=== spi_byte_sequencer ===
==> spi_byte_sequencer/congestion_map.png <==
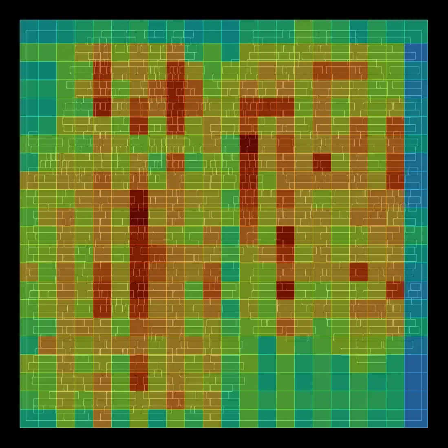

**src/rtl/spi_pkg.sv**
```systemverilog
// Shared definitions for the SPI byte sequencer: byte width and FSM state encoding.
package spi_pkg;

  localparam int BYTE_W = 8;

  typedef enum logic [2:0] {
    S_IDLE  = 3'd0,
    S_LOAD  = 3'd1,
    S_KICK  = 3'd2,
    S_WAIT  = 3'd3,
    S_STORE = 3'd4,
    S_FIN   = 3'd5
  } state_t;

endpackage

```
**src/rtl/spi_sync_fifo.sv**
```systemverilog
// Synchronous first-word fall-through FIFO with wrap-bit pointers.
// The head reads as zero while the FIFO is empty, so a freshly reset or drained
// FIFO presents a defined value and an ignored pop leaves the head unchanged.
module spi_sync_fifo #(
  parameter int DEPTH = 16,
  parameter int WIDTH = 8
) (
  input  logic             clk,
  input  logic             rst,
  input  logic             push,
  input  logic [WIDTH-1:0] push_data,
  input  logic             pop,
  output logic [WIDTH-1:0] head,
  output logic             full,
  output logic             empty
);

  localparam int AW = $clog2(DEPTH);

  logic [AW:0]      wr_ptr;
  logic [AW:0]      rd_ptr;
  logic [WIDTH-1:0] mem [DEPTH];
  logic             push_ok;
  logic             pop_ok;

  assign empty = (wr_ptr == rd_ptr);
  assign full  = (wr_ptr[AW] != rd_ptr[AW]) && (wr_ptr[AW-1:0] == rd_ptr[AW-1:0]);

  // A push into a full FIFO is legal only when a pop frees the head slot in the same cycle.
  assign push_ok = push && (!full || pop);
  assign pop_ok  = pop && !empty;

  assign head = empty ? '0 : mem[rd_ptr[AW-1:0]];

  // Pointer update; only the pointers carry reset state.
  always_ff @(posedge clk or posedge rst) begin
    if (rst) begin
      wr_ptr <= '0;
      rd_ptr <= '0;
    end else begin
      if (push_ok) wr_ptr <= wr_ptr + 1'b1;
      if (pop_ok)  rd_ptr <= rd_ptr + 1'b1;
    end
  end

  // Storage write; contents are qualified by the pointers and need no reset.
  always_ff @(posedge clk) begin
    if (push_ok) mem[wr_ptr[AW-1:0]] <= push_data;
  end

endmodule

```
**src/rtl/spi_byte_sequencer.sv**
```systemverilog
// Host-side burst front end for the SPI byte master: TX FIFO feeds the master one byte
// per START/BUSY handshake, each received byte lands in the RX FIFO, and a burst of LEN
// bytes ends with a one-cycle DONE pulse. An empty TX FIFO is padded with FILL_BYTE.
module spi_byte_sequencer
  import spi_pkg::*;
#(
  parameter int                DEPTH     = 16,
  parameter int                LEN_W     = 8,
  parameter logic [BYTE_W-1:0] FILL_BYTE = 8'hFF
) (
  input  logic              CLK,
  input  logic              RST,
  input  logic              TX_WR,
  input  logic [BYTE_W-1:0] TX_DATA,
  output logic              TX_FULL,
  input  logic              RX_RD,
  output logic [BYTE_W-1:0] RX_DATA,
  output logic              RX_EMPTY,
  input  logic              GO,
  input  logic [LEN_W-1:0]  LEN,
  output logic              BUSY,
  output logic              DONE,
  output logic              M_START,
  output logic [BYTE_W-1:0] M_DOUT,
  input  logic              M_BUSY,
  input  logic [BYTE_W-1:0] M_DIN
);

  state_t            state;
  logic [LEN_W-1:0]  count;
  logic [BYTE_W-1:0] tx_head;
  logic              tx_empty;
  logic              tx_pop;
  logic              rx_full;
  logic              rx_push;
  logic              start_q;
  logic              done_q;
  logic [BYTE_W-1:0] dout_q;

  // LOAD consumes the TX head (ignored by the FIFO when empty); STORE pushes only with room.
  assign tx_pop  = (state == S_LOAD);
  assign rx_push = (state == S_STORE) && !rx_full;

  assign BUSY    = (state != S_IDLE);
  assign DONE    = done_q;
  assign M_START = start_q;
  assign M_DOUT  = dout_q;

  spi_sync_fifo #(.DEPTH(DEPTH), .WIDTH(BYTE_W)) u_tx_fifo (
    .clk       (CLK),
    .rst       (RST),
    .push      (TX_WR),
    .push_data (TX_DATA),
    .pop       (tx_pop),
    .head      (tx_head),
    .full      (TX_FULL),
    .empty     (tx_empty)
  );

  spi_sync_fifo #(.DEPTH(DEPTH), .WIDTH(BYTE_W)) u_rx_fifo (
    .clk       (CLK),
    .rst       (RST),
    .push      (rx_push),
    .push_data (M_DIN),
    .pop       (RX_RD),
    .head      (RX_DATA),
    .full      (rx_full),
    .empty     (RX_EMPTY)
  );

  // Burst FSM with registered START/DOUT/DONE; START is high exactly while in KICK
  // and DONE is high exactly while in FIN (or the cycle after a zero-length GO).
  always_ff @(posedge CLK or posedge RST) begin
    if (RST) begin
      state   <= S_IDLE;
      count   <= '0;
      start_q <= 1'b0;
      done_q  <= 1'b0;
      dout_q  <= '0;
    end else begin
      done_q <= 1'b0;
      case (state)
        S_IDLE: begin
          if (GO) begin
            if (LEN != '0) begin
              count <= LEN;
              state <= S_LOAD;
            end else begin
              done_q <= 1'b1;
            end
          end
        end
        S_LOAD: begin
          dout_q  <= tx_empty ? FILL_BYTE : tx_head;
          start_q <= 1'b1;
          state   <= S_KICK;
        end
        S_KICK: begin
          if (M_BUSY) begin
            start_q <= 1'b0;
            state   <= S_WAIT;
          end
        end
        S_WAIT: begin
          if (!M_BUSY) state <= S_STORE;
        end
        S_STORE: begin
          if (!rx_full) begin
            count <= count - 1'b1;
            if (count == LEN_W'(1)) begin
              done_q <= 1'b1;
              state  <= S_FIN;
            end else begin
              state <= S_LOAD;
            end
          end
        end
        S_FIN: begin
          state <= S_IDLE;
        end
        default: begin
          state   <= S_IDLE;
          start_q <= 1'b0;
        end
      endcase
    end
  end

endmodule

```
**config.mk**
```make
export PLATFORM = sky130hd
export DESIGN_NAME = spi_byte_sequencer
export DESIGN_NICKNAME = d
export VERILOG_FILES = /design/src/rtl/spi_pkg.sv /design/src/rtl/spi_sync_fifo.sv /design/src/rtl/spi_byte_sequencer.sv
export SDC_FILE = /design/constraint.sdc
export NUM_CORES = 1
export LEC_CHECK = 0
export ABC_AREA = 0
export CAP_MARGIN = 20
export CORE_MARGIN = 2
export CORE_UTILIZATION = 55
export DETAILED_ROUTE_END_ITERATION = 6
export GPL_ROUTABILITY_DRIVEN = 0
export PLACE_DENSITY = 0.73
export SYNTH_ARGS = -nofsm -noshare
export SYNTH_HDL_FRONTEND = slang
export SYNTH_HIERARCHICAL = 1
export SYNTH_SLANG_ARGS = --single-unit
```
**constraint.sdc**
```tcl
create_clock -name CLK -period 3.6 [get_ports CLK]
set_input_delay 0.9 -clock CLK [delete_from_list [all_inputs] [get_ports CLK]]
set_output_delay 0.9 -clock CLK [all_outputs]
set_load 0.02 [all_outputs]
```
=== pc_gen_unit ===
`src/rtl/pc_pkg.sv`:
```
// pc_pkg -- shared definitions for the program-counter generator.
//
// Contents:
//   PRI_*               2-bit redirect priority codes (higher value wins)
//   EXC_VECTOR_DEFAULT  default exception handler address
//   PC_MAX_W            widest PC the helper function handles
//   align_addr()        clears the low log2(instr_bytes) bits of an address
package pc_pkg;

  localparam int unsigned PC_MAX_W = 64;

  localparam logic [1:0] PRI_NONE = 2'd0;
  localparam logic [1:0] PRI_JMP  = 2'd1;
  localparam logic [1:0] PRI_BR   = 2'd2;
  localparam logic [1:0] PRI_EXC  = 2'd3;

  localparam logic [31:0] EXC_VECTOR_DEFAULT = 32'h0000_0080;

  // instr_bytes must be a power of two; callers zero-extend narrower
  // addresses to PC_MAX_W and take back the low bits they need.
  function automatic logic [PC_MAX_W-1:0] align_addr(
    input logic [PC_MAX_W-1:0] addr,
    input int unsigned         instr_bytes
  );
    logic [PC_MAX_W-1:0] mask;
    mask = ~(PC_MAX_W'(instr_bytes) - PC_MAX_W'(1));
    return addr & mask;
  endfunction

endpackage

```
`src/rtl/pc_redirect_arb.sv`:
```
// pc_redirect_arb -- combinational redirect arbiter.
//
// Picks the highest-priority incoming request (exc > br > jmp), then lets
// a held (pending) redirect win if its priority is greater than or equal
// to the incoming one: on a tie the pending redirect is older and wins.
//
// Ports:
//   exc_valid_i / exc_target_i   exception request and handler address
//   br_valid_i  / br_target_i    MEM-stage taken branch
//   jmp_valid_i / jmp_target_i   ID-stage jump (target already formed)
//   pend_valid_i/_pri_i/_target_i  held redirect slot
//   win_valid_o/_pri_o/_target_o   winning redirect (unaligned target)
module pc_redirect_arb
  import pc_pkg::*;
#(
  parameter int unsigned ADDR_W = 32
) (
  input  logic              exc_valid_i,
  input  logic [ADDR_W-1:0] exc_target_i,
  input  logic              br_valid_i,
  input  logic [ADDR_W-1:0] br_target_i,
  input  logic              jmp_valid_i,
  input  logic [ADDR_W-1:0] jmp_target_i,
  input  logic              pend_valid_i,
  input  logic [1:0]        pend_pri_i,
  input  logic [ADDR_W-1:0] pend_target_i,
  output logic              win_valid_o,
  output logic [1:0]        win_pri_o,
  output logic [ADDR_W-1:0] win_target_o
);

  logic [1:0]        in_pri;
  logic [ADDR_W-1:0] in_target;

  always_comb begin
    in_pri    = PRI_NONE;
    in_target = '0;
    if (exc_valid_i) begin
      in_pri    = PRI_EXC;
      in_target = exc_target_i;
    end else if (br_valid_i) begin
      in_pri    = PRI_BR;
      in_target = br_target_i;
    end else if (jmp_valid_i) begin
      in_pri    = PRI_JMP;
      in_target = jmp_target_i;
    end
  end

  always_comb begin
    win_valid_o  = pend_valid_i || (in_pri != PRI_NONE);
    win_pri_o    = in_pri;
    win_target_o = in_target;
    if (pend_valid_i && (pend_pri_i >= in_pri)) begin
      win_pri_o    = pend_pri_i;
      win_target_o = pend_target_i;
    end
  end

endmodule

```
`src/rtl/pc_gen_unit.sv`:
```
// pc_gen_unit -- fetch program-counter generator.
//
// Holds the fetch PC, arbitrates redirects (exception > MEM branch >
// ID jump > sequential), merges NUM_WE stall sources and keeps a redirect
// that arrives during a stall until the PC is allowed to move again.
//
// Fetch handshake: fetch_valid says curr_pc is a live request; the request
// is consumed on a rising edge where fetch_valid && fetch_ready, and only
// then (absent a redirect, with all write enables high) does the PC step
// to pc_plus. A redirect replaces curr_pc without waiting for fetch_ready,
// since the outstanding fetch is squashed by flush.
//
// Ports:
//   Clk, Reset_n         clock (rising edge), async active-low reset
//   pc_we[NUM_WE]        write enables; PC changes only when all are 1
//   fetch_ready          instruction memory accepts curr_pc
//   exc_valid            exception redirect to EXC_VECTOR
//   br_valid, br_target  MEM-stage taken branch
//   jmp_valid, jmp_abs, jmp_index, jmp_reg   ID-stage jump (j/jal or jr)
//   curr_pc, pc_plus, next_pc   current, incremented and next PC
//   fetch_valid          curr_pc is a valid fetch request
//   flush                redirect applied this cycle (IF/ID flush)
//   pend_valid           a stalled redirect is being held
//   misalign             one-cycle pulse after applying a misaligned target
//
// ADDR_W may be at most pc_pkg::PC_MAX_W.
module pc_gen_unit
  import pc_pkg::*;
#(
  parameter int unsigned       ADDR_W       = 32,
  parameter logic [ADDR_W-1:0] RESET_VECTOR = '0,
  parameter logic [31:0]       EXC_VECTOR   = EXC_VECTOR_DEFAULT,
  parameter int unsigned       NUM_WE       = 2,
  parameter int unsigned       INSTR_BYTES  = 4
) (
  input  logic              Clk,
  input  logic              Reset_n,
  input  logic [NUM_WE-1:0] pc_we,
  input  logic              fetch_ready,
  input  logic              exc_valid,
  input  logic              br_valid,
  input  logic [ADDR_W-1:0] br_target,
  input  logic              jmp_valid,
  input  logic              jmp_abs,
  input  logic [ADDR_W-7:0] jmp_index,
  input  logic [ADDR_W-1:0] jmp_reg,
  output logic [ADDR_W-1:0] curr_pc,
  output logic [ADDR_W-1:0] pc_plus,
  output logic [ADDR_W-1:0] next_pc,
  output logic              fetch_valid,
  output logic              flush,
  output logic              pend_valid,
  output logic              misalign
);

  logic [ADDR_W-1:0] curr_pc_q,     curr_pc_d;
  logic              pend_valid_q,  pend_valid_d;
  logic [1:0]        pend_pri_q,    pend_pri_d;
  logic [ADDR_W-1:0] pend_target_q, pend_target_d;
  logic              fetch_valid_q;
  logic              misalign_q,    misalign_d;

  logic              we_all;
  logic [ADDR_W-1:0] exc_target;
  logic [ADDR_W-1:0] jmp_target;
  logic              win_valid;
  logic [1:0]        win_pri;
  logic [ADDR_W-1:0] win_target;
  logic [PC_MAX_W-1:0] win_full;
  logic [PC_MAX_W-1:0] win_aligned_full;
  logic [ADDR_W-1:0] win_aligned;
  logic              win_misalign;

  assign we_all     = &pc_we;
  assign pc_plus    = curr_pc_q + ADDR_W'(INSTR_BYTES);
  assign exc_target = ADDR_W'(EXC_VECTOR);

  // Region jumps keep the top nibble of the sequential PC.
  assign jmp_target = jmp_abs ? {pc_plus[ADDR_W-1 -: 4], jmp_index, 2'b00}
                              : jmp_reg;

  pc_redirect_arb #(
    .ADDR_W (ADDR_W)
  ) u_arb (
    .exc_valid_i   (exc_valid),
    .exc_target_i  (exc_target),
    .br_valid_i    (br_valid),
    .br_target_i   (br_target),
    .jmp_valid_i   (jmp_valid),
    .jmp_target_i  (jmp_target),
    .pend_valid_i  (pend_valid_q),
    .pend_pri_i    (pend_pri_q),
    .pend_target_i (pend_target_q),
    .win_valid_o   (win_valid),
    .win_pri_o     (win_pri),
    .win_target_o  (win_target)
  );

  // The pending slot stores the raw target; alignment and the misalign
  // flag are produced only when the redirect is actually applied.
  assign win_full         = PC_MAX_W'(win_target);
  assign win_aligned_full = align_addr(win_full, INSTR_BYTES);
  assign win_aligned      = win_aligned_full[ADDR_W-1:0];
  assign win_misalign     = (win_aligned_full != win_full);

  always_comb begin
    if (win_valid) begin
      next_pc = win_aligned;
    end else if (fetch_ready && fetch_valid_q) begin
      next_pc = pc_plus;
    end else begin
      next_pc = curr_pc_q;
    end
  end

  assign flush = we_all && win_valid;

  always_comb begin
    curr_pc_d     = curr_pc_q;
    pend_valid_d  = pend_valid_q;
    pend_pri_d    = pend_pri_q;
    pend_target_d = pend_target_q;
    misalign_d    = 1'b0;
    if (we_all) begin
      curr_pc_d = next_pc;
      if (win_valid) begin
        pend_valid_d = 1'b0;
        pend_pri_d   = PRI_NONE;
        misalign_d   = win_misalign;
      end
    end else if (win_valid) begin
      // Winner already accounts for the held slot, so a weaker or equal
      // incoming request leaves the pending redirect unchanged.
      pend_valid_d  = 1'b1;
      pend_pri_d    = win_pri;
      pend_target_d = win_target;
    end
  end

  always_ff @(posedge Clk or negedge Reset_n) begin
    if (!Reset_n) begin
      curr_pc_q     <= RESET_VECTOR;
      pend_valid_q  <= 1'b0;
      pend_pri_q    <= PRI_NONE;
      pend_target_q <= '0;
      fetch_valid_q <= 1'b0;
      misalign_q    <= 1'b0;
    end else begin
      curr_pc_q     <= curr_pc_d;
      pend_valid_q  <= pend_valid_d;
      pend_pri_q    <= pend_pri_d;
      pend_target_q <= pend_target_d;
      fetch_valid_q <= 1'b1;
      misalign_q    <= misalign_d;
    end
  end

  assign curr_pc     = curr_pc_q;
  assign fetch_valid = fetch_valid_q;
  assign pend_valid  = pend_valid_q;
  assign misalign    = misalign_q;

endmodule

```
`config.mk`:
```
export PLATFORM = sky130hd
export DESIGN_NAME = pc_gen_unit
export DESIGN_NICKNAME = d
export VERILOG_FILES = /design/src/rtl/pc_pkg.sv /design/src/rtl/pc_redirect_arb.sv /design/src/rtl/pc_gen_unit.sv
export SDC_FILE = /design/constraint.sdc
export NUM_CORES = 1
export LEC_CHECK = 0
export CAP_MARGIN = 30
export CORE_ASPECT_RATIO = 1.5
export CORE_MARGIN = 1
export CORE_UTILIZATION = 41
export CTS_CLUSTER_SIZE = 24
export DETAILED_ROUTE_END_ITERATION = 16
export PLACE_DENSITY = 0.78
export SETUP_SLACK_MARGIN = 0.15
export SLEW_MARGIN = 0
export SYNTH_ARGS = -nofsm -noshare
export SYNTH_HDL_FRONTEND = slang
export SYNTH_SLANG_ARGS = --single-unit
```
`constraint.sdc`:
```
create_clock -name Clk -period 3 [get_ports Clk]
set_input_delay 0.45 -clock Clk [delete_from_list [all_inputs] [get_ports Clk]]
set_output_delay 0.45 -clock Clk [all_outputs]
set_load 0.01 [all_outputs]
```
==> spi_byte_sequencer/m3.png <==
Scale: 2 px per µm.
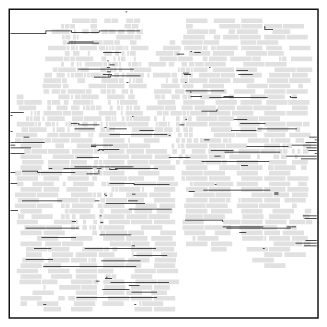
nets with wire on the layer: 91
share of all routed wire: 5.5%
met3 Track Usage GR: 0.02847
final wirelength: 24.02 mm
DR vias: 6312

## Picture notes: spi_byte_sequencer/congestion_map.png
met2 Use GR: 0.3556
wire length per cell: 23.28 µm
GR Util All Layers: 0.2074

==> run notes, spi_byte_sequencer <==
fresh numbers from the pnr run: pre-CTS WS=0.3957 ns, Internal Power=7.598 mW, cell class ranked first by area=flip-flops and latches, Worst-path clk slew=about 0.060 ns, register area=8716 µm², post-synthesis average cell area=18.43 µm², Die Wd=153.6 µm, H-Tree Depth=1, routed length on met3=1.312 mm, status=complete, no violations, critical path arrival=2.50 ns, antenna-violating nets left=0, Flops=~300, library cells used by synthesis=58, area leader, netlist=edfxtp_1, Net Sw Power=3.553 mW, share of cells above drive strength 1=0.2035, initial antenna violation count=0, fp util=0.5625, P_comb=3.67 mW, Worst IR Drop VDD=around 0.0006 V, vias in the first global route=6594, synth warn=6, CP required=2.70 ns, number of OpenROAD warnings=33, most frequent cell after synthesis=edfxtp_1, Slew headroom=0.3145, Iter 0 DRT Violations=633, Top cell area share=0.6243, num rows=54, CTS tree=yes, Hold Crit Class=reg2reg, flop2flop setup slack=0.58 ns, CP bufs+invs=2, largest net degree at the start of global routing=36, Tapcells=roughly 280, reg-to-reg endpoint=u_rx_fifo/mem[4][0]$_DFFE_PP_, Yosys chip area=12310 µm², Crit. End Element=output port, via/cell ratio=roughly 6, total chip power=11.15 mW, Sequential Power=~4.5 mW, PD cells=791.7 nW/µm², DP Wirelength=15.49 mm, hold_ws=0.4877 ns, count of library flops with an enable pin=256, Final Hold Viols=0, Final Cell Area=14080 µm², Top power group=registers, fill count=about 1500, CP Depth=5, Area contributors post-synth=edfxtp_1 (62%), mux4_2 (12%), dfrtp_1 (8.3%), a22oi_1 (2.0%), and3_1 (1.3%), RSZ-0062 raised after global routing=false, Synth Cell Area=12310 µm², first-pass GRT wire length=~38 mm, Fmax achieved=about 0.3 GHz, end of the critical path=RX_EMPTY, Worst Hold Path EP=u_rx_fifo/wr_ptr[4]$_DFFE_PP0P_
==> spi_byte_sequencer: kinds of logic (layout without fill, tap and decap cells) <==
family                     count (synthesis)  in the layout  synth area share
muxes                                     67             67            0.1198
buffers and inverters                     51            135           0.02286
DFF                                      297            297            0.7077
xor gates and xnor gates                  26             26           0.02398
and+or+nand+nor                          129            129           0.06260
AOI/OAI and AO/OA                         86             86           0.05091
adders and majority gates                 12             12           0.01219
==> pc_gen_unit/clock_wires.png <==
Scale: 3 px per µm.
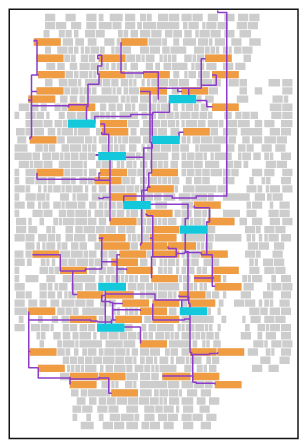
legend:
  clock-net drivers:
    color: cyan
    count: 9
  flip-flops:
    color: orange
    count: 69
  clock wires:
    color: purple
    length: 996 µm
routed clock nets: 10
Worst Skew: 0.009761 ns
Late-Pin Clk Latency: 0.35 ns
Clock group: 1.18 mW
clock share of power: 0.209

==> pc_gen_unit/congestion_map.png <==
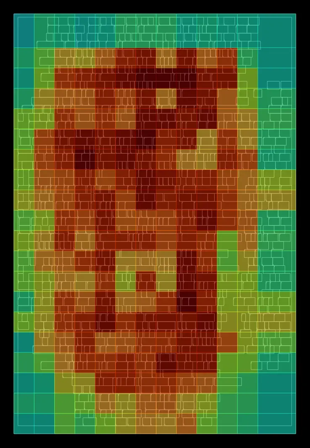
final core occ: 0.7347
busiest grt layer: met2
wire length per cell: 20.96 µm
routing usage on met1: 0.3848

==> run notes, pc_gen_unit <==
fresh numbers from the pnr run: Slew Viols, Final=0, Die ar.=13650 µm², Yosys chip area=5401 µm², end of the critical path=next_pc[24], Final Cell Area=about 9500 µm², GR Util All Layers=0.3283, critical setup path kind=reg2out, most frequent cells after synthesis=nand2_1 (86), nor2_1 (79), a21oi_1 (72), crit path cell chain=ha_4, nand4_4, or4_4, buf_6, or3_4, xnor2_1, nor2_1, a21oi_2, buf_2, critical path arrival=2.51 ns, Post-Place Cells=~1100, xor/xnor share=0.08918, status=complete, no violations, first-pass GRT wire length=33.93 mm, final wirelength=between 20 and 25 mm, Flops=between 60 and 70, number of buffers added on ports=198, critical path startpoint category=register, fin crit share=0.9861, Area Growth Syn to Fin=75.33%, area leader, netlist=dfrtp_1, flop share of the area=0.1830, CP required=2.55 ns, Fmax achieved=0.3380 GHz, Commonest flop=dfrtp_1, initial antenna violation count=0, most frequent cells in the layout=buf_4 (154), clkdlybuf4s50_1 (140), nand2_1 (81), dfrtp_1 (64), nor2_1 (63), Placed Instance Area=8437 µm², CTS Buf Count=9, Flop pwr share=0.250
[pc_gen_unit: routing by layer]
metal  vias to the layer above  track usage  wire (µm)
met5                         -            0          0
li1                       3123            -          -
met2                       598       0.5579      11870
met3                       175      0.05609       2651
met4                         0       0.1822       1868
met1                      3298       0.3848       8428
[pc_gen_unit: state kept, by name, indices dropped and copies added (netlist names)]
| register | cells |
|---|---|
| curr_pc | 32 |
| pend_pri_q | 2 |
| misalign | 1 |
| fetch_valid | 1 |
| pend_target_q | 32 |
| pend_valid | 1 |

==> layout pictures side by side <==
Routed metal, one color a layer.
Scale: 2 px per µm.
picture 1
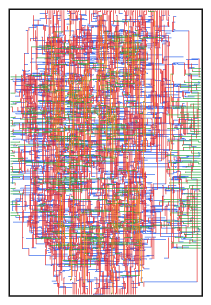
picture 2
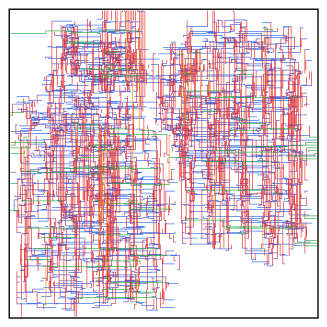
The one with the largest die is picture 2.
| picture | from |
|---|---|
| picture 2 | spi_byte_sequencer |
| picture 1 | pc_gen_unit |

Key to picture 2:
legend:
  M3:
    color: green
    wire_length: 1310 µm
  M4:
    color: orange
    wire_length: 646 µm
  M2:
    color: red
    wire_length: 12400 µm
  M1:
    color: blue
    wire_length: 9620 µm


=== mem_wb_stage ===
==> mem_wb_stage/m3.png <==
Scale: 2 px per µm.
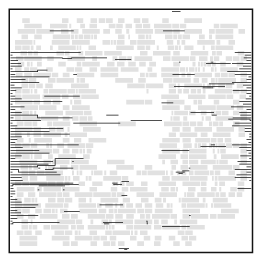

<file path="src/rtl/mips_pkg.sv">
// Shared definitions for the 32-bit MIPS datapath.
//   DATA_W               : datapath width (only 32 is supported)
//   WB_ALU/WB_MEM/WB_LINK: writeback source select encodings (3 aliases ALU)
//   LD_B/LD_H/LD_W       : load size encodings (3 aliases word)
package mips_pkg;

    localparam int DATA_W = 32;

    localparam logic [1:0] WB_ALU  = 2'd0;
    localparam logic [1:0] WB_MEM  = 2'd1;
    localparam logic [1:0] WB_LINK = 2'd2;

    localparam logic [1:0] LD_B = 2'd0;
    localparam logic [1:0] LD_H = 2'd1;
    localparam logic [1:0] LD_W = 2'd2;

endpackage

</file>
<file path="src/rtl/load_extract.sv">
// Little-endian sub-word load extraction (purely combinational).
// Ports:
//   mem     in  32 : raw aligned memory word
//   ldsz    in  2  : load size (LD_B / LD_H / LD_W; 3 behaves as word)
//   ldsgn   in  1  : sign-extend byte/half results
//   addr_lo in  2  : byte address bits [1:0]
//   data    out 32 : extracted, extended load value
module load_extract
    import mips_pkg::*;
(
    input  logic [31:0] mem,
    input  logic [1:0]  ldsz,
    input  logic        ldsgn,
    input  logic [1:0]  addr_lo,
    output logic [31:0] data
);

    logic [7:0]  byte_v;
    logic [15:0] half_v;

    always_comb begin
        case (addr_lo)
            2'd0:    byte_v = mem[7:0];
            2'd1:    byte_v = mem[15:8];
            2'd2:    byte_v = mem[23:16];
            default: byte_v = mem[31:24];
        endcase
        // addr_lo[0] is ignored for halves; misalignment is trapped upstream.
        half_v = addr_lo[1] ? mem[31:16] : mem[15:0];

        case (ldsz)
            LD_B:    data = {{24{ldsgn & byte_v[7]}}, byte_v};
            LD_H:    data = {{16{ldsgn & half_v[15]}}, half_v};
            default: data = mem;
        endcase
    end

endmodule

</file>
<file path="src/rtl/mem_wb_stage.sv">
// MEM/WB pipeline register and writeback selector.
// Captures memory-stage results, selects the writeback value (ALU, load
// data or link address), drives the register-file write port, mirrors it as
// a forwarding source and counts retired instructions.
// Optional feature macro: WB_SUBWORD_LOAD_EN
//   defined   : byte/half loads extracted and extended via load_extract
//   undefined : in_ldsz/in_ldsgn/in_addr_lo ignored, loads pass the raw word
// Ports:
//   clk, rst (async, active-high), stall, flush
//   in_valid, in_regwr, in_sel[1:0], in_rw[4:0], in_alu, in_mem, in_pc4,
//   in_ldsz[1:0], in_ldsgn, in_addr_lo[1:0]      : memory-stage results
//   Rw[4:0], busW, RegWr                         : register-file write port
//   fwd_en                                       : forwarding valid (= RegWr)
//   instret[31:0]                                : retired-instruction count
module mem_wb_stage #(
    parameter int DATA_W = 32
) (
    input  logic              clk,
    input  logic              rst,
    input  logic              stall,
    input  logic              flush,
    input  logic              in_valid,
    input  logic              in_regwr,
    input  logic [1:0]        in_sel,
    input  logic [4:0]        in_rw,
    input  logic [DATA_W-1:0] in_alu,
    input  logic [DATA_W-1:0] in_mem,
    input  logic [DATA_W-1:0] in_pc4,
    input  logic [1:0]        in_ldsz,
    input  logic              in_ldsgn,
    input  logic [1:0]        in_addr_lo,
    output logic [4:0]        Rw,
    output logic [DATA_W-1:0] busW,
    output logic              RegWr,
    output logic              fwd_en,
    output logic [31:0]       instret
);

    import mips_pkg::*;

    logic              valid_q, valid_d;
    logic              regwr_q, regwr_d;
    logic [1:0]        sel_q,   sel_d;
    logic [4:0]        rw_q,    rw_d;
    logic [DATA_W-1:0] alu_q,   alu_d;
    logic [DATA_W-1:0] mem_q,   mem_d;
    logic [DATA_W-1:0] pc4_q,   pc4_d;
    logic [31:0]       instret_q, instret_d;
    logic [DATA_W-1:0] load_data;

    // Flush only needs to kill valid/regwr; the payload simply holds.
    always_comb begin
        valid_d = valid_q;
        regwr_d = regwr_q;
        sel_d   = sel_q;
        rw_d    = rw_q;
        alu_d   = alu_q;
        mem_d   = mem_q;
        pc4_d   = pc4_q;
        if (flush) begin
            valid_d = 1'b0;
            regwr_d = 1'b0;
        end else if (!stall) begin
            valid_d = in_valid;
            regwr_d = in_regwr;
            sel_d   = in_sel;
            rw_d    = in_rw;
            alu_d   = in_alu;
            mem_d   = in_mem;
            pc4_d   = in_pc4;
        end
    end

    // A slot retires when it leaves the stage, i.e. valid and not held.
    assign instret_d = instret_q + {31'd0, (valid_q & ~stall)};

    always_ff @(posedge clk or posedge rst) begin
        if (rst) begin
            valid_q   <= 1'b0;
            regwr_q   <= 1'b0;
            sel_q     <= WB_ALU;
            rw_q      <= 5'd0;
            alu_q     <= '0;
            mem_q     <= '0;
            pc4_q     <= '0;
            instret_q <= 32'd0;
        end else begin
            valid_q   <= valid_d;
            regwr_q   <= regwr_d;
            sel_q     <= sel_d;
            rw_q      <= rw_d;
            alu_q     <= alu_d;
            mem_q     <= mem_d;
            pc4_q     <= pc4_d;
            instret_q <= instret_d;
        end
    end

`ifdef WB_SUBWORD_LOAD_EN
    logic [1:0] ldsz_q,    ldsz_d;
    logic       ldsgn_q,   ldsgn_d;
    logic [1:0] addr_lo_q, addr_lo_d;

    always_comb begin
        ldsz_d    = ldsz_q;
        ldsgn_d   = ldsgn_q;
        addr_lo_d = addr_lo_q;
        if (!flush && !stall) begin
            ldsz_d    = in_ldsz;
            ldsgn_d   = in_ldsgn;
            addr_lo_d = in_addr_lo;
        end
    end

    always_ff @(posedge clk or posedge rst) begin
        if (rst) begin
            ldsz_q    <= LD_W;
            ldsgn_q   <= 1'b0;
            addr_lo_q <= 2'd0;
        end else begin
            ldsz_q    <= ldsz_d;
            ldsgn_q   <= ldsgn_d;
            addr_lo_q <= addr_lo_d;
        end
    end

    load_extract u_load_extract (
        .mem     (mem_q),
        .ldsz    (ldsz_q),
        .ldsgn   (ldsgn_q),
        .addr_lo (addr_lo_q),
        .data    (load_data)
    );
`else
    // Sub-word controls are kept as ports but have no function here.
    logic unused_ld;
    assign unused_ld = ^{in_ldsz, in_ldsgn, in_addr_lo};
    assign load_data = mem_q;
`endif

    // r0 is hard-wired zero, so a write to it is never issued.
    assign RegWr   = valid_q & regwr_q & (rw_q != 5'd0);
    assign fwd_en  = RegWr;
    assign Rw      = RegWr ? rw_q : 5'd0;
    assign instret = instret_q;

    always_comb begin
        case (sel_q)
            WB_MEM:  busW = load_data;
            WB_LINK: busW = pc4_q;
            default: busW = alu_q;
        endcase
    end

endmodule

</file>
<file path="config.mk">
export PLATFORM = sky130hd
export DESIGN_NAME = mem_wb_stage
export DESIGN_NICKNAME = d
export VERILOG_FILES = /design/src/rtl/mips_pkg.sv /design/src/rtl/load_extract.sv /design/src/rtl/mem_wb_stage.sv
export SDC_FILE = /design/constraint.sdc
export NUM_CORES = 1
export LEC_CHECK = 0
export CAP_MARGIN = 20
export CORE_MARGIN = 2
export CORE_UTILIZATION = 44
export CTS_CLUSTER_DIAMETER = 50
export DETAILED_ROUTE_END_ITERATION = 10
export GPL_ROUTABILITY_DRIVEN = 0
export PLACE_DENSITY = 0.76
export SYNTH_ARGS = -nofsm -noshare
export SYNTH_HDL_FRONTEND = slang
export SYNTH_SLANG_ARGS = --single-unit
</file>
<file path="constraint.sdc">
create_clock -name clk -period 5.2 [get_ports clk]
set_input_delay 1.04 -clock clk [delete_from_list [all_inputs] [get_ports clk]]
set_output_delay 1.04 -clock clk [all_outputs]
set_load 0.1 [all_outputs]
</file>
=== sa_tile_sequencer ===
==> src/rtl/sa_tile_sequencer.sv <==
// sa_tile_sequencer
// Control FSM for one weight-stationary tile operation on an NxN systolic
// array. The phases are weight load (N cycles), input feed (k_len cycles) and
// pipeline drain (LAT cycles), followed by a single DONE cycle. All strobes
// are registered.
//
// Ports:
//   clk, rstn     clock (rising edge) and async active-low reset
//   start, k_len  start request and vector count; both are sampled only in IDLE
//   abort         synchronous abort; it has priority over everything else
//   busy, done    command-side status; done is a one-cycle pulse
//   w_load_en, w_row     weight-row write strobe and row index
//   feed_en, feed_idx    input vector strobe and index to the skew buffers
//   drain_en             high while the array drains
//   out_valid, out_idx   result row strobe and index (feed delayed by LAT)
//
// state  | meaning
// IDLE   | waiting for start with a non-zero k_len
// LOAD_W | writing weight rows 0..N-1
// FEED   | presenting input vectors 0..k_len-1
// DRAIN  | LAT cycles for the last results to leave the array
// DONE   | one-cycle completion pulse
module sa_tile_sequencer #(
  parameter int N   = 4,
  parameter int KW  = 8,
  parameter int LAT = 2*N-1
) (
  input  logic                 clk,
  input  logic                 rstn,
  input  logic                 start,
  input  logic [KW-1:0]        k_len,
  input  logic                 abort,
  output logic                 busy,
  output logic                 done,
  output logic                 w_load_en,
  output logic [$clog2(N)-1:0] w_row,
  output logic                 feed_en,
  output logic [KW-1:0]        feed_idx,
  output logic                 drain_en,
  output logic                 out_valid,
  output logic [KW-1:0]        out_idx
);

  localparam int RW = $clog2(N);
  localparam int DW = $clog2(LAT);
  // Delay stages between the registered feed strobe and out_valid; the
  // out_valid register itself provides the final stage.
  localparam int PD = LAT-1;

  localparam logic [RW-1:0] ROW_LAST   = RW'(N-1);
  localparam logic [DW-1:0] DRAIN_LAST = DW'(LAT-1);

  typedef enum logic [2:0] {
    S_IDLE,
    S_LOAD_W,
    S_FEED,
    S_DRAIN,
    S_DONE
  } state_t;

  state_t          r_state;
  logic [KW-1:0]   r_k_lat;
  logic [DW-1:0]   r_drain_cnt;
  logic            r_busy;
  logic            r_done;
  logic            r_w_load_en;
  logic [RW-1:0]   r_w_row;
  logic            r_feed_en;
  logic [KW-1:0]   r_feed_idx;
  logic            r_drain_en;
  logic            r_out_valid;
  logic [KW-1:0]   r_out_idx;
  logic [PD-1:0]   r_pipe_v;
  logic [KW-1:0]   r_pipe_idx [PD];

  always_ff @(posedge clk or negedge rstn) begin
    if (!rstn) begin
      r_state     <= S_IDLE;
      r_k_lat     <= '0;
      r_drain_cnt <= '0;
      r_busy      <= 1'b0;
      r_done      <= 1'b0;
      r_w_load_en <= 1'b0;
      r_w_row     <= '0;
      r_feed_en   <= 1'b0;
      r_feed_idx  <= '0;
      r_drain_en  <= 1'b0;
      r_out_valid <= 1'b0;
      r_out_idx   <= '0;
      r_pipe_v    <= '0;
      for (int i = 0; i < PD; i++) r_pipe_idx[i] <= '0;
    end else if (abort) begin
      // Abort keeps the latched k_len and clears everything else, including
      // any results still in flight.
      r_state     <= S_IDLE;
      r_drain_cnt <= '0;
      r_busy      <= 1'b0;
      r_done      <= 1'b0;
      r_w_load_en <= 1'b0;
      r_w_row     <= '0;
      r_feed_en   <= 1'b0;
      r_feed_idx  <= '0;
      r_drain_en  <= 1'b0;
      r_out_valid <= 1'b0;
      r_out_idx   <= '0;
      r_pipe_v    <= '0;
      for (int i = 0; i < PD; i++) r_pipe_idx[i] <= '0;
    end else begin
      // feed_idx is zero whenever feed_en is low, so out_idx is also zero
      // whenever out_valid is low. No extra masking is needed.
      r_pipe_v      <= {r_pipe_v[PD-2:0], r_feed_en};
      r_pipe_idx[0] <= r_feed_idx;
      for (int i = 1; i < PD; i++) r_pipe_idx[i] <= r_pipe_idx[i-1];
      r_out_valid   <= r_pipe_v[PD-1];
      r_out_idx     <= r_pipe_idx[PD-1];

      case (r_state)
        S_IDLE: begin
          if (start && (k_len != '0)) begin
            r_state     <= S_LOAD_W;
            r_k_lat     <= k_len;
            r_busy      <= 1'b1;
            r_w_load_en <= 1'b1;
            r_w_row     <= '0;
          end
        end
        S_LOAD_W: begin
          if (r_w_row == ROW_LAST) begin
            r_state     <= S_FEED;
            r_w_load_en <= 1'b0;
            r_w_row     <= '0;
            r_feed_en   <= 1'b1;
            r_feed_idx  <= '0;
          end else begin
            r_w_row <= r_w_row + RW'(1);
          end
        end
        S_FEED: begin
          if (r_feed_idx == r_k_lat - KW'(1)) begin
            r_state     <= S_DRAIN;
            r_feed_en   <= 1'b0;
            r_feed_idx  <= '0;
            r_drain_en  <= 1'b1;
            r_drain_cnt <= '0;
          end else begin
            r_feed_idx <= r_feed_idx + KW'(1);
          end
        end
        S_DRAIN: begin
          if (r_drain_cnt == DRAIN_LAST) begin
            r_state     <= S_DONE;
            r_drain_en  <= 1'b0;
            r_drain_cnt <= '0;
            r_done      <= 1'b1;
          end else begin
            r_drain_cnt <= r_drain_cnt + DW'(1);
          end
        end
        S_DONE: begin
          r_state <= S_IDLE;
          r_done  <= 1'b0;
          r_busy  <= 1'b0;
        end
        default: begin
          r_state <= S_IDLE;
        end
      endcase
    end
  end

  assign busy      = r_busy;
  assign done      = r_done;
  assign w_load_en = r_w_load_en;
  assign w_row     = r_w_row;
  assign feed_en   = r_feed_en;
  assign feed_idx  = r_feed_idx;
  assign drain_en  = r_drain_en;
  assign out_valid = r_out_valid;
  assign out_idx   = r_out_idx;

endmodule
==> config.mk <==
export PLATFORM = sky130hd
export DESIGN_NAME = sa_tile_sequencer
export DESIGN_NICKNAME = d
export VERILOG_FILES = /design/src/rtl/sa_tile_sequencer.sv
export SDC_FILE = /design/constraint.sdc
export NUM_CORES = 1
export LEC_CHECK = 0
export CAP_MARGIN = 20
export CELL_PAD_IN_SITES_DETAIL_PLACEMENT = 0
export CELL_PAD_IN_SITES_GLOBAL_PLACEMENT = 1
export CORE_UTILIZATION = 40
export DETAILED_ROUTE_END_ITERATION = 16
export PLACE_DENSITY_LB_ADDON = 0.1
export SYNTH_ARGS = -nofsm -noshare
export SYNTH_HDL_FRONTEND = slang
export SYNTH_SLANG_ARGS = --single-unit
==> constraint.sdc <==
create_clock -name clk -period 2.17 [get_ports clk]
set_input_delay 0.217 -clock clk [delete_from_list [all_inputs] [get_ports clk]]
set_output_delay 0.217 -clock clk [all_outputs]
set_load 0.03 [all_outputs]
=== spi_counter_rx ===
## src/rtl/spi_counter_rx.sv

```systemverilog
// ---------------------------------------------------------------------------
// spi_counter_rx
//   SPI mode-0 slave receive front-end for the FND display path. The raw
//   SCK/MOSI/SS pins are asynchronous to clk. Each pin is synchronized and
//   edge-detected, and one 16-bit MSB-first frame is assembled per SS-low
//   window. A frame is accepted when it has exactly 16 bits and a 2'b00
//   header. The 14-bit payload is then presented with a one-cycle valid
//   pulse. MISO is not driven.
//
// Ports
//   clk           in   system clock; the only clock in the block
//   reset         in   synchronous, active-high reset
//   sclk          in   raw SPI clock (asynchronous)
//   mosi          in   raw SPI data, sampled on SCK rise (asynchronous)
//   ss            in   raw slave select, active-low (asynchronous)
//   o_counter     out  last accepted 14-bit counter value
//   o_data_valid  out  1-cycle pulse; o_counter changes in the same cycle
//   o_frame_err   out  1-cycle pulse; the frame was rejected
//   o_busy        out  high while a frame is being shifted in
// ---------------------------------------------------------------------------
module spi_counter_rx #(
  parameter int SYNC_STAGES    = 2,
  parameter int TIMEOUT_CYCLES = 100000
) (
  input  logic        clk,
  input  logic        reset,
  input  logic        sclk,
  input  logic        mosi,
  input  logic        ss,
  output logic [13:0] o_counter,
  output logic        o_data_valid,
  output logic        o_frame_err,
  output logic        o_busy
);

  localparam int TMO_W  = $clog2(TIMEOUT_CYCLES + 1);
  localparam int IDLE_W = $clog2(SYNC_STAGES + 3);

  typedef enum logic [1:0] {
    WAIT_IDLE = 2'd0,
    IDLE      = 2'd1,
    SHIFT     = 2'd2
  } state_e;

  // Synchronizer chains; the last stage is the synced pin value
  logic [SYNC_STAGES-1:0] sclk_sync_q, sclk_sync_d;
  logic [SYNC_STAGES-1:0] mosi_sync_q, mosi_sync_d;
  logic [SYNC_STAGES-1:0] ss_sync_q,   ss_sync_d;
  logic sclk_sync, mosi_sync, ss_sync;

  // One delay flop per pin, and registered edge strobes. mosi_dly_q lines up
  // with sck_rise_q, so the bit seen with a strobe is the one present at the rise.
  logic sclk_dly_q, sclk_dly_d;
  logic mosi_dly_q, mosi_dly_d;
  logic ss_dly_q,   ss_dly_d;
  logic sck_rise_q, sck_rise_d;
  logic ss_rise_q,  ss_rise_d;
  logic ss_fall_q,  ss_fall_d;

  state_e             state_q,   state_d;
  logic [15:0]        shift_q,   shift_d;
  logic [4:0]         bit_cnt_q, bit_cnt_d;
  logic [TMO_W-1:0]   tmo_q,     tmo_d;
  logic [IDLE_W-1:0]  idle_q,    idle_d;
  logic [13:0]        counter_q, counter_d;
  logic               valid_q,   valid_d;
  logic               err_q,     err_d;

  // Frame contents after the current cycle's shift (if any), used for eval
  logic [15:0] shift_nxt;
  logic [4:0]  cnt_nxt;

  assign sclk_sync = sclk_sync_q[SYNC_STAGES-1];
  assign mosi_sync = mosi_sync_q[SYNC_STAGES-1];
  assign ss_sync   = ss_sync_q[SYNC_STAGES-1];

  always_comb begin
    // NOTE: every signal gets a default first so no path leaves one unassigned (no latches).
    sclk_sync_d = {sclk_sync_q[SYNC_STAGES-2:0], sclk};
    mosi_sync_d = {mosi_sync_q[SYNC_STAGES-2:0], mosi};
    ss_sync_d   = {ss_sync_q[SYNC_STAGES-2:0], ss};
    sclk_dly_d  = sclk_sync;
    mosi_dly_d  = mosi_sync;
    ss_dly_d    = ss_sync;
    sck_rise_d  = sclk_sync & ~sclk_dly_q;
    ss_rise_d   = ss_sync & ~ss_dly_q;
    ss_fall_d   = ~ss_sync & ss_dly_q;

    state_d   = state_q;
    shift_d   = shift_q;
    bit_cnt_d = bit_cnt_q;
    tmo_d     = tmo_q;
    idle_d    = idle_q;
    counter_d = counter_q;
    valid_d   = 1'b0;
    err_d     = 1'b0;
    shift_nxt = shift_q;
    cnt_nxt   = bit_cnt_q;

    case (state_q)
      // SS must read high for SYNC_STAGES+2 consecutive cycles before a frame
      // can start. This flushes the reset-time idle level out of the
      // synchronizer, so a frame already running at reset release is ignored.
      WAIT_IDLE: begin
        if (ss_sync) begin
          if (idle_q == IDLE_W'(SYNC_STAGES + 1)) begin
            state_d = IDLE;
            idle_d  = '0;
          end else begin
            idle_d = idle_q + IDLE_W'(1);
          end
        end else begin
          idle_d = '0;
        end
      end

      IDLE: begin
        if (ss_fall_q) begin
          shift_d   = '0;
          bit_cnt_d = '0;
          tmo_d     = '0;
          state_d   = SHIFT;
        end
      end

      SHIFT: begin
        if (sck_rise_q) begin
          shift_nxt = {shift_q[14:0], mosi_dly_q};
          cnt_nxt   = (bit_cnt_q == 5'd17) ? 5'd17 : bit_cnt_q + 5'd1;
          tmo_d     = '0;
        end else begin
          tmo_d = tmo_q + TMO_W'(1);
        end
        shift_d   = shift_nxt;
        bit_cnt_d = cnt_nxt;

        // Timeout takes priority over a coincident SS rise
        if (!sck_rise_q && tmo_q == TMO_W'(TIMEOUT_CYCLES - 1)) begin
          err_d   = 1'b1;
          idle_d  = '0;
          state_d = WAIT_IDLE;
        end else if (ss_rise_q) begin
          // Evaluated on the post-shift frame, so a coincident last bit counts
          if (cnt_nxt == 5'd16 && shift_nxt[15:14] == 2'b00) begin
            counter_d = shift_nxt[13:0];
            valid_d   = 1'b1;
          end else begin
            err_d = 1'b1;
          end
          state_d = IDLE;
        end
      end

      default: state_d = WAIT_IDLE;
    endcase
  end

  always_ff @(posedge clk) begin
    if (reset) begin
      // Synchronizers start at the idle pin levels so reset release creates no false edge
      sclk_sync_q <= '0;
      mosi_sync_q <= '0;
      ss_sync_q   <= '1;
      sclk_dly_q  <= 1'b0;
      mosi_dly_q  <= 1'b0;
      ss_dly_q    <= 1'b1;
      sck_rise_q  <= 1'b0;
      ss_rise_q   <= 1'b0;
      ss_fall_q   <= 1'b0;
      state_q     <= WAIT_IDLE;
      shift_q     <= '0;
      bit_cnt_q   <= '0;
      tmo_q       <= '0;
      idle_q      <= '0;
      counter_q   <= '0;
      valid_q     <= 1'b0;
      err_q       <= 1'b0;
    end else begin
      // NOTE: non-blocking assignments: all flops update together from pre-edge values.
      sclk_sync_q <= sclk_sync_d;
      mosi_sync_q <= mosi_sync_d;
      ss_sync_q   <= ss_sync_d;
      sclk_dly_q  <= sclk_dly_d;
      mosi_dly_q  <= mosi_dly_d;
      ss_dly_q    <= ss_dly_d;
      sck_rise_q  <= sck_rise_d;
      ss_rise_q   <= ss_rise_d;
      ss_fall_q   <= ss_fall_d;
      state_q     <= state_d;
      shift_q     <= shift_d;
      bit_cnt_q   <= bit_cnt_d;
      tmo_q       <= tmo_d;
      idle_q      <= idle_d;
      counter_q   <= counter_d;
      valid_q     <= valid_d;
      err_q       <= err_d;
    end
  end

  assign o_counter    = counter_q;
  assign o_data_valid = valid_q;
  assign o_frame_err  = err_q;
  assign o_busy       = (state_q == SHIFT);

endmodule
```

## config.mk

```make
export PLATFORM = sky130hd
export DESIGN_NAME = spi_counter_rx
export DESIGN_NICKNAME = d
export VERILOG_FILES = /design/src/rtl/spi_counter_rx.sv
export SDC_FILE = /design/constraint.sdc
export NUM_CORES = 1
export LEC_CHECK = 0
export ABC_AREA = 1
export CAP_MARGIN = 15
export CORE_MARGIN = 2
export CORE_UTILIZATION = 53
export DETAILED_ROUTE_END_ITERATION = 8
export PLACE_DENSITY = 0.76
export SYNTH_ARGS = -nofsm -noshare
export SYNTH_HDL_FRONTEND = slang
export SYNTH_SLANG_ARGS = --single-unit
export TNS_END_PERCENT = 30
```

## constraint.sdc

```tcl
create_clock -name clk -period 1.8 [get_ports clk]
set_clock_uncertainty 0.05 [all_clocks]
set_input_delay 0.36 -clock clk [delete_from_list [all_inputs] [get_ports clk]]
set_output_delay 0.36 -clock clk [all_outputs]
set_load 0.03 [all_outputs]
```

==> sa_tile_sequencer/congestion_map.png <==
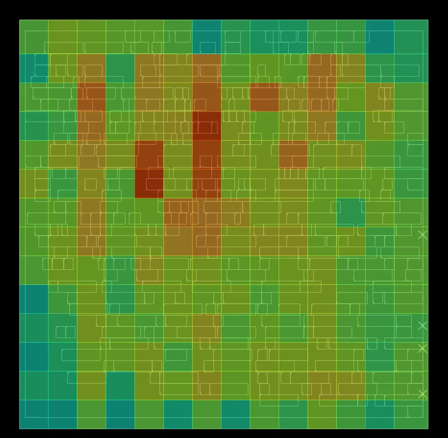
met3 Track Usage GR: 0.02792
final core occ: 0.5217
routing usage on met1: 0.1988
GR Util All Layers: 0.1456

==> sa_tile_sequencer/ff_map.png <==
Scale: 3 px per µm.
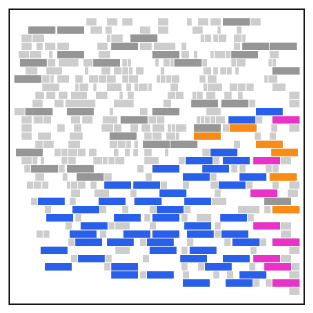
legend:
  out_idx:
    color: magenta
    sequential_cells: 8
  r_pipe_v:
    color: orange
    sequential_cells: 6
    where: middle right
  r_pipe_idx:
    color: blue
    sequential_cells: 48
not colored: 30
register area: 2302 µm²
flop share of the area: 0.5011

==> run notes, sa_tile_sequencer <==
fresh numbers from the pnr run: status=complete, but fails checks, Final setup viols=2, Tapcells=108, Area Growth Syn to Fin=25.11%, slack of the critical path=-0.005338 ns, critical setup path kind=reg2reg, met2 WL=between 2 and 3 mm, busiest grt layer=met2, Max FO, Critical Path=6, CTS Buf Count=9, share of cells above drive strength 1=0.1850, DP Wirelength=between 4 and 5 mm, worst hold start=abort, Crit. End Element=register, vias in the first global route=2280, Net Sw Power=about 1.3 mW, met2 Use GR=0.2231, Post-Place Cells=464, drc violations=8, Area contributors post-synth=dfrtp_1 (63%), nor2b_1 (11%), mux2_2 (2.8%), a21oi_1 (1.9%), nor2_1 (1.6%), inverter count=5, Setup Buffers After CTS=0, clock buffer count=10, Top power group=registers, failing checks=design-rule violations, negative setup slack, end of the critical path=feed_idx[2]$_DFFE_PN0P_, Internal Power=2.806 mW, synth warn=0, Clock Sinks=92, Synth Cell Area=between 3000 and 4000 µm², CP Depth=10, crit path cell chain=inv_1, ha_2, nor3b_4, buf_4, a21oi_2, mux2i_1, or3_4, o21bai_4, nor3b_2, a211o_1, total chip power=4.082 mW, fin crit share=1.002, RD Place Congestion=0.7414, Tmin final=2.175 ns, CP max stage cell=or3_4, ClkCell Share=0.04167, count of plain and timing-repair buffers=63, area fraction in compound gates=0.08245, Slew Viols, Final=0, wire length per cell=13.15 µm
## sa_tile_sequencer: synthesized netlist by cell type (all sizes together) (4+ instances only)
cell / n
a21o: 5
a21oi: 14
clkbuf: 12
dfrtp: 92
inv: 5
mux2: 9
nand2: 15
nand2b: 6
nor2: 16
nor2b: 63
nor3: 4
nor3b: 5
nor4: 4
o21ai: 7
xnor2: 4
xor2: 5
## sa_tile_sequencer: timing repair
item | in CTS | in global routing
gates cloned | 0 | 0
setup endpoints to repair | 5 | 9
gates resized | 1 | 15
hold endpoints to repair | 23 | 0
pin swaps | 0 | 5
hold buffers | 1 | 0
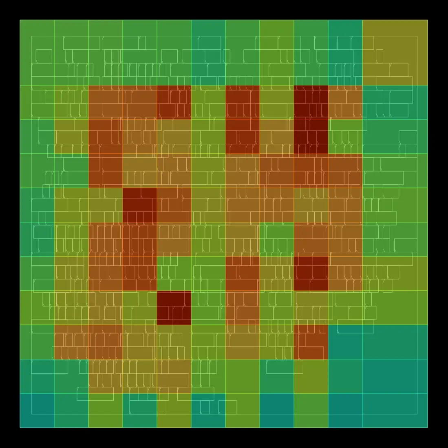
(spi_counter_rx/congestion_map.png)
routing usage on met1: 0.2978
wire length per cell: 13.83 µm
final core occ: 0.6767
met3 Track Usage GR: 0.05761

==> run notes, spi_counter_rx <==
fresh numbers from the pnr run: status=complete, but fails checks, failing checks=negative setup slack, # diodes=0, Final Cell Area=~4000 µm², cell class ranked first by area=multi-input combinational cells, CTS tree=yes, end of the critical path=o_counter[6]$_SDFFE_PP0P_, CP bufs+invs=4, Top power group=registers, Net Sw Frac=0.2413, met2 Use GR=0.4146, Final setup viols=13, Max FO, Critical Path=7, Final Hold Viols=0, CP delay by family, top=simple AND/OR/NAND/NOR gates, flop share of the area=0.3557, Yosys chip area=about 3200 µm², largest net degree at the start of global routing=37, worst hold start=sclk_dly_q$_SDFF_PP0_, Worst Hold Path EP=sck_rise_q$_SDFF_PP0_, PD cells=approximately 800 nW/µm², library cells used by synthesis=31, I/O Pins=22, cell depth of the worst hold path=1, Top Layer Used=met4, met2 WL=3.870 mm, Die ar.=6746 µm², area fraction in mux cells=0, Fmax achieved=0.5427 GHz, Crit. End Element=register, final wirelength=7.869 mm, #FFs+latches synth=71, Area contributors post-synth=dfxtp_1 (44%), nand2_1 (11%), nor2_1 (7.7%), inv_1 (6.6%), o21ai_0 (5.3%), Die Span Y=between 80 and 90 µm, P_comb=0.138 mW, Total Nets Final=498, slack of the critical path=-0.04278 ns, Flops=71, clock root buffer=clkbuf_8, Placed Instance Area=between 3000 and 4000 µm², Tmin final=1.843 ns, TNS Setup=-0.2825 ns, Largest Register=tmo_q, Critical Path Source=bit_cnt_q[1]$_SDFFE_PP0P_, Max Buffers Root-to-Sink=2, Largest register FFs=17, fp util=0.5465, flop2flop setup slack=-0.04 ns, Slew headroom=0.7593, RSZ-0062 raised after global routing=true, clock buffer count=9, Post-Place Cells=550, Flop pwr share=0.497
==> spi_counter_rx: synthesized netlist by cell type (all sizes together) <==
cell / number
nand2: 99
dfxtp: 71
a22oi: 1
and3: 1
nand3b: 1
nand4: 2
o21ai: 38
o31ai: 1
or2: 2
inv: 58
nor3: 4
a21oi: 21
o22ai: 2
clkbuf: 15
buf: 6
nand3: 36
xor2: 1
clkinv: 1
nor2: 71
ha: 4
o32ai: 18
o211a: 1
==> mem_wb_stage/layers.png <==
Scale: 2 px per µm.
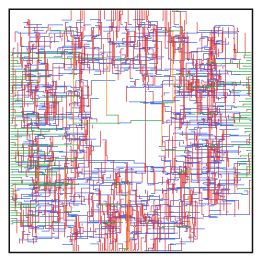
legend:
  M3:
    color: green
    wire_length: 1280 µm
  M2:
    color: red
    wire_length: 6940 µm
  M4:
    color: orange
    wire_length: 301 µm
  M1:
    color: blue
    wire_length: 6050 µm
final wirelength: 14.57 mm
GR Util All Layers: 0.2121
wire length per cell: 17.35 µm

About mem_wb_stage/m3.png:
longest straight run: 34.7 µm
main direction: horizontal
share of all routed wire: 8.8%
wire length on this layer: 1280 µm
nets with wire on the layer: 135
DR vias: 4426
met3 Track Usage GR: 0.07707

==> run notes, mem_wb_stage <==
fresh numbers from the pnr run: Post-CTS Hold Buffers=0, inverter count=6, Post-Place Cells=809, Hold Crit Class=reg2reg, CTS Buf Count=17, Synth async-reset ratio=1.000, final core occ=0.6387, largest net degree at the start of global routing=111, count of library flops with an enable pin=0, Tmin final=4.263 ns, Net Sw Frac=0.3831, Final Hold Viols=0, PD cells=421.3 nW/µm², crit path cell chain=inv_1, ha_1, buf_4, a22oi_1, o21ai_0, clkdlybuf4s50_1, clock share of power=0.300, CP required=4.16 ns, CTS tree=yes, Flops=137, area fraction in mux cells=0.1925, status=complete, no violations, Resize count post-CTS=0, RSZ-0062 raised after global routing=false, num rows=42, flop share of the area=0.4037, vias in the first global route=4787, Critical Path Source=sel_q[1]$_DFFE_PP0P_, Synth Cell Area=6011 µm², Max Buffers Root-to-Sink=2, # diodes=0, Core Region=roughly 13000 µm², first-pass GRT wire length=23.89 mm
==> mem_wb_stage: metal layers <==
metal	up-vias	global-route usage	part of all wire
met1	2169	0.2584	0.42
met2	181	0.3395	0.48
met4	0	0.09012	0.021
li1	2049	-	-
met5	-	0	0
met3	27	0.07707	0.088
==> mem_wb_stage: sequential cells by signal (all words and copies together) (netlist names) <==
| name | cells |
|---|---|
| valid_q | 1 |
| rw_q | 5 |
| load_data | 32 |
| pc4_q | 32 |
| alu_q | 32 |
| sel_q | 2 |
| regwr_q | 1 |
| instret | 32 |

=== bcd_countdown_timer ===
==> bcd_countdown_timer/m3.png <==
Scale: 4 px per µm.
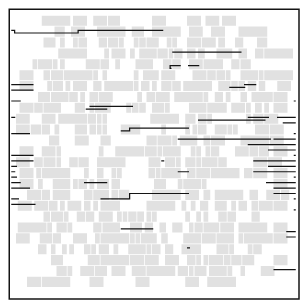

===== src/rtl/bcd_timer_pkg.sv =====
// Shared types and constants for the BCD countdown timer.
// Holds the FSM encoding, digit limits and time constants.
package bcd_timer_pkg;

    typedef enum logic [1:0] {
        IDLE   = 2'd0,
        RUN    = 2'd1,
        PAUSED = 2'd2,
        DONE   = 2'd3
    } state_e;

    localparam logic [3:0]  DIGIT_MAX = 4'd9;
    localparam logic [3:0]  TENS_MAX  = 4'd5;
    localparam logic [23:0] ZERO_TIME = 24'h00_00_00;
    localparam logic [23:0] ONE_SEC   = 24'h00_00_01;

    // Two-digit BCD field check with a caller-chosen tens limit.
    function automatic logic bcd_ok(input logic [7:0] v,
                                    input logic [3:0] tens_max);
        return (v[3:0] <= DIGIT_MAX) && (v[7:4] <= tens_max);
    endfunction

endpackage


===== src/rtl/bcd_digit_down.sv =====
// One BCD down-counting digit with load and wrap-on-borrow.
// Borrow is raised combinationally when decrementing from zero.
module bcd_digit_down
    import bcd_timer_pkg::*;
(
    input  logic       clk,
    input  logic       reset,
    input  logic       dec,
    input  logic       load,
    input  logic [3:0] load_val,
    input  logic [3:0] wrap_val,
    output logic [3:0] digit,
    output logic       borrow
);

    logic [3:0] digit_d;
    logic [3:0] digit_q;

    // Next digit: load wins, otherwise decrement with wrap.
    always_comb begin
        digit_d = digit_q;
        if (load) begin
            digit_d = load_val;
        end else if (dec) begin
            if (digit_q == 4'd0) begin
                digit_d = wrap_val;
            end else begin
                digit_d = digit_q - 4'd1;
            end
        end
    end

    // Digit register.
    always_ff @(posedge clk) begin
        if (reset) begin
            digit_q <= 4'd0;
        end else begin
            digit_q <= digit_d;
        end
    end

    assign digit  = digit_q;
    assign borrow = dec && (digit_q == 4'd0);

endmodule


===== src/rtl/bcd_countdown_timer.sv =====
// HH:MM:SS BCD countdown timer with load, start, pause and clear.
// Six chained BCD digits; control FSM sets priority and pulses.
module bcd_countdown_timer
    import bcd_timer_pkg::*;
#(
    parameter logic [7:0] HH_MAX = 8'h23
) (
    input  logic       clk,
    input  logic       reset,
    input  logic       tick,
    input  logic       load,
    input  logic [7:0] load_hh,
    input  logic [7:0] load_mm,
    input  logic [7:0] load_ss,
    input  logic       start,
    input  logic       pause,
    input  logic       clear,
    output logic [7:0] hh,
    output logic [7:0] mm,
    output logic [7:0] ss,
    output logic       running,
    output logic       expired,
    output logic       load_err
);

    state_e      state_d, state_q;
    logic        running_d, running_q;
    logic        expired_d, expired_q;
    logic        load_err_d, load_err_q;

    logic        dec;
    logic        dig_load;
    logic [23:0] load_vec;
    logic [23:0] cnt;
    logic [6:0]  chain;
    logic        preset_ok;
    logic        is_zero;
    logic        is_one;
    logic        unused_borrow;

    assign is_zero = (cnt == ZERO_TIME);
    assign is_one  = (cnt == ONE_SEC);

    assign preset_ok = bcd_ok(load_hh, DIGIT_MAX)
                    && (load_hh <= HH_MAX)
                    && bcd_ok(load_mm, TENS_MAX)
                    && bcd_ok(load_ss, TENS_MAX);

    // Control FSM: clear > load > pause > start > tick.
    always_comb begin
        state_d    = state_q;
        expired_d  = 1'b0;
        load_err_d = 1'b0;
        dec        = 1'b0;
        dig_load   = 1'b0;
        load_vec   = ZERO_TIME;
        if (clear) begin
            dig_load = 1'b1;
            state_d  = IDLE;
        end else if (load) begin
            if (state_q != RUN && preset_ok) begin
                dig_load = 1'b1;
                load_vec = {load_hh, load_mm, load_ss};
                state_d  = IDLE;
            end else begin
                load_err_d = 1'b1;
            end
        end else if (pause && state_q == RUN) begin
            state_d = PAUSED;
        end else if (start && !is_zero
                     && (state_q == IDLE || state_q == PAUSED)) begin
            state_d = RUN;
        end else if (tick && state_q == RUN) begin
            dec = 1'b1;
            if (is_one) begin
                state_d   = DONE;
                expired_d = 1'b1;
            end
        end
        running_d = (state_d == RUN);
    end

    // State and registered status outputs.
    always_ff @(posedge clk) begin
        if (reset) begin
            state_q    <= IDLE;
            running_q  <= 1'b0;
            expired_q  <= 1'b0;
            load_err_q <= 1'b0;
        end else begin
            state_q    <= state_d;
            running_q  <= running_d;
            expired_q  <= expired_d;
            load_err_q <= load_err_d;
        end
    end

    assign chain[0] = dec;

    // Digit 0 is seconds units; tens of mm/ss wrap to 5.
    for (genvar i = 0; i < 6; i++) begin : g_dig
        localparam logic [3:0] WRAP =
            (i == 1 || i == 3) ? TENS_MAX : DIGIT_MAX;
        bcd_digit_down u_dig (
            .clk      (clk),
            .reset    (reset),
            .dec      (chain[i]),
            .load     (dig_load),
            .load_val (load_vec[4*i +: 4]),
            .wrap_val (WRAP),
            .digit    (cnt[4*i +: 4]),
            .borrow   (chain[i+1])
        );
    end

    // Never set: decrement is blocked at zero.
    assign unused_borrow = chain[6];

    assign hh       = cnt[23:16];
    assign mm       = cnt[15:8];
    assign ss       = cnt[7:0];
    assign running  = running_q;
    assign expired  = expired_q;
    assign load_err = load_err_q;

endmodule


===== config.mk =====
export PLATFORM = sky130hd
export DESIGN_NAME = bcd_countdown_timer
export DESIGN_NICKNAME = d
export VERILOG_FILES = /design/src/rtl/bcd_timer_pkg.sv /design/src/rtl/bcd_digit_down.sv /design/src/rtl/bcd_countdown_timer.sv
export SDC_FILE = /design/constraint.sdc
export NUM_CORES = 1
export LEC_CHECK = 0
export CORE_UTILIZATION = 44
export CTS_CLUSTER_DIAMETER = 60
export CTS_CLUSTER_SIZE = 8
export DETAILED_ROUTE_END_ITERATION = 16
export PLACE_DENSITY_LB_ADDON = 0.08
export SYNTH_ARGS = -nofsm -noshare
export SYNTH_HDL_FRONTEND = slang
export SYNTH_HIERARCHICAL = 1
export SYNTH_SLANG_ARGS = --single-unit

===== constraint.sdc =====
create_clock -name clk -period 4.9 [get_ports clk]
set_input_delay 0.98 -clock clk [delete_from_list [all_inputs] [get_ports clk]]
set_output_delay 0.98 -clock clk [all_outputs]
set_load 0.02 [all_outputs]

=== march_bist_controller_flat ===
==> src/rtl/march_bist_if.sv <==
// SRAM-side bus of the March C- BIST controller.
// Read data is registered in the SRAM: it is valid the cycle after the address.
interface march_bist_if #(
    parameter int unsigned ADDR_W = 8,
    parameter int unsigned DATA_W = 4
);
    logic [ADDR_W-1:0] sram_addr;
    logic              sram_we;
    logic [DATA_W-1:0] sram_wdata;
    logic [DATA_W-1:0] sram_rdata;
    logic              bist_active;

    modport master (
        output sram_addr,
        output sram_we,
        output sram_wdata,
        output bist_active,
        input  sram_rdata
    );

    modport slave (
        input  sram_addr,
        input  sram_we,
        input  sram_wdata,
        input  bist_active,
        output sram_rdata
    );
endinterface

==> src/rtl/march_bist_controller.sv <==
// March C- sequencer for a single-port SRAM: drives one operation per clock,
// checks read data one cycle later and keeps pass/fail and first-failure diagnostics.
module march_bist_controller #(
    parameter int unsigned       ADDR_W = 8,
    parameter int unsigned       DATA_W = 4,
    parameter logic [DATA_W-1:0] BG     = '0
) (
    input  logic              clk,
    input  logic              rst_n,
    input  logic              start,
    march_bist_if.master      sram,
    output logic              busy,
    output logic              done,
    output logic              go_nogo,
    output logic [ADDR_W-1:0] fail_addr,
    output logic [DATA_W-1:0] fail_exp,
    output logic [DATA_W-1:0] fail_act,
    output logic [2:0]        fail_elem,
    output logic [7:0]        err_count,
    output logic [1:0]        dbg_state
);
    localparam logic [1:0] S_IDLE  = 2'd0;
    localparam logic [1:0] S_RUN   = 2'd1;
    localparam logic [1:0] S_DRAIN = 2'd2;
    localparam logic [1:0] S_DONE  = 2'd3;

    localparam logic [ADDR_W-1:0] ADDR_ONE = {{(ADDR_W-1){1'b0}}, 1'b1};
    localparam logic [ADDR_W-1:0] ADDR_MAX = {ADDR_W{1'b1}};

    logic [1:0]        state_q, state_d;
    logic [2:0]        elem_q, elem_d;
    logic [ADDR_W-1:0] addr_q, addr_d;
    logic              phase_q, phase_d;
    logic              pipe_vld_q, pipe_vld_d;
    logic [DATA_W-1:0] pipe_exp_q, pipe_exp_d;
    logic [ADDR_W-1:0] pipe_addr_q, pipe_addr_d;
    logic [2:0]        pipe_elem_q, pipe_elem_d;
    logic              done_q, done_d;
    logic              go_q, go_d;
    logic [7:0]        err_q, err_d;
    logic [ADDR_W-1:0] fail_addr_q, fail_addr_d;
    logic [DATA_W-1:0] fail_exp_q, fail_exp_d;
    logic [DATA_W-1:0] fail_act_q, fail_act_d;
    logic [2:0]        fail_elem_q, fail_elem_d;

    logic              run;
    logic              two_op;
    logic              is_read;
    logic              is_write;
    logic              up;
    logic              op_last;
    logic [ADDR_W-1:0] last_addr;
    logic [DATA_W-1:0] rd_exp;
    logic [DATA_W-1:0] wr_data;

    // Element decode: M0 w0, M1 r0w1, M2 r1w0, M3 r0w1 (down), M4 r1w0 (down), M5 r0.
    assign run       = (state_q == S_RUN);
    assign two_op    = (elem_q >= 3'd1) && (elem_q <= 3'd4);
    assign is_read   = (elem_q == 3'd5) || (two_op && !phase_q);
    assign is_write  = !is_read;
    assign up        = !((elem_q == 3'd3) || (elem_q == 3'd4));
    assign op_last   = is_write || (elem_q == 3'd5);
    assign last_addr = up ? ADDR_MAX : '0;
    assign rd_exp    = ((elem_q == 3'd2) || (elem_q == 3'd4)) ? ~BG : BG;
    assign wr_data   = ((elem_q == 3'd1) || (elem_q == 3'd3)) ? ~BG : BG;

    always_comb begin
        state_d     = state_q;
        elem_d      = elem_q;
        addr_d      = addr_q;
        phase_d     = phase_q;
        done_d      = done_q;
        go_d        = go_q;
        err_d       = err_q;
        fail_addr_d = fail_addr_q;
        fail_exp_d  = fail_exp_q;
        fail_act_d  = fail_act_q;
        fail_elem_d = fail_elem_q;
        pipe_vld_d  = run && is_read;
        pipe_exp_d  = rd_exp;
        pipe_addr_d = addr_q;
        pipe_elem_d = elem_q;

        // go_q still high means no earlier mismatch in this run.
        if (pipe_vld_q && (sram.sram_rdata != pipe_exp_q)) begin
            go_d = 1'b0;
            if (err_q != 8'hFF) err_d = err_q + 8'd1;
            if (go_q) begin
                fail_addr_d = pipe_addr_q;
                fail_exp_d  = pipe_exp_q;
                fail_act_d  = sram.sram_rdata;
                fail_elem_d = pipe_elem_q;
            end
        end

        case (state_q)
            S_IDLE, S_DONE: begin
                if (start) begin
                    state_d     = S_RUN;
                    elem_d      = 3'd0;
                    addr_d      = '0;
                    phase_d     = 1'b0;
                    done_d      = 1'b0;
                    go_d        = 1'b1;
                    err_d       = 8'd0;
                    fail_addr_d = '0;
                    fail_exp_d  = '0;
                    fail_act_d  = '0;
                    fail_elem_d = 3'd0;
                end
            end
            S_RUN: begin
                if (!op_last) begin
                    phase_d = 1'b1;
                end else begin
                    phase_d = 1'b0;
                    if (addr_q == last_addr) begin
                        if (elem_q == 3'd5) begin
                            state_d = S_DRAIN;
                        end else begin
                            elem_d = elem_q + 3'd1;
                            // M3 and M4 walk downwards from the top address.
                            addr_d = ((elem_q == 3'd2) || (elem_q == 3'd3)) ? ADDR_MAX : '0;
                        end
                    end else begin
                        addr_d = up ? (addr_q + ADDR_ONE) : (addr_q - ADDR_ONE);
                    end
                end
            end
            S_DRAIN: begin
                state_d = S_DONE;
                done_d  = 1'b1;
            end
            default: state_d = S_IDLE;
        endcase
    end

    always_ff @(posedge clk or negedge rst_n) begin
        if (!rst_n) begin
            state_q     <= S_IDLE;
            elem_q      <= 3'd0;
            addr_q      <= '0;
            phase_q     <= 1'b0;
            pipe_vld_q  <= 1'b0;
            pipe_exp_q  <= '0;
            pipe_addr_q <= '0;
            pipe_elem_q <= 3'd0;
            done_q      <= 1'b0;
            go_q        <= 1'b1;
            err_q       <= 8'd0;
            fail_addr_q <= '0;
            fail_exp_q  <= '0;
            fail_act_q  <= '0;
            fail_elem_q <= 3'd0;
        end else begin
            state_q     <= state_d;
            elem_q      <= elem_d;
            addr_q      <= addr_d;
            phase_q     <= phase_d;
            pipe_vld_q  <= pipe_vld_d;
            pipe_exp_q  <= pipe_exp_d;
            pipe_addr_q <= pipe_addr_d;
            pipe_elem_q <= pipe_elem_d;
            done_q      <= done_d;
            go_q        <= go_d;
            err_q       <= err_d;
            fail_addr_q <= fail_addr_d;
            fail_exp_q  <= fail_exp_d;
            fail_act_q  <= fail_act_d;
            fail_elem_q <= fail_elem_d;
        end
    end

    assign sram.sram_addr   = run ? addr_q : '0;
    assign sram.sram_we     = run && is_write;
    assign sram.sram_wdata  = (run && is_write) ? wr_data : BG;
    assign sram.bist_active = (state_q == S_RUN) || (state_q == S_DRAIN);

    assign busy      = (state_q == S_RUN) || (state_q == S_DRAIN);
    assign done      = done_q;
    assign go_nogo   = go_q;
    assign fail_addr = fail_addr_q;
    assign fail_exp  = fail_exp_q;
    assign fail_act  = fail_act_q;
    assign fail_elem = fail_elem_q;
    assign err_count = err_q;
    assign dbg_state = state_q;
endmodule

==> src/flat_wrapper.sv <==
// flat-port wrapper written by rule: the top's interface ports become plain ports
module march_bist_controller_flat 
#(
    parameter int unsigned       ADDR_W = 8,
    parameter int unsigned       DATA_W = 4,
    parameter logic [DATA_W-1:0] BG     = '0
)
  (clk, rst_n, start, busy, done, go_nogo, fail_addr, fail_exp, fail_act, fail_elem, err_count, dbg_state, sram_sram_addr, sram_sram_we, sram_sram_wdata, sram_bist_active, sram_sram_rdata);
  march_bist_if #(.ADDR_W(ADDR_W), .DATA_W(DATA_W)) sram_i ();
  input  logic clk;
  input  logic rst_n;
  input  logic start;
  output logic busy;
  output logic done;
  output logic go_nogo;
  output logic [ADDR_W-1:0] fail_addr;
  output logic [DATA_W-1:0] fail_exp;
  output logic [DATA_W-1:0] fail_act;
  output logic [2:0] fail_elem;
  output logic [7:0] err_count;
  output logic [1:0] dbg_state;
  output wire logic [$bits(sram_i.sram_addr)-1:0] sram_sram_addr;
  output wire logic [$bits(sram_i.sram_we)-1:0] sram_sram_we;
  output wire logic [$bits(sram_i.sram_wdata)-1:0] sram_sram_wdata;
  output wire logic [$bits(sram_i.bist_active)-1:0] sram_bist_active;
  input wire logic [$bits(sram_i.sram_rdata)-1:0] sram_sram_rdata;
  assign sram_sram_addr = sram_i.sram_addr;
  assign sram_sram_we = sram_i.sram_we;
  assign sram_sram_wdata = sram_i.sram_wdata;
  assign sram_bist_active = sram_i.bist_active;
  assign sram_i.sram_rdata = sram_sram_rdata;
  march_bist_controller #(.ADDR_W(ADDR_W), .DATA_W(DATA_W), .BG(BG)) u_core (.clk(clk), .rst_n(rst_n), .start(start), .sram(sram_i), .busy(busy), .done(done), .go_nogo(go_nogo), .fail_addr(fail_addr), .fail_exp(fail_exp), .fail_act(fail_act), .fail_elem(fail_elem), .err_count(err_count), .dbg_state(dbg_state));
endmodule
==> config.mk <==
export PLATFORM = sky130hd
export DESIGN_NAME = march_bist_controller_flat
export DESIGN_NICKNAME = d
export VERILOG_FILES = /design/src/rtl/march_bist_if.sv /design/src/rtl/march_bist_controller.sv /design/src/flat_wrapper.sv
export SDC_FILE = /design/constraint.sdc
export NUM_CORES = 1
export LEC_CHECK = 0
export ABC_CLOCK_PERIOD_IN_PS = 3050
export CORE_ASPECT_RATIO = 1.75
export CORE_MARGIN = 4
export CORE_UTILIZATION = 53
export DETAILED_ROUTE_END_ITERATION = 8
export PLACE_DENSITY = 0.8
export RECOVER_POWER = 25
export SYNTH_ARGS = -nofsm -noshare
export SYNTH_HDL_FRONTEND = slang
export SYNTH_SLANG_ARGS = --single-unit
==> constraint.sdc <==
create_clock -name clk -period 3.05 [get_ports clk]
set_input_delay 0.7625 -clock clk [delete_from_list [all_inputs] [get_ports clk]]
set_output_delay 0.7625 -clock clk [all_outputs]
set_load 0.02 [all_outputs]

==> gallery <==
Track usage over the die.
shot_01.png
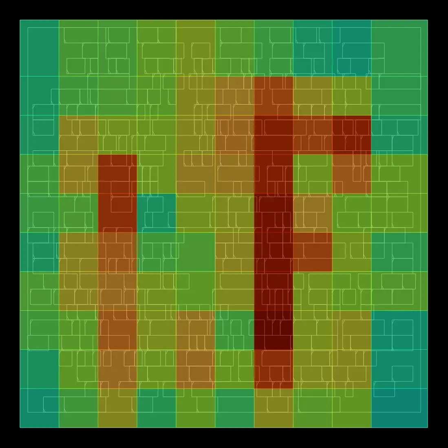
shot_02.png
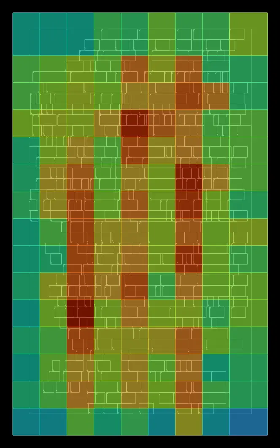
- highest track usage: shot_01.png
shot_01.png is bcd_countdown_timer.
shot_02.png is march_bist_controller_flat.

==> bcd_countdown_timer/layers.png <==
Scale: 4 px per µm.
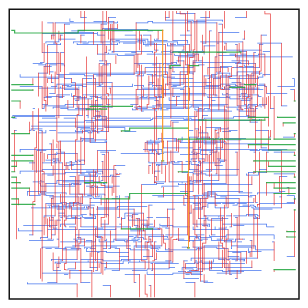
legend:
  M3:
    color: green
    wire_length: 318 µm
  M2:
    color: red
    wire_length: 2720 µm
  M1:
    color: blue
    wire_length: 2920 µm
  M4:
    color: orange
    wire_length: 78.2 µm
GR Util All Layers: 0.2451
wire length per cell: 13.93 µm
DR vias: 2300
final wirelength: 6.033 mm

==> bcd_countdown_timer/blocks.png <==
Scale: 6 px per µm.
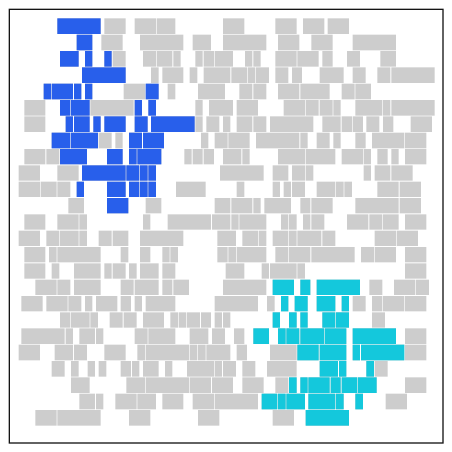
legend:
  g_dig[1].u_dig:
    color: blue
    cells: 39
  g_dig[4].u_dig:
    color: cyan
    cells: 38
    where: lower right
not colored: 289
Die ar.: 5192 µm²
Cell Count, Final, Fillers Out: 433
final core occ: 0.6509

About bcd_countdown_timer/m3.png:
main direction: horizontal
nets with wire on the layer: 47
share of all routed wire: 5.3%
met3 Track Usage GR: 0.05139

==> run notes, bcd_countdown_timer <==
fresh numbers from the pnr run: Crit path top cell by count=nand2_1, critical path startpoint category=input port, Largest register FFs=24, Resize count post-CTS=0, synth warn=6, Flop pwr share=0.432, CTS tree=yes, I/O Pins=58, Top Layer Used=met4, Placed Instance Area=between 2000 and 3000 µm², status=complete, no violations, Top power group=registers, clock share of power=0.348, Fmax achieved=0.2315 GHz, Max FO, Critical Path=5, PD cells=196.7 nW/µm², routed length on met3=317 µm, RD Place Congestion=0.8343, met2 Use GR=0.3983, Synth Instances=269, Setup Buffers After CTS=0, Area Growth Syn to Fin=42.35%, Net Sw Frac=0.2952, Final setup viols=0, inverter count=26, # diodes=0, Max Buffers Root-to-Sink=2, crit-path max cell delay=roughly 0.48 ns, logic share of the area=0.5165, total chip power=around 0.60 mW, post-synthesis average cell area=~8 µm², Clock group=0.210 mW, M1 WL=2.917 mm
bcd_countdown_timer: placed cells by master (no fill, tap or decap), drive strengths merged, types with 2 or more instances in the layout:
cell and instances:
or4b 6, mux2i 6, a21oi 9, or3 7
nand2 14, ha 6, nand2b 12, or3b 6
clkbuf 7, clkdlybuf4s50 57, nor3 13, nor2 28
o22ai 6, nor2b 2, and2 20, o21a 12
dfxtp 29, a221oi 7, buf 9, o21ai 4
conb 28, o221a 6, nor3b 7, nor4 10
nand4 2, inv 26, nand3 7, a311oi 12
==> march_bist_controller_flat/layers.png <==
Scale: 3 px per µm.
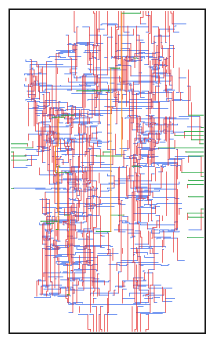
legend:
  M3:
    color: green
    wire_length: 184 µm
  M1:
    color: blue
    wire_length: 2540 µm
  M2:
    color: red
    wire_length: 3430 µm
  M4:
    color: orange
    wire_length: 169 µm
GR Util All Layers: 0.1937
final wirelength: 6.317 mm
wire length per cell: 15.04 µm
DR vias: 2316

==> run notes, march_bist_controller_flat <==
fresh numbers from the pnr run: Synth Instances=288, Post-CTS Hold Buffers=0, # Cells Yosys=288, via/cell ratio=approximately 5.5, Placed Instance Area=roughly 3600 µm², slack of the critical path=0.2010 ns, Iter 0 DRT Violations=102, Top non-seq family=simple AND/OR/NAND/NOR gates, clock root buffer=clkbuf_8, failing checks=max-capacitance violations, max-slew violations, largest net degree at the start of global routing=38, most instantiated logic cell after routing=dfrtp_1, CP Depth=9, RSZ-0062 raised after global routing=false, P_comb=1.23 mW, status=complete, but fails checks, Die Span Y=between 100 and 150 µm, most frequent cell after synthesis=dfrtp_1, max cap viols=1, Worst IR Drop VDD=0.0004838 V, area fraction in mux cells=0.08472, Final Cell Area=3664 µm², ClkCell Share=0.02459, Die ar.=6971 µm², most frequent cells after synthesis=dfrtp_1 (55), nor2_1 (26), mux2i_1 (21), first-pass GRT wire length=around 11 mm, Flop pwr share=0.379, count of library flops with an enable pin=0, Slew Viols, Final=38, Cell Count, Final, Fillers Out=420, Tapcells=between 70 and 80, Total Nets Final=366, Comb area=1448 µm², Setup Buffers After CTS=0, cell class ranked first by area=multi-input combinational cells, crit path cell chain=inv_1, ha_1, mux2_4, ha_1, a2111oi_0, o21ai_0, mux2i_1, a31oi_1, a311o_1, Max Buffers Root-to-Sink=2, clock buffer count=5, Worst Skew=0.007637 ns, Critical Path Source=u_core.elem_q[0]$_DFFE_PN0P_, count of plain and timing-repair buffers=61, GR Overflow Total=0, critical setup path kind=reg2reg, CP max stage cell=dfrtp_1, Yosys chip area=2998 µm², DR pass1 iterations=4, PD cells=717.1 nW/µm², Synth Seq Share=0.4679, CTS Buf Count=5, flop share of the area=0.3832, Clock Sinks=56, CTS tree=yes, CP required=3.25 ns, R2R depth=9, share of cells above drive strength 1=0.08721, antenna-violating nets left=0, critical path startpoint category=register, Worst-path clk slew=0.10 ns, Tmin final=2.849 ns, # diodes=0, hold_ws=0.4429 ns, register area=1404 µm², xor/xnor share=0.02045
[march_bist_controller_flat: layer usage]
layer / share of wire / up-vias / GRT usage / wire length, µm
met3: 0.029 / 13 / 0.02194 / 183
met5: 0 / - / 0 / 0
met1: 0.40 / 1127 / 0.2357 / 2537
met2: 0.54 / 50 / 0.3377 / 3428
met4: 0.027 / 0 / 0.08775 / 168
li1: - / 1126 / - / -
[march_bist_controller_flat: through the flow]
stage,power [mW],utilization
after detailed placement,2.250,0.6488
after global routing,2.812,0.6612
after global placement,2.222,0.6488
after floorplan,1.817,-
final,2.627,0.6612
after CTS,2.648,0.6644

=== muldiv_sequencer ===
==> muldiv_sequencer/m3.png <==
Scale: 3 px per µm.
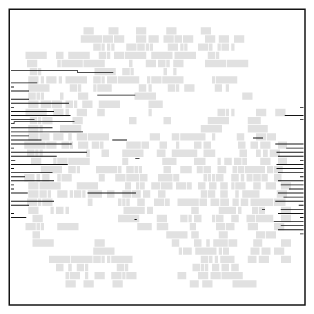

File: src/rtl/muldiv_sequencer.sv
// muldiv_sequencer: launches the iterative mul/div unit, tracks its pending write, stalls dependent D-stage ops and arbitrates the write port
module muldiv_sequencer #(
  parameter int XLEN = 32,
  parameter int STARVE_MAX = 4
) (
  input  logic            clk,
  input  logic            reset_n,
  input  logic            muldivD,
  input  logic            regwriteD,
  input  logic [4:0]      rsD,
  input  logic [4:0]      rtD,
  input  logic [4:0]      writeregD,
  input  logic            issueE,
  input  logic [4:0]      writeregE,
  input  logic            regwriteW,
  input  logic            unit_done,
  input  logic [XLEN-1:0] unit_result,
  output logic            unit_start,
  output logic            stall_req,
  output logic            wb_en,
  output logic [4:0]      wb_reg,
  output logic [XLEN-1:0] wb_data
);
  localparam logic [1:0] IDLE = 2'd0, RUN = 2'd1, WB_WAIT = 2'd2;
  logic [1:0] state;
  logic [4:0] pend_rd;
  logic [XLEN-1:0] res;
  logic [3:0] starve_cnt;
  logic idle, active, hit, starved;
  logic [4:0] act_rd;
  always_comb begin
    idle = state == IDLE;
    act_rd = idle ? writeregE : pend_rd;
    active = !idle || issueE;
    hit = act_rd != 5'd0 && (rsD == act_rd || rtD == act_rd || (regwriteD && writeregD == act_rd));
    starved = state == WB_WAIT && starve_cnt >= 4'(STARVE_MAX);
    unit_start = idle && issueE;
    stall_req = active && (hit || muldivD || starved);
    wb_en = state == WB_WAIT && !regwriteW;
    wb_reg = pend_rd;
    wb_data = res;
  end
  always_ff @(posedge clk) begin
    if (!reset_n) begin
      state <= IDLE;
      pend_rd <= 5'd0;
      res <= '0;
      starve_cnt <= 4'd0;
    end else if (unit_start) begin
      pend_rd <= writeregE;
      state <= RUN;
    end else if (state == RUN && unit_done) begin
      state <= pend_rd == 5'd0 ? IDLE : WB_WAIT;
      res <= unit_result;
      starve_cnt <= 4'd0;
    end else if (state == WB_WAIT) begin
      if (wb_en) state <= IDLE;
      else if (starve_cnt != 4'hf) starve_cnt <= starve_cnt + 4'd1;
    end
  end
endmodule

File: config.mk
export PLATFORM = sky130hd
export DESIGN_NAME = muldiv_sequencer
export DESIGN_NICKNAME = d
export VERILOG_FILES = /design/src/rtl/muldiv_sequencer.sv
export SDC_FILE = /design/constraint.sdc
export NUM_CORES = 1
export LEC_CHECK = 0
export CAP_MARGIN = 5
export CORE_MARGIN = 4
export CORE_UTILIZATION = 25
export DETAILED_ROUTE_END_ITERATION = 6
export HOLD_SLACK_MARGIN = 0.1
export PLACE_DENSITY = 0.6
export SLEW_MARGIN = 20
export SYNTH_ARGS = -nofsm -noshare
export SYNTH_HDL_FRONTEND = slang
export SYNTH_SLANG_ARGS = --single-unit
File: constraint.sdc
create_clock -name clk -period 1.8 [get_ports clk]
set_input_delay 0.45 -clock clk [delete_from_list [all_inputs] [get_ports clk]]
set_output_delay 0.45 -clock clk [all_outputs]
set_load 0.02 [all_outputs]
=== instr_sequencer ===
### config.mk
export PLATFORM = sky130hd
export DESIGN_NAME = instr_sequencer
export DESIGN_NICKNAME = d
export VERILOG_FILES = /design/src/rtl/instr_sequencer.sv
export SDC_FILE = /design/constraint.sdc
export NUM_CORES = 1
export LEC_CHECK = 0
export ABC_AREA = 0
export CAP_MARGIN = 40
export CELL_PAD_IN_SITES_DETAIL_PLACEMENT = 0
export CELL_PAD_IN_SITES_GLOBAL_PLACEMENT = 1
export CORE_MARGIN = 3
export CORE_UTILIZATION = 51
export CTS_CLUSTER_SIZE = 16
export DETAILED_ROUTE_END_ITERATION = 16
export HOLD_SLACK_MARGIN = 0.08
export PLACE_DENSITY = 0.9
export SLEW_MARGIN = 10
export SYNTH_ARGS = -nofsm -noshare
export SYNTH_HDL_FRONTEND = slang
export SYNTH_SLANG_ARGS = --single-unit
export TNS_END_PERCENT = 20
### constraint.sdc
create_clock -name i_clk -period 4 [get_ports i_clk]
set_input_delay 0.8 -clock i_clk [delete_from_list [all_inputs] [get_ports i_clk]]
set_output_delay 0.8 -clock i_clk [all_outputs]
set_load 0.005 [all_outputs]
### src/rtl/instr_sequencer.sv
// Program-buffer instruction sequencer: buffers instruction words and replays
// them to the processor, holding each legal word for a fixed number of cycles.
module instr_sequencer #(
   parameter int DEPTH  = 16,
   parameter int HOLD_W = 8
) (
   input  logic                       i_clk,
   input  logic                       i_reset,
   input  logic                       i_wr_en,
   input  logic [15:0]                i_wr_data,
   output logic                       o_wr_ready,
   input  logic                       i_clear,
   input  logic                       i_start,
   input  logic                       i_abort,
   input  logic [HOLD_W-1:0]          i_hold_cycles,
   output logic [15:0]                o_instruction,
   output logic                       o_instr_valid,
   output logic                       o_busy,
   output logic                       o_done,
   output logic [$clog2(DEPTH):0]     o_count,
   output logic                       o_err
);

   localparam int IW = $clog2(DEPTH);
   localparam int CW = IW + 1;

   typedef enum logic [1:0] {
      S_IDLE = 2'd0,
      S_RUN  = 2'd1,
      S_DONE = 2'd2
   } state_t;

   state_t              r_state;
   state_t              w_state_nxt;
   logic [15:0]         r_mem [DEPTH];
   logic [CW-1:0]       r_count;
   logic [IW-1:0]       r_idx;
   logic [HOLD_W-1:0]   r_hold;
   logic [HOLD_W-1:0]   r_hcnt;
   logic [15:0]         r_instr;
   logic                r_valid;
   logic                r_busy;
   logic                r_done;
   logic                r_err;

   logic                w_acc;
   logic [CW-1:0]       w_cnt_eff;
   logic [CW-1:0]       w_idx_inc;
   logic                w_last;
   logic [IW-1:0]       w_fetch_idx;
   logic [15:0]         w_fetch;
   logic                w_legal;
   logic                w_load;
   logic [HOLD_W-1:0]   w_h_eff;
   logic [IW-1:0]       w_idx_n;
   logic [HOLD_W-1:0]   w_hold_n;
   logic [HOLD_W-1:0]   w_hcnt_n;
   logic [15:0]         w_instr_n;
   logic                w_valid_n;
   logic                w_done_n;
   logic                w_err_n;

   assign o_wr_ready    = (r_state == S_IDLE) && (r_count < CW'(DEPTH));
   assign o_instruction = r_instr;
   assign o_instr_valid = r_valid;
   assign o_busy        = r_busy;
   assign o_done        = r_done;
   assign o_count       = r_count;
   assign o_err         = r_err;

   // clear beats a same-cycle write; nothing is accepted while in reset
   assign w_acc     = i_reset & i_wr_en & o_wr_ready & ~i_clear;
   assign w_cnt_eff = (i_clear && r_state == S_IDLE) ? '0
                      : r_count + CW'(w_acc);
   assign w_idx_inc = {1'b0, r_idx} + CW'(1);
   assign w_last    = (w_idx_inc >= r_count);

   // entry 0 may be the word being written in the start cycle
   assign w_fetch_idx = (r_state == S_IDLE) ? '0 : w_idx_inc[IW-1:0];
   assign w_fetch     = (w_acc && r_count == {1'b0, w_fetch_idx})
                        ? i_wr_data : r_mem[w_fetch_idx];
   assign w_legal     = (w_fetch[13:11] == 3'b000);

   // program buffer write port
   always_ff @(posedge i_clk) begin
      if (w_acc) r_mem[r_count[IW-1:0]] <= i_wr_data;
   end

   // state register
   always_ff @(posedge i_clk) begin
      if (!i_reset) r_state <= S_IDLE;
      else          r_state <= w_state_nxt;
   end

   // next-state logic
   always_comb begin
      w_state_nxt = r_state;
      unique case (r_state)
         S_IDLE: begin
            if (i_start)
               w_state_nxt = (w_cnt_eff == '0) ? S_DONE : S_RUN;
         end
         S_RUN: begin
            if (i_abort)
               w_state_nxt = S_IDLE;
            else if (r_hcnt == '0 && w_last)
               w_state_nxt = S_DONE;
         end
         S_DONE:  w_state_nxt = S_IDLE;
         default: w_state_nxt = S_IDLE;
      endcase
   end

   // next values of the registered outputs and slot bookkeeping
   always_comb begin
      w_load    = 1'b0;
      w_h_eff   = r_hold;
      w_hold_n  = r_hold;
      w_idx_n   = r_idx;
      w_hcnt_n  = r_hcnt;
      w_instr_n = r_instr;
      w_valid_n = 1'b0;
      w_done_n  = 1'b0;
      w_err_n   = r_err;
      unique case (r_state)
         S_IDLE: begin
            if (i_start) begin
               w_hold_n = (i_hold_cycles == '0) ? HOLD_W'(1) : i_hold_cycles;
               w_h_eff  = w_hold_n;
               w_err_n  = 1'b0;
               w_idx_n  = '0;
               if (w_cnt_eff == '0) w_done_n = 1'b1;
               else                 w_load   = 1'b1;
            end
         end
         S_RUN: begin
            if (!i_abort) begin
               if (r_hcnt != '0) begin
                  w_hcnt_n  = r_hcnt - HOLD_W'(1);
                  w_valid_n = r_valid;
               end else if (!w_last) begin
                  w_load  = 1'b1;
                  w_idx_n = w_idx_inc[IW-1:0];
               end else begin
                  w_done_n = 1'b1;
               end
            end
         end
         default: ;
      endcase
      if (w_load) begin
         if (w_legal) begin
            w_instr_n = w_fetch;
            w_valid_n = 1'b1;
            w_hcnt_n  = w_h_eff - HOLD_W'(1);
         end else begin
            w_err_n  = 1'b1;
            w_hcnt_n = '0;
         end
      end
   end

   // datapath and output registers
   always_ff @(posedge i_clk) begin
      if (!i_reset) begin
         r_count <= '0;
         r_idx   <= '0;
         r_hold  <= HOLD_W'(1);
         r_hcnt  <= '0;
         r_instr <= 16'h0000;
         r_valid <= 1'b0;
         r_busy  <= 1'b0;
         r_done  <= 1'b0;
         r_err   <= 1'b0;
      end else begin
         if (i_clear && r_state == S_IDLE) r_count <= '0;
         else if (w_acc)                   r_count <= r_count + CW'(1);
         r_idx   <= w_idx_n;
         r_hold  <= w_hold_n;
         r_hcnt  <= w_hcnt_n;
         r_instr <= w_instr_n;
         r_valid <= w_valid_n;
         r_busy  <= (w_state_nxt == S_RUN);
         r_done  <= w_done_n;
         r_err   <= w_err_n;
      end
   end

endmodule
=== alu_arbiter ===
**config.mk**
```make
export PLATFORM = sky130hd
export DESIGN_NAME = alu_arbiter
export DESIGN_NICKNAME = d
export VERILOG_FILES = /design/src/rtl/alu_pkg.sv /design/src/rtl/alu_arbiter_rr.sv /design/src/rtl/alu_arbiter.sv
export SDC_FILE = /design/constraint.sdc
export NUM_CORES = 1
export LEC_CHECK = 0
export CELL_PAD_IN_SITES_DETAIL_PLACEMENT = 0
export CELL_PAD_IN_SITES_GLOBAL_PLACEMENT = 1
export CORE_MARGIN = 2
export CORE_UTILIZATION = 20
export DETAILED_ROUTE_END_ITERATION = 10
export GPL_ROUTABILITY_DRIVEN = 0
export MAX_ROUTING_LAYER = met4
export PLACE_DENSITY_LB_ADDON = 0.08
export REMOVE_ABC_BUFFERS = 1
export SYNTH_ARGS = -nofsm -noshare
export SYNTH_HDL_FRONTEND = slang
export SYNTH_HIERARCHICAL = 1
export SYNTH_SLANG_ARGS = --single-unit
```
**constraint.sdc**
```tcl
create_clock -name clk -period 2.8 [get_ports clk]
set_input_delay 0.56 -clock clk [delete_from_list [all_inputs] [get_ports clk]]
set_output_delay 0.56 -clock clk [all_outputs]
set_load 0.01 [all_outputs]
```
**src/rtl/alu_pkg.sv**
```systemverilog
`default_nettype none
// ============================================================================
// Module   : alu_pkg
// Brief    : Shared ALU types: operand width, funct3 encodings, in-flight tag.
// Revision : 1.0
// ============================================================================
package alu_pkg;

  localparam int XLEN      = 32;
  localparam int TAG_IDX_W = 8;

  typedef enum logic [2:0] {
    F3_ADD_SUB = 3'b000,
    F3_SLL     = 3'b001,
    F3_SLT     = 3'b010,
    F3_SLTU    = 3'b011,
    F3_XOR     = 3'b100,
    F3_SRL_SRA = 3'b101,
    F3_OR      = 3'b110,
    F3_AND     = 3'b111
  } funct3_e;

  // Index field is wide enough for any practical requester count.
  typedef struct packed {
    logic                 valid;
    logic [TAG_IDX_W-1:0] index;
  } tag_t;

endpackage
`default_nettype wire

```
**src/rtl/alu_arbiter_rr.sv**
```systemverilog
`default_nettype none
// ============================================================================
// Module   : rr_arbiter
// Brief    : Combinational round-robin one-hot grant starting at i_ptr.
// Revision : 1.0
// ============================================================================
module rr_arbiter #(
  parameter int NREQ  = 2,
  parameter int IDX_W = $clog2(NREQ)
) (
  input  logic [NREQ-1:0]  i_req,
  input  logic [IDX_W-1:0] i_ptr,
  output logic [NREQ-1:0]  o_grant,
  output logic [IDX_W-1:0] o_grant_idx,
  output logic             o_grant_vld
);

  logic [NREQ-1:0] w_hi;
  logic [NREQ-1:0] w_sel;

  // Requests at or above the pointer win first; otherwise wrap to the bottom.
  always_comb begin
    w_hi = '0;
    for (int i = 0; i < NREQ; i++) begin
      w_hi[i] = i_req[i] && (IDX_W'(i) >= i_ptr);
    end
  end

  assign w_sel       = (|w_hi) ? w_hi : i_req;
  assign o_grant     = w_sel & (~w_sel + NREQ'(1));
  assign o_grant_vld = |i_req;

  always_comb begin
    o_grant_idx = '0;
    for (int i = 0; i < NREQ; i++) begin
      if (o_grant[i]) begin
        o_grant_idx = IDX_W'(i);
      end
    end
  end

endmodule
`default_nettype wire

```
**src/rtl/alu_arbiter.sv**
```systemverilog
`default_nettype none
// ============================================================================
// Module   : alu_arbiter
// Brief    : Round-robin sharing of one registered ALU between NREQ requesters.
// Revision : 1.0
// ============================================================================
module alu_arbiter
  import alu_pkg::*;
#(
  parameter int NREQ = 2,
  parameter int LAT  = 1
) (
  input  logic                 clk,
  input  logic                 rst,
  input  logic                 i_flush,
  input  logic [NREQ-1:0]      i_req_valid,
  output logic [NREQ-1:0]      o_req_ready,
  input  logic [NREQ*XLEN-1:0] i_req_rs1,
  input  logic [NREQ*XLEN-1:0] i_req_rs2,
  input  logic [NREQ*3-1:0]    i_req_funct3,
  input  logic [NREQ-1:0]      i_req_funct7,
  output logic [NREQ-1:0]      o_rsp_valid,
  input  logic [NREQ-1:0]      i_rsp_ready,
  output logic [NREQ*XLEN-1:0] o_rsp_rd,
  output logic [NREQ-1:0]      o_rsp_z,
  output logic [XLEN-1:0]      o_alu_rs1,
  output logic [XLEN-1:0]      o_alu_rs2,
  output logic [2:0]           o_alu_funct3,
  output logic                 o_alu_funct7,
  input  logic [XLEN-1:0]      i_alu_rd,
  input  logic                 i_alu_z
);

  localparam int                IDX_W      = $clog2(NREQ);
  localparam logic [IDX_W-1:0] c_last_idx = IDX_W'(NREQ - 1);

  logic [IDX_W-1:0]     r_rr_ptr;
  logic [NREQ-1:0]      r_busy;
  logic [NREQ-1:0]      r_rsp_valid;
  logic [NREQ*XLEN-1:0] r_rsp_rd;
  logic [NREQ-1:0]      r_rsp_z;
  tag_t                 r_tag [LAT];

  logic [NREQ-1:0]  w_elig;
  logic [NREQ-1:0]  w_gnt;
  logic [IDX_W-1:0] w_gnt_idx;
  logic             w_gnt_vld;
  logic [NREQ-1:0]  w_rsp_hs;
  logic [NREQ-1:0]  w_wr;
  tag_t             w_tag_out;
  logic [XLEN-1:0]  w_alu_rs1;
  logic [XLEN-1:0]  w_alu_rs2;
  logic [2:0]       w_alu_funct3;
  logic             w_alu_funct7;

  // Reset is included so the ALU shows the idle ADD while reset is asserted.
  assign w_elig   = i_req_valid & ~r_busy & {NREQ{~(i_flush | rst)}};
  assign w_rsp_hs = r_rsp_valid & i_rsp_ready;

  rr_arbiter #(
    .NREQ  (NREQ),
    .IDX_W (IDX_W)
  ) u_rr_arbiter (
    .i_req       (w_elig),
    .i_ptr       (r_rr_ptr),
    .o_grant     (w_gnt),
    .o_grant_idx (w_gnt_idx),
    .o_grant_vld (w_gnt_vld)
  );

  always_comb begin
    w_alu_rs1    = '0;
    w_alu_rs2    = '0;
    w_alu_funct3 = F3_ADD_SUB;
    w_alu_funct7 = 1'b0;
    for (int i = 0; i < NREQ; i++) begin
      if (w_gnt[i]) begin
        w_alu_rs1    = i_req_rs1[i*XLEN +: XLEN];
        w_alu_rs2    = i_req_rs2[i*XLEN +: XLEN];
        w_alu_funct3 = i_req_funct3[i*3 +: 3];
        w_alu_funct7 = i_req_funct7[i];
      end
    end
  end

  assign o_req_ready  = w_gnt;
  assign o_alu_rs1    = w_alu_rs1;
  assign o_alu_rs2    = w_alu_rs2;
  assign o_alu_funct3 = w_alu_funct3;
  assign o_alu_funct7 = w_alu_funct7;

  always_ff @(posedge clk or posedge rst) begin
    if (rst) begin
      r_rr_ptr <= '0;
    end else if (w_gnt_vld) begin
      r_rr_ptr <= (w_gnt_idx == c_last_idx) ? '0 : w_gnt_idx + IDX_W'(1);
    end
  end

  // Tag pipe tracks which requester owns the result emerging from the ALU.
  always_ff @(posedge clk or posedge rst) begin
    if (rst) begin
      for (int s = 0; s < LAT; s++) begin
        r_tag[s] <= '0;
      end
    end else if (i_flush) begin
      for (int s = 0; s < LAT; s++) begin
        r_tag[s] <= '0;
      end
    end else begin
      r_tag[0] <= {w_gnt_vld, TAG_IDX_W'(w_gnt_idx)};
      for (int s = 1; s < LAT; s++) begin
        r_tag[s] <= r_tag[s-1];
      end
    end
  end

  assign w_tag_out = r_tag[LAT-1];

  always_comb begin
    w_wr = '0;
    for (int i = 0; i < NREQ; i++) begin
      w_wr[i] = w_tag_out.valid && (w_tag_out.index == TAG_IDX_W'(i));
    end
  end

  always_ff @(posedge clk or posedge rst) begin
    if (rst) begin
      r_busy      <= '0;
      r_rsp_valid <= '0;
      r_rsp_rd    <= '0;
      r_rsp_z     <= '0;
    end else if (i_flush) begin
      r_busy      <= '0;
      r_rsp_valid <= '0;
    end else begin
      for (int i = 0; i < NREQ; i++) begin
        if (w_gnt[i]) begin
          r_busy[i] <= 1'b1;
        end else if (w_rsp_hs[i]) begin
          r_busy[i] <= 1'b0;
        end
        if (w_wr[i]) begin
          r_rsp_valid[i]             <= 1'b1;
          r_rsp_rd[i*XLEN +: XLEN]   <= i_alu_rd;
          r_rsp_z[i]                 <= i_alu_z;
        end else if (w_rsp_hs[i]) begin
          r_rsp_valid[i] <= 1'b0;
        end
      end
    end
  end

  assign o_rsp_valid = r_rsp_valid;
  assign o_rsp_rd    = r_rsp_rd;
  assign o_rsp_z     = r_rsp_z;

endmodule
`default_nettype wire

```
==> alu_arbiter/ff_map.png <==
Scale: 2 px per µm.
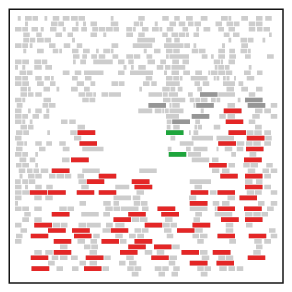
legend:
  r_tag:
    color: green
    sequential_cells: 2
  o_rsp_rd:
    color: red
    sequential_cells: 64
Sequential Power: 1.32 mW
final core occ: 0.4316
flop share of the area: 0.2464

==> alu_arbiter/congestion_map.png <==
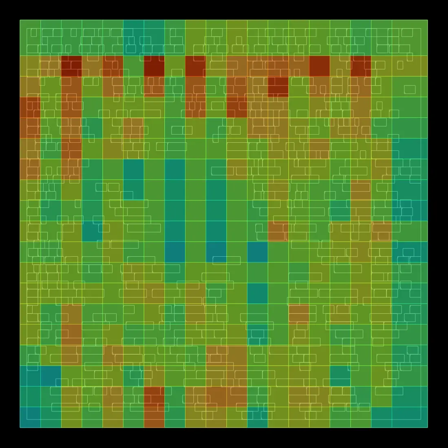
routing usage on met1: 0.2039
GR Util All Layers: 0.1725
wire length per cell: 19.83 µm
met3 Track Usage GR: 0.04922

==> run notes, alu_arbiter <==
fresh numbers from the pnr run: status=complete, no violations, Hold Crit Class=in2async, via/cell ratio=4.309, drc violations=0, antenna-violating nets left=0, end of the critical path=o_alu_rs2[30], share of cells above drive strength 1=0.3183, critical path arrival=2.20 ns, R2R depth=6, library cells used by synthesis=23, Area contributors post-synth=dfrtp_1 (52%), mux2_2 (20%), a22o_1 (17%), buf_2 (1.3%), buf_6 (1.3%), most instantiated logic cell after routing=clkdlybuf4s50_1, Top cell area share=0.5233, GR Overflow Total=0, hold_ws=0.4862 ns, Die Span Y=136.1 µm, count of library flops with an enable pin=0, most frequent cell after synthesis=dfrtp_1, Worst IR Drop VDD=around 0.00028 V, P_comb=1.16 mW, Total Nets Final=approximately 770, busiest grt layer=met2, Top power group=clock, Leak=3.345 nW, fill count=1649, number of buffers added on ports=313, Clock Sinks=73, DP Wirelength=12.12 mm, Post-Place Cells=slightly below 800, Post-CTS Hold Buffers=0, critical path startpoint category=register, area fraction in mux cells=0.2158, met2 Use GR=0.2884, initial antenna violation count=0, Internal Power=about 2.9 mW, Top non-seq family=multiplexers, Crit Reg-Reg Startpoint=r_busy[0]$_DFFE_PP0P_, vias in the first global route=~3800, PD cells=513.3 nW/µm², Synth Instances=258, crit path cell chain=nor4b_4, buf_4, a21boi_4, buf_4, buf_6, buf_12, a22o_1, clkdlybuf4s15_2, flop2flop setup slack=around 1.2 ns, final wirelength=16.30 mm, Core Region=17180 µm², pre-CTS WS=-0.9105 ns, area share of fa/ha/maj cells after synthesis=0, met2 WL=8.295 mm, synth warn=6, Synth Cell Area=3491 µm², CP delay by family, top=buffers and inverters, Commonest flop=dfrtp_1
==> alu_arbiter: area by class of cell <==
cell class / instances / area, µm² / area share
Timing Repair Buffer: 346 / 3357 / 0.4528
Sequential cell: 73 / 1827 / 0.2464
Multi-Input combinational cell: 159 / 1592 / 0.2147
Tap cell: 225 / 281.5 / 0.03797
Clock buffer: 12 / 246.5 / 0.03325
Clock inverter: 4 / 98.84 / 0.01333
Inverter: 3 / 11.26 / 0.001519
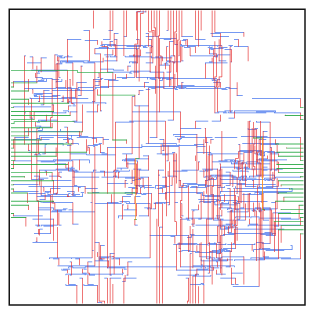
(muldiv_sequencer/layers.png)
Scale: 3 px per µm.
legend:
  M1:
    color: blue
    wire_length: 2740 µm
  M4:
    color: orange
    wire_length: 44.2 µm
  M3:
    color: green
    wire_length: 527 µm
  M2:
    color: red
    wire_length: 3040 µm
final wirelength: 6.356 mm
GR Util All Layers: 0.1310
DR vias: 2113
wire length per cell: 13.27 µm

## Picture notes: muldiv_sequencer/m3.png
nets with wire on the layer: 60
wire length on this layer: 527 µm
longest straight run: 25.1 µm
share of all routed wire: 8.3%
met3 Track Usage GR: 0.05357

==> run notes, muldiv_sequencer <==
fresh numbers from the pnr run: Commonest flop=dfxtp_1, library cells used by synthesis=36, worst hold start=wb_data[2]$_SDFFE_PN0P_, Critical Path Source=writeregE[0], R2R depth=7, routing usage on met1=0.1545, initial antenna violation count=0, Die Span Y=98.07 µm, Slew headroom=0.7821, CP bufs+invs=2, area fraction in mux cells=0.01974, share of cells above drive strength 1=0.1724, CTS Buf Count=5, busiest grt layer=met2, area share of fa/ha/maj cells after synthesis=0.006169, Late-Pin Clk Latency=roughly 0.29 ns, area leader, netlist=dfxtp_1, RSZ-0062 raised after global routing=true, PD cells=633.1 nW/µm², Net Sw Power=between 0.6 and 0.7 mW, Worst Hold Path EP=wb_data[2]$_SDFFE_PN0P_, failing checks=negative setup slack, Leak=1.369 nW, status=complete, but fails checks, met2 Use GR=0.2168, Synth Area in Simple Gates=0.2295, end of the critical path=stall_req, routed length on met3=527 µm, Tmin final=2.409 ns, most frequent cells in the layout=clkdlybuf4s50_1 (88), nand2_1 (78), dfxtp_1 (41), a21boi_0 (38), buf_4 (33), GR Overflow Total=0, flop2flop setup slack=roughly 0.26 ns, H-Tree Depth=2, Largest register FFs=32, Synth Instances=about 250, Area Growth Syn to Fin=75.32%, area fraction in compound gates=0.2159, Final setup viols=3, Worst Skew=0.004586 ns, slack of the critical path=-0.6093 ns, largest net degree at the start of global routing=30, Total Nets Final=436, Synth Seq Share=0.4244, Post-CTS Hold Buffers=0
[muldiv_sequencer: cell type report]
cell class	instances	area, µm²	area share
timing repair buffer	134	1266	0.3561
sequential	43	868.3	0.2442
inverter	7	26.28	0.007389
multi-input combinational	185	1182	0.3325
clock inverter	2	12.51	0.003519
clock buffer	6	72.57	0.02041
tap	102	127.6	0.03589
==> instr_sequencer/clock_wires.png <==
Scale: 2 px per µm.
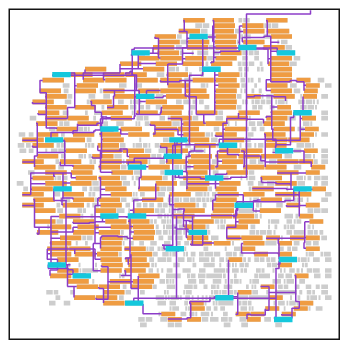
legend:
  clock-net drivers:
    color: cyan
    count: 30
  clock wires:
    color: purple
    length: 3310 µm
  flip-flops:
    color: orange
    count: 303
flops lie: spread over the die
Late-Pin Clk Latency: 0.56 ns
Clock group: 2.56 mW
Worst Skew: 0.01575 ns
clock share of power: 0.403

==> instr_sequencer/congestion_map.png <==
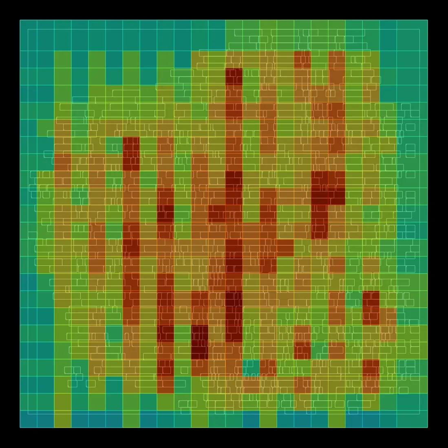
final core occ: 0.6031
met2 Use GR: 0.3636
routing usage on met1: 0.2910
busiest grt layer: met2
wire length per cell: 21.66 µm

==> run notes, instr_sequencer <==
fresh numbers from the pnr run: RD Place Congestion=0.8296, Worst IR Drop VDD=0.0002896 V, Top cell area share=0.6021, Layout non-clock buf frac=0.06454, Final Hold Viols=0, clock root buffer=clkbuf_16, via/cell ratio=5.925, Final setup viols=0, area leader, netlist=edfxtp_1, Net Sw Frac=0.2104, Synth Seq Share=0.6757, Total Nets Final=~1000, met3 Track Usage GR=0.03153, ClkCell Share=0.06022, Core Region=between 20000 and 25000 µm², Flop pwr share=0.544, Hold Crit Class=reg2reg, final wirelength=~29 mm, register area=8632 µm², Post-CTS Hold Buffers=0, antenna-violating nets left=0, crit-path max cell delay=about 0.62 ns, CP required=4.44 ns, status=complete, no violations, Top power group=registers, Synth Area in Simple Gates=0.09505, Slew Viols, Final=0, reg-to-reg endpoint=r_hcnt[5]$_SDFFE_PN0P_, initial antenna violation count=0, Comb area=3831 µm², flop share of the area=0.5851, Synth Cell Area=12770 µm²
-- instr_sequencer: layer usage --
metal	routed length (µm)	part of all wire
met4	710	0.025
met3	1760	0.061
met1	12230	0.43
met5	0	0
met2	14070	0.49
-- instr_sequencer: critical path: cells and delay by family, from the launching register on --
family | cells | cell delay [ns]
AND/OR/NAND/NOR | 3 | 1.52
AND-OR/OR-AND | 4 | 1.18
flip-flops | 1 | 0.61
-- instr_sequencer: registers in the layout, summed over array words and instances (netlist names) --
signal	count
o_instr_valid	1
o_count	5
o_instruction	16
r_state	2
r_mem	256
r_hold	8
r_idx	4
o_busy	1
o_err	1
r_hcnt	8
o_done	1

=== fram_spi_reader_flat ===
===== src/rtl/fram_pkg.sv =====
// Shared widths, opcodes and FSM encoding for the FRAM read responder.
// FRAM_FAST_READ_EN selects FAST READ (0x0B plus one dummy byte) instead of READ (0x03).
package fram_pkg;

    localparam int LEN_W  = 11;
    localparam int ADDR_W = 16;

    localparam logic [7:0] FRAM_OP_READ  = 8'h03;
    localparam logic [7:0] FRAM_OP_FREAD = 8'h0B;

`ifdef FRAM_FAST_READ_EN
    localparam bit FRAM_FAST = 1'b1;
`else
    localparam bit FRAM_FAST = 1'b0;
`endif

    localparam logic [7:0] FRAM_OPCODE = FRAM_FAST ? FRAM_OP_FREAD : FRAM_OP_READ;

    localparam logic [2:0] S_IDLE  = 3'd0;
    localparam logic [2:0] S_CMD   = 3'd1;
    localparam logic [2:0] S_ADDR  = 3'd2;
    localparam logic [2:0] S_DATA  = 3'd3;
    localparam logic [2:0] S_HOLD  = 3'd4;
`ifdef FRAM_FAST_READ_EN
    localparam logic [2:0] S_DUMMY = 3'd5;
`endif

    typedef enum logic [2:0] {
        ST_IDLE  = S_IDLE,
        ST_CMD   = S_CMD,
        ST_ADDR  = S_ADDR,
        ST_DATA  = S_DATA,
`ifdef FRAM_FAST_READ_EN
        ST_DUMMY = S_DUMMY,
`endif
        ST_HOLD  = S_HOLD
    } fram_state_e;

endpackage


===== src/rtl/fram_spi_reader_if.sv =====
// Request/response bundle between an init loader (master) and the FRAM reader (slave).
// Responses carry no backpressure: the master must take every valid byte.
interface fram_spi_reader_if;
    import fram_pkg::*;

    logic              fram_rden;
    logic [LEN_W-1:0]  fram_length;
    logic [ADDR_W-1:0] fram_addr;
    logic              fram_busy;
    logic              fram_rd_error;
    logic              init_fram_valid;
    logic              init_fram_last;
    logic [7:0]        init_fram_data;

    modport master (
        output fram_rden, fram_length, fram_addr,
        input  fram_busy, fram_rd_error, init_fram_valid, init_fram_last, init_fram_data
    );

    modport slave (
        input  fram_rden, fram_length, fram_addr,
        output fram_busy, fram_rd_error, init_fram_valid, init_fram_last, init_fram_data
    );

endinterface


===== src/rtl/spi_byte_shifter.sv =====
// Mode-0 SPI byte engine: one byte per 16*CLK_DIV cycles, first SCK rise CLK_DIV cycles after start.
// rx_done follows the 8th capture edge by one cycle; done marks the last half-period so a start can chain bytes gap-free.
module spi_byte_shifter #(
    parameter int CLK_DIV = 2
) (
    input  logic       sys_clk,
    input  logic       glbl_rst,
    input  logic       start,
    input  logic [7:0] tx_byte,
    output logic       done,
    output logic       rx_done,
    output logic [7:0] rx_byte,
    output logic       sck,
    output logic       mosi,
    input  logic       miso
);

    logic       active;
    logic [7:0] div_cnt;
    logic [3:0] half_cnt;
    logic [7:0] tx_sr;
    logic [7:0] rx_sr;
    logic       tick;
    logic       rise;
    logic       load;

    assign tick = active && (div_cnt == 8'(CLK_DIV - 1));
    assign rise = tick && !sck;
    assign done = tick && sck && (half_cnt == 4'd15);
    assign load = start && (!active || done);

    always_ff @(posedge sys_clk or posedge glbl_rst) begin
        if (glbl_rst) begin
            active   <= 1'b0;
            div_cnt  <= 8'd0;
            half_cnt <= 4'd0;
            tx_sr    <= 8'd0;
            rx_sr    <= 8'd0;
            rx_byte  <= 8'd0;
            rx_done  <= 1'b0;
            sck      <= 1'b0;
            mosi     <= 1'b0;
        end else begin
            rx_done <= 1'b0;
            if (load) begin
                // Chained loads land on the final falling edge, so MOSI still only moves while SCK drops.
                active   <= 1'b1;
                div_cnt  <= 8'd0;
                half_cnt <= 4'd0;
                tx_sr    <= tx_byte;
                mosi     <= tx_byte[7];
                sck      <= 1'b0;
            end else if (tick) begin
                div_cnt  <= 8'd0;
                sck      <= ~sck;
                half_cnt <= half_cnt + 4'd1;
                if (rise) begin
                    rx_sr <= {rx_sr[6:0], miso};
                    if (half_cnt == 4'd14) begin
                        rx_byte <= {rx_sr[6:0], miso};
                        rx_done <= 1'b1;
                    end
                end else begin
                    tx_sr <= {tx_sr[6:0], 1'b0};
                    mosi  <= tx_sr[6];
                    if (half_cnt == 4'd15) begin
                        active <= 1'b0;
                        mosi   <= 1'b0;
                    end
                end
            end else if (active) begin
                div_cnt <= div_cnt + 8'd1;
            end
        end
    end

endmodule


===== src/rtl/fram_spi_reader.sv =====
// FRAM read responder: one SPI READ burst per request (FAST READ + dummy byte when FRAM_FAST_READ_EN is defined).
// First byte (3+1)*16*CLK_DIV-1 cycles after CS_n falls; no upstream backpressure, requests while busy are dropped.
module fram_spi_reader
    import fram_pkg::*;
#(
    parameter int CLK_DIV = 2,
    parameter int CS_HOLD = 4
) (
    input  logic              sys_clk,
    input  logic              glbl_rst,
    fram_spi_reader_if.slave  rd,
    output logic              fram_cs_n,
    output logic              fram_sck,
    output logic              fram_mosi,
    input  logic              fram_miso
);

    localparam logic [15:0] TAIL_LAST = 16'(CLK_DIV - 1);
    localparam logic [15:0] HOLD_LAST = 16'(CS_HOLD - 1);

    fram_state_e       state;
    fram_state_e       state_nxt;
    logic [ADDR_W-1:0] addr_q;
    logic [LEN_W-1:0]  byte_cnt;
    logic [LEN_W-1:0]  bytes_left;
    logic              addr_lo_sent;
    logic              tail;
    logic [15:0]       wait_cnt;
    logic              accept;

    logic       sh_start;
    logic [7:0] sh_tx;
    logic       sh_done;
    logic       sh_rx_done;
    logic [7:0] sh_rx_byte;

    spi_byte_shifter #(.CLK_DIV(CLK_DIV)) u_shifter (
        .sys_clk  (sys_clk),
        .glbl_rst (glbl_rst),
        .start    (sh_start),
        .tx_byte  (sh_tx),
        .done     (sh_done),
        .rx_done  (sh_rx_done),
        .rx_byte  (sh_rx_byte),
        .sck      (fram_sck),
        .mosi     (fram_mosi),
        .miso     (fram_miso)
    );

    assign accept = rd.fram_rden && (rd.fram_length != '0);
    // With CLK_DIV=1 the byte's rx_done coincides with its done, before byte_cnt has been decremented.
    assign bytes_left = byte_cnt - LEN_W'(sh_rx_done);

    always_ff @(posedge sys_clk or posedge glbl_rst) begin
        if (glbl_rst) state <= ST_IDLE;
        else          state <= state_nxt;
    end

    always_comb begin
        state_nxt = state;
        sh_start  = 1'b0;
        sh_tx     = 8'h00;
        case (state)
            ST_IDLE: begin
                if (accept) begin
                    sh_start  = 1'b1;
                    sh_tx     = FRAM_OPCODE;
                    state_nxt = ST_CMD;
                end
            end
            ST_CMD: begin
                if (sh_done) begin
                    sh_start  = 1'b1;
                    sh_tx     = addr_q[15:8];
                    state_nxt = ST_ADDR;
                end
            end
            ST_ADDR: begin
                if (sh_done) begin
                    sh_start = 1'b1;
                    if (!addr_lo_sent) begin
                        sh_tx = addr_q[7:0];
                    end else begin
`ifdef FRAM_FAST_READ_EN
                        state_nxt = ST_DUMMY;
`else
                        state_nxt = ST_DATA;
`endif
                    end
                end
            end
`ifdef FRAM_FAST_READ_EN
            ST_DUMMY: begin
                if (sh_done) begin
                    sh_start  = 1'b1;
                    state_nxt = ST_DATA;
                end
            end
`endif
            ST_DATA: begin
                if (sh_done && (bytes_left != '0)) sh_start = 1'b1;
                if (tail && (wait_cnt == TAIL_LAST)) state_nxt = ST_HOLD;
            end
            ST_HOLD: begin
                if (wait_cnt == HOLD_LAST) state_nxt = ST_IDLE;
            end
            default: state_nxt = ST_IDLE;
        endcase
    end

    always_ff @(posedge sys_clk or posedge glbl_rst) begin
        if (glbl_rst) begin
            fram_cs_n          <= 1'b1;
            rd.fram_busy       <= 1'b0;
            rd.fram_rd_error   <= 1'b0;
            rd.init_fram_valid <= 1'b0;
            rd.init_fram_last  <= 1'b0;
            rd.init_fram_data  <= 8'd0;
            addr_q             <= '0;
            byte_cnt           <= '0;
            addr_lo_sent       <= 1'b0;
            tail               <= 1'b0;
            wait_cnt           <= 16'd0;
        end else begin
            rd.fram_rd_error   <= 1'b0;
            rd.init_fram_valid <= 1'b0;
            rd.init_fram_last  <= 1'b0;
            case (state)
                ST_IDLE: begin
                    if (rd.fram_rden && (rd.fram_length == '0)) begin
                        rd.fram_rd_error <= 1'b1;
                    end else if (accept) begin
                        addr_q       <= rd.fram_addr;
                        byte_cnt     <= rd.fram_length;
                        addr_lo_sent <= 1'b0;
                        rd.fram_busy <= 1'b1;
                        fram_cs_n    <= 1'b0;
                    end
                end
                ST_ADDR: begin
                    if (sh_done) addr_lo_sent <= 1'b1;
                end
                ST_DATA: begin
                    if (sh_rx_done) begin
                        rd.init_fram_valid <= 1'b1;
                        rd.init_fram_data  <= sh_rx_byte;
                        rd.init_fram_last  <= (byte_cnt == LEN_W'(1));
                        byte_cnt           <= byte_cnt - LEN_W'(1);
                    end
                    // SCK is back low after the final byte; CS_n follows CLK_DIV cycles later.
                    if (sh_done && !sh_start) begin
                        tail     <= 1'b1;
                        wait_cnt <= 16'd0;
                    end else if (tail) begin
                        if (wait_cnt == TAIL_LAST) begin
                            tail      <= 1'b0;
                            fram_cs_n <= 1'b1;
                            wait_cnt  <= 16'd0;
                        end else begin
                            wait_cnt <= wait_cnt + 16'd1;
                        end
                    end
                end
                ST_HOLD: begin
                    if (wait_cnt == HOLD_LAST) begin
                        rd.fram_busy <= 1'b0;
                        wait_cnt     <= 16'd0;
                    end else begin
                        wait_cnt <= wait_cnt + 16'd1;
                    end
                end
                default: ;
            endcase
        end
    end

endmodule


===== src/flat_wrapper.sv =====
// flat-port wrapper written by rule: the top's interface ports become plain ports
module fram_spi_reader_flat import fram_pkg::*;
#(
    parameter int CLK_DIV = 2,
    parameter int CS_HOLD = 4
)
  (sys_clk, glbl_rst, fram_cs_n, fram_sck, fram_mosi, fram_miso, rd_fram_rden, rd_fram_length, rd_fram_addr, rd_fram_busy, rd_fram_rd_error, rd_init_fram_valid, rd_init_fram_last, rd_init_fram_data);
  fram_spi_reader_if rd_i ();
  input  logic sys_clk;
  input  logic glbl_rst;
  output logic fram_cs_n;
  output logic fram_sck;
  output logic fram_mosi;
  input  logic fram_miso;
  input wire logic [$bits(rd_i.fram_rden)-1:0] rd_fram_rden;
  input wire logic [$bits(rd_i.fram_length)-1:0] rd_fram_length;
  input wire logic [$bits(rd_i.fram_addr)-1:0] rd_fram_addr;
  output wire logic [$bits(rd_i.fram_busy)-1:0] rd_fram_busy;
  output wire logic [$bits(rd_i.fram_rd_error)-1:0] rd_fram_rd_error;
  output wire logic [$bits(rd_i.init_fram_valid)-1:0] rd_init_fram_valid;
  output wire logic [$bits(rd_i.init_fram_last)-1:0] rd_init_fram_last;
  output wire logic [$bits(rd_i.init_fram_data)-1:0] rd_init_fram_data;
  assign rd_i.fram_rden = rd_fram_rden;
  assign rd_i.fram_length = rd_fram_length;
  assign rd_i.fram_addr = rd_fram_addr;
  assign rd_fram_busy = rd_i.fram_busy;
  assign rd_fram_rd_error = rd_i.fram_rd_error;
  assign rd_init_fram_valid = rd_i.init_fram_valid;
  assign rd_init_fram_last = rd_i.init_fram_last;
  assign rd_init_fram_data = rd_i.init_fram_data;
  fram_spi_reader #(.CLK_DIV(CLK_DIV), .CS_HOLD(CS_HOLD)) u_core (.sys_clk(sys_clk), .glbl_rst(glbl_rst), .rd(rd_i), .fram_cs_n(fram_cs_n), .fram_sck(fram_sck), .fram_mosi(fram_mosi), .fram_miso(fram_miso));
endmodule

===== config.mk =====
export PLATFORM = sky130hd
export DESIGN_NAME = fram_spi_reader_flat
export DESIGN_NICKNAME = d
export VERILOG_FILES = /design/src/rtl/fram_pkg.sv /design/src/rtl/fram_spi_reader_if.sv /design/src/rtl/spi_byte_shifter.sv /design/src/rtl/fram_spi_reader.sv /design/src/flat_wrapper.sv
export SDC_FILE = /design/constraint.sdc
export NUM_CORES = 1
export LEC_CHECK = 0
export ABC_CLOCK_PERIOD_IN_PS = 4800
export CAP_MARGIN = 5
export CELL_PAD_IN_SITES_DETAIL_PLACEMENT = 0
export CELL_PAD_IN_SITES_GLOBAL_PLACEMENT = 1
export CORE_ASPECT_RATIO = 1.2
export CORE_MARGIN = 5
export CORE_UTILIZATION = 45
export DETAILED_ROUTE_END_ITERATION = 16
export HOLD_SLACK_MARGIN = 0.06
export PLACE_DENSITY_LB_ADDON = 0.1
export SLEW_MARGIN = 20
export SYNTH_ARGS = -nofsm -noshare
export SYNTH_HDL_FRONTEND = slang
export SYNTH_SLANG_ARGS = --single-unit

===== constraint.sdc =====
create_clock -name sys_clk -period 4.8 [get_ports sys_clk]
set_input_delay 1.2 -clock sys_clk [delete_from_list [all_inputs] [get_ports sys_clk]]
set_output_delay 1.2 -clock sys_clk [all_outputs]
set_load 0.01 [all_outputs]

==> fram_spi_reader_flat/layers.png <==
Scale: 2 px per µm.
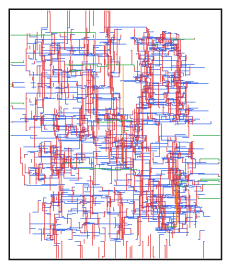
legend:
  M4:
    color: orange
    wire_length: 118 µm
  M3:
    color: green
    wire_length: 270 µm
  M2:
    color: red
    wire_length: 4910 µm
  M1:
    color: blue
    wire_length: 4800 µm
GR Util All Layers: 0.1603
DR vias: 3643
final wirelength: 10.10 mm
wire length per cell: 15.80 µm

==> run notes <==
fresh numbers from the pnr run: status=complete, no violations, I/O Pins=46, pre-CTS WS=0.8132 ns, most frequent cell after synthesis=dfrtp_1, flop2flop setup slack=around 1.8 ns, area share of fa/ha/maj cells after synthesis=0.02295, Total Nets Final=545, top flop regs=u_core.addr_q (16), u_core.wait_cnt (16), u_core.byte_cnt (11), Tapcells=129, worst hold start=u_core.u_shifter.tx_sr[0]$_DFFE_PP0P_, critical path startpoint category=input port, area leader, netlist=dfrtp_1, Comb area=approximately 2300 µm², Worst IR Drop VDD=0.0002816 V, Max FO, Critical Path=18, Yosys chip area=4907 µm², flop share of the area=0.4294, Core Region=10620 µm², # diodes=0, Commonest flop=dfrtp_1, Least-Margin Pin Slew=0.8255 ns, Layout non-clock buf frac=0.08194, max cap viols=0, Setup Buffers After CTS=0, DR pass1 iterations=4, Worst-path clk slew=about 0.070 ns, CP bufs+invs=1, Tmin final=3.609 ns, largest net degree at the start of global routing=~80, Crit. End Element=register, most frequent cells in the layout=dfrtp_1 (98), nor2_1 (45), clkdlybuf4s50_1 (45), nand2_1 (43), mux2_2 (42), via/cell ratio=between 5 and 6, CTS Buf Count=9, area fraction in compound gates=0.1410, Iter 0 DRT Violations=about 110, PD cells=534.4 nW/µm², #FFs+latches synth=99, Post-Place Cells=623, library cells used by synthesis=59, MI comb cells=336, Post-CTS Hold Buffers=0, Crit Reg-Reg Startpoint=u_core.u_shifter.div_cnt[1]$_DFFE_PP0P_, DP Wirelength=7.011 mm, hold_ws=roughly 0.5 ns, Top cell area share=0.4997, Flops=99, reg-to-reg endpoint=u_core.wait_cnt[13]$_DFFE_PP0P_, register area=2479 µm², Top non-seq family=simple AND/OR/NAND/NOR gates, slack of the critical path=1.191 ns, Die ar.=approximately 13000 µm², crit path cell chain=clkdlybuf4s50_1, nor4_1, nand3_1, a221oi_4, a31o_4, or2_0, o221ai_1, Die Span Y=124.4 µm, Resize count post-CTS=0, H-Tree Depth=3, ClkCell Share=0.05116, count of plain and timing-repair buffers=48, RSZ-0062 raised after global routing=false, cell depth of the worst hold path=2, Synth Cell Area=4907 µm², most frequent cells after synthesis=dfrtp_1 (98), nor2_1 (45), nand2_1 (43), Area contributors post-synth=dfrtp_1 (50%), mux2_2 (9.6%), nor2_1 (3.4%), nand2_1 (3.3%), o21ai_0 (2.5%)
[per-stage QoR]
step	utilization	power (mW)	cell area, µm²
global route	0.5435	3.309	5772
CTS	0.5433	3.114	5769
finish	0.5435	3.085	5772
global placement	0.5155	2.368	5474
floorplan	-	2.114	4907
detailed placement	0.5155	2.394	5474
[power by group]
group          switching, mW  internal, mW
Sequential             0.240          1.10
Combinational          0.546         0.491
Clock                  0.342         0.366
Total                   1.13          1.96
[layer usage]
metal,GRT usage,up-vias,part of all wire
met5,0,-,0
met4,0.04556,0,0.012
met3,0.03836,7,0.027
met2,0.2586,46,0.49
met1,0.2145,1804,0.48
li1,-,1786,-


==> screenshots <==
Routed metal, one color a layer.
panel A
Scale: 2 px per µm.
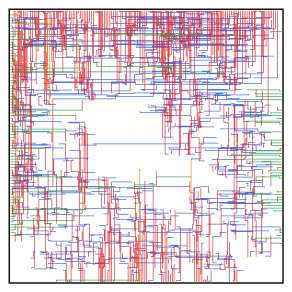
panel B
Scale: 3 px per µm.
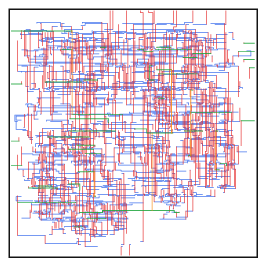
panel C
Scale: 1.5 px per µm.
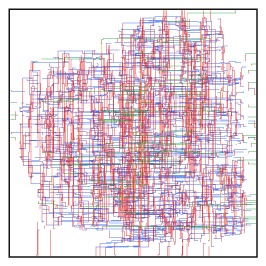
panel D
Scale: 3 px per µm.
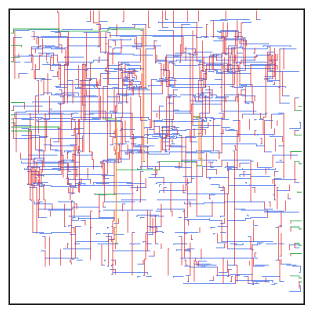
instr_sequencer is panel C.
alu_arbiter is panel A.
sa_tile_sequencer is panel D.
spi_counter_rx is panel B.
- least wire: panel D

Key to panel D:
legend:
  M4:
    color: orange
    wire_length: 105 µm
  M3:
    color: green
    wire_length: 157 µm
  M1:
    color: blue
    wire_length: 3150 µm
  M2:
    color: red
    wire_length: 2920 µm


==> gallery <==
Clock distribution.
image #1
Scale: 4 px per µm.
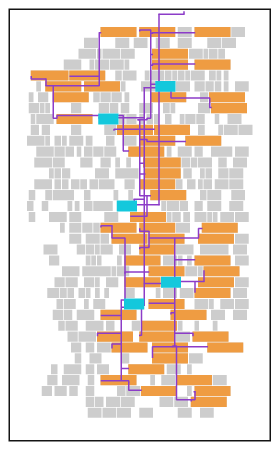
image #2
Scale: 4 px per µm.
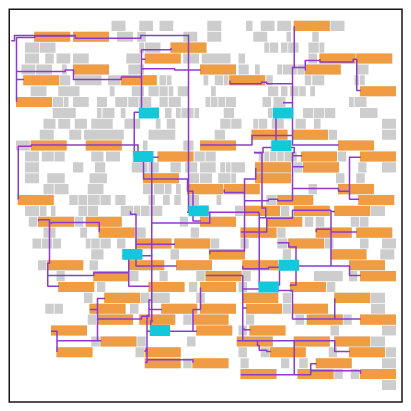
image #3
Scale: 3 px per µm.
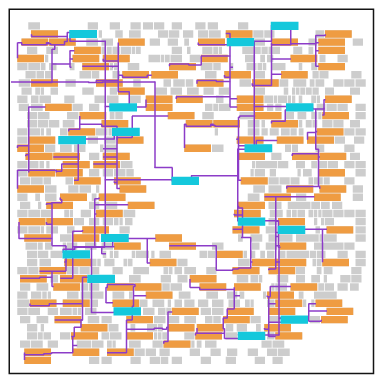
image #4
Scale: 4 px per µm.
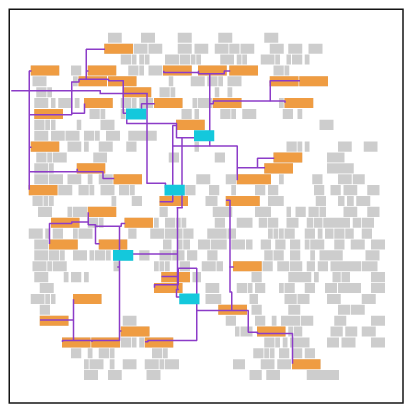
image #5
Scale: 3 px per µm.
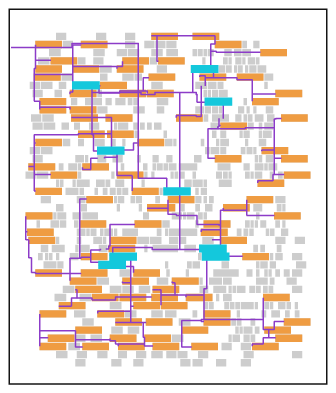
image #6
Scale: 4 px per µm.
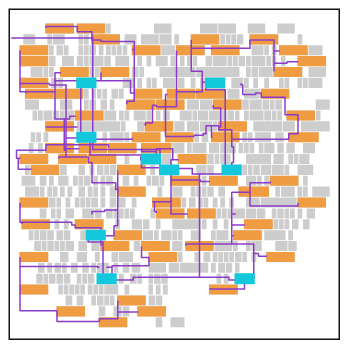
The one with the most sequential cells is image #3.
image #2 -> sa_tile_sequencer
image #3 -> mem_wb_stage
image #5 -> fram_spi_reader_flat
image #4 -> muldiv_sequencer
image #1 -> march_bist_controller_flat
image #6 -> spi_counter_rx

Power and IR drop assume default switching activity.
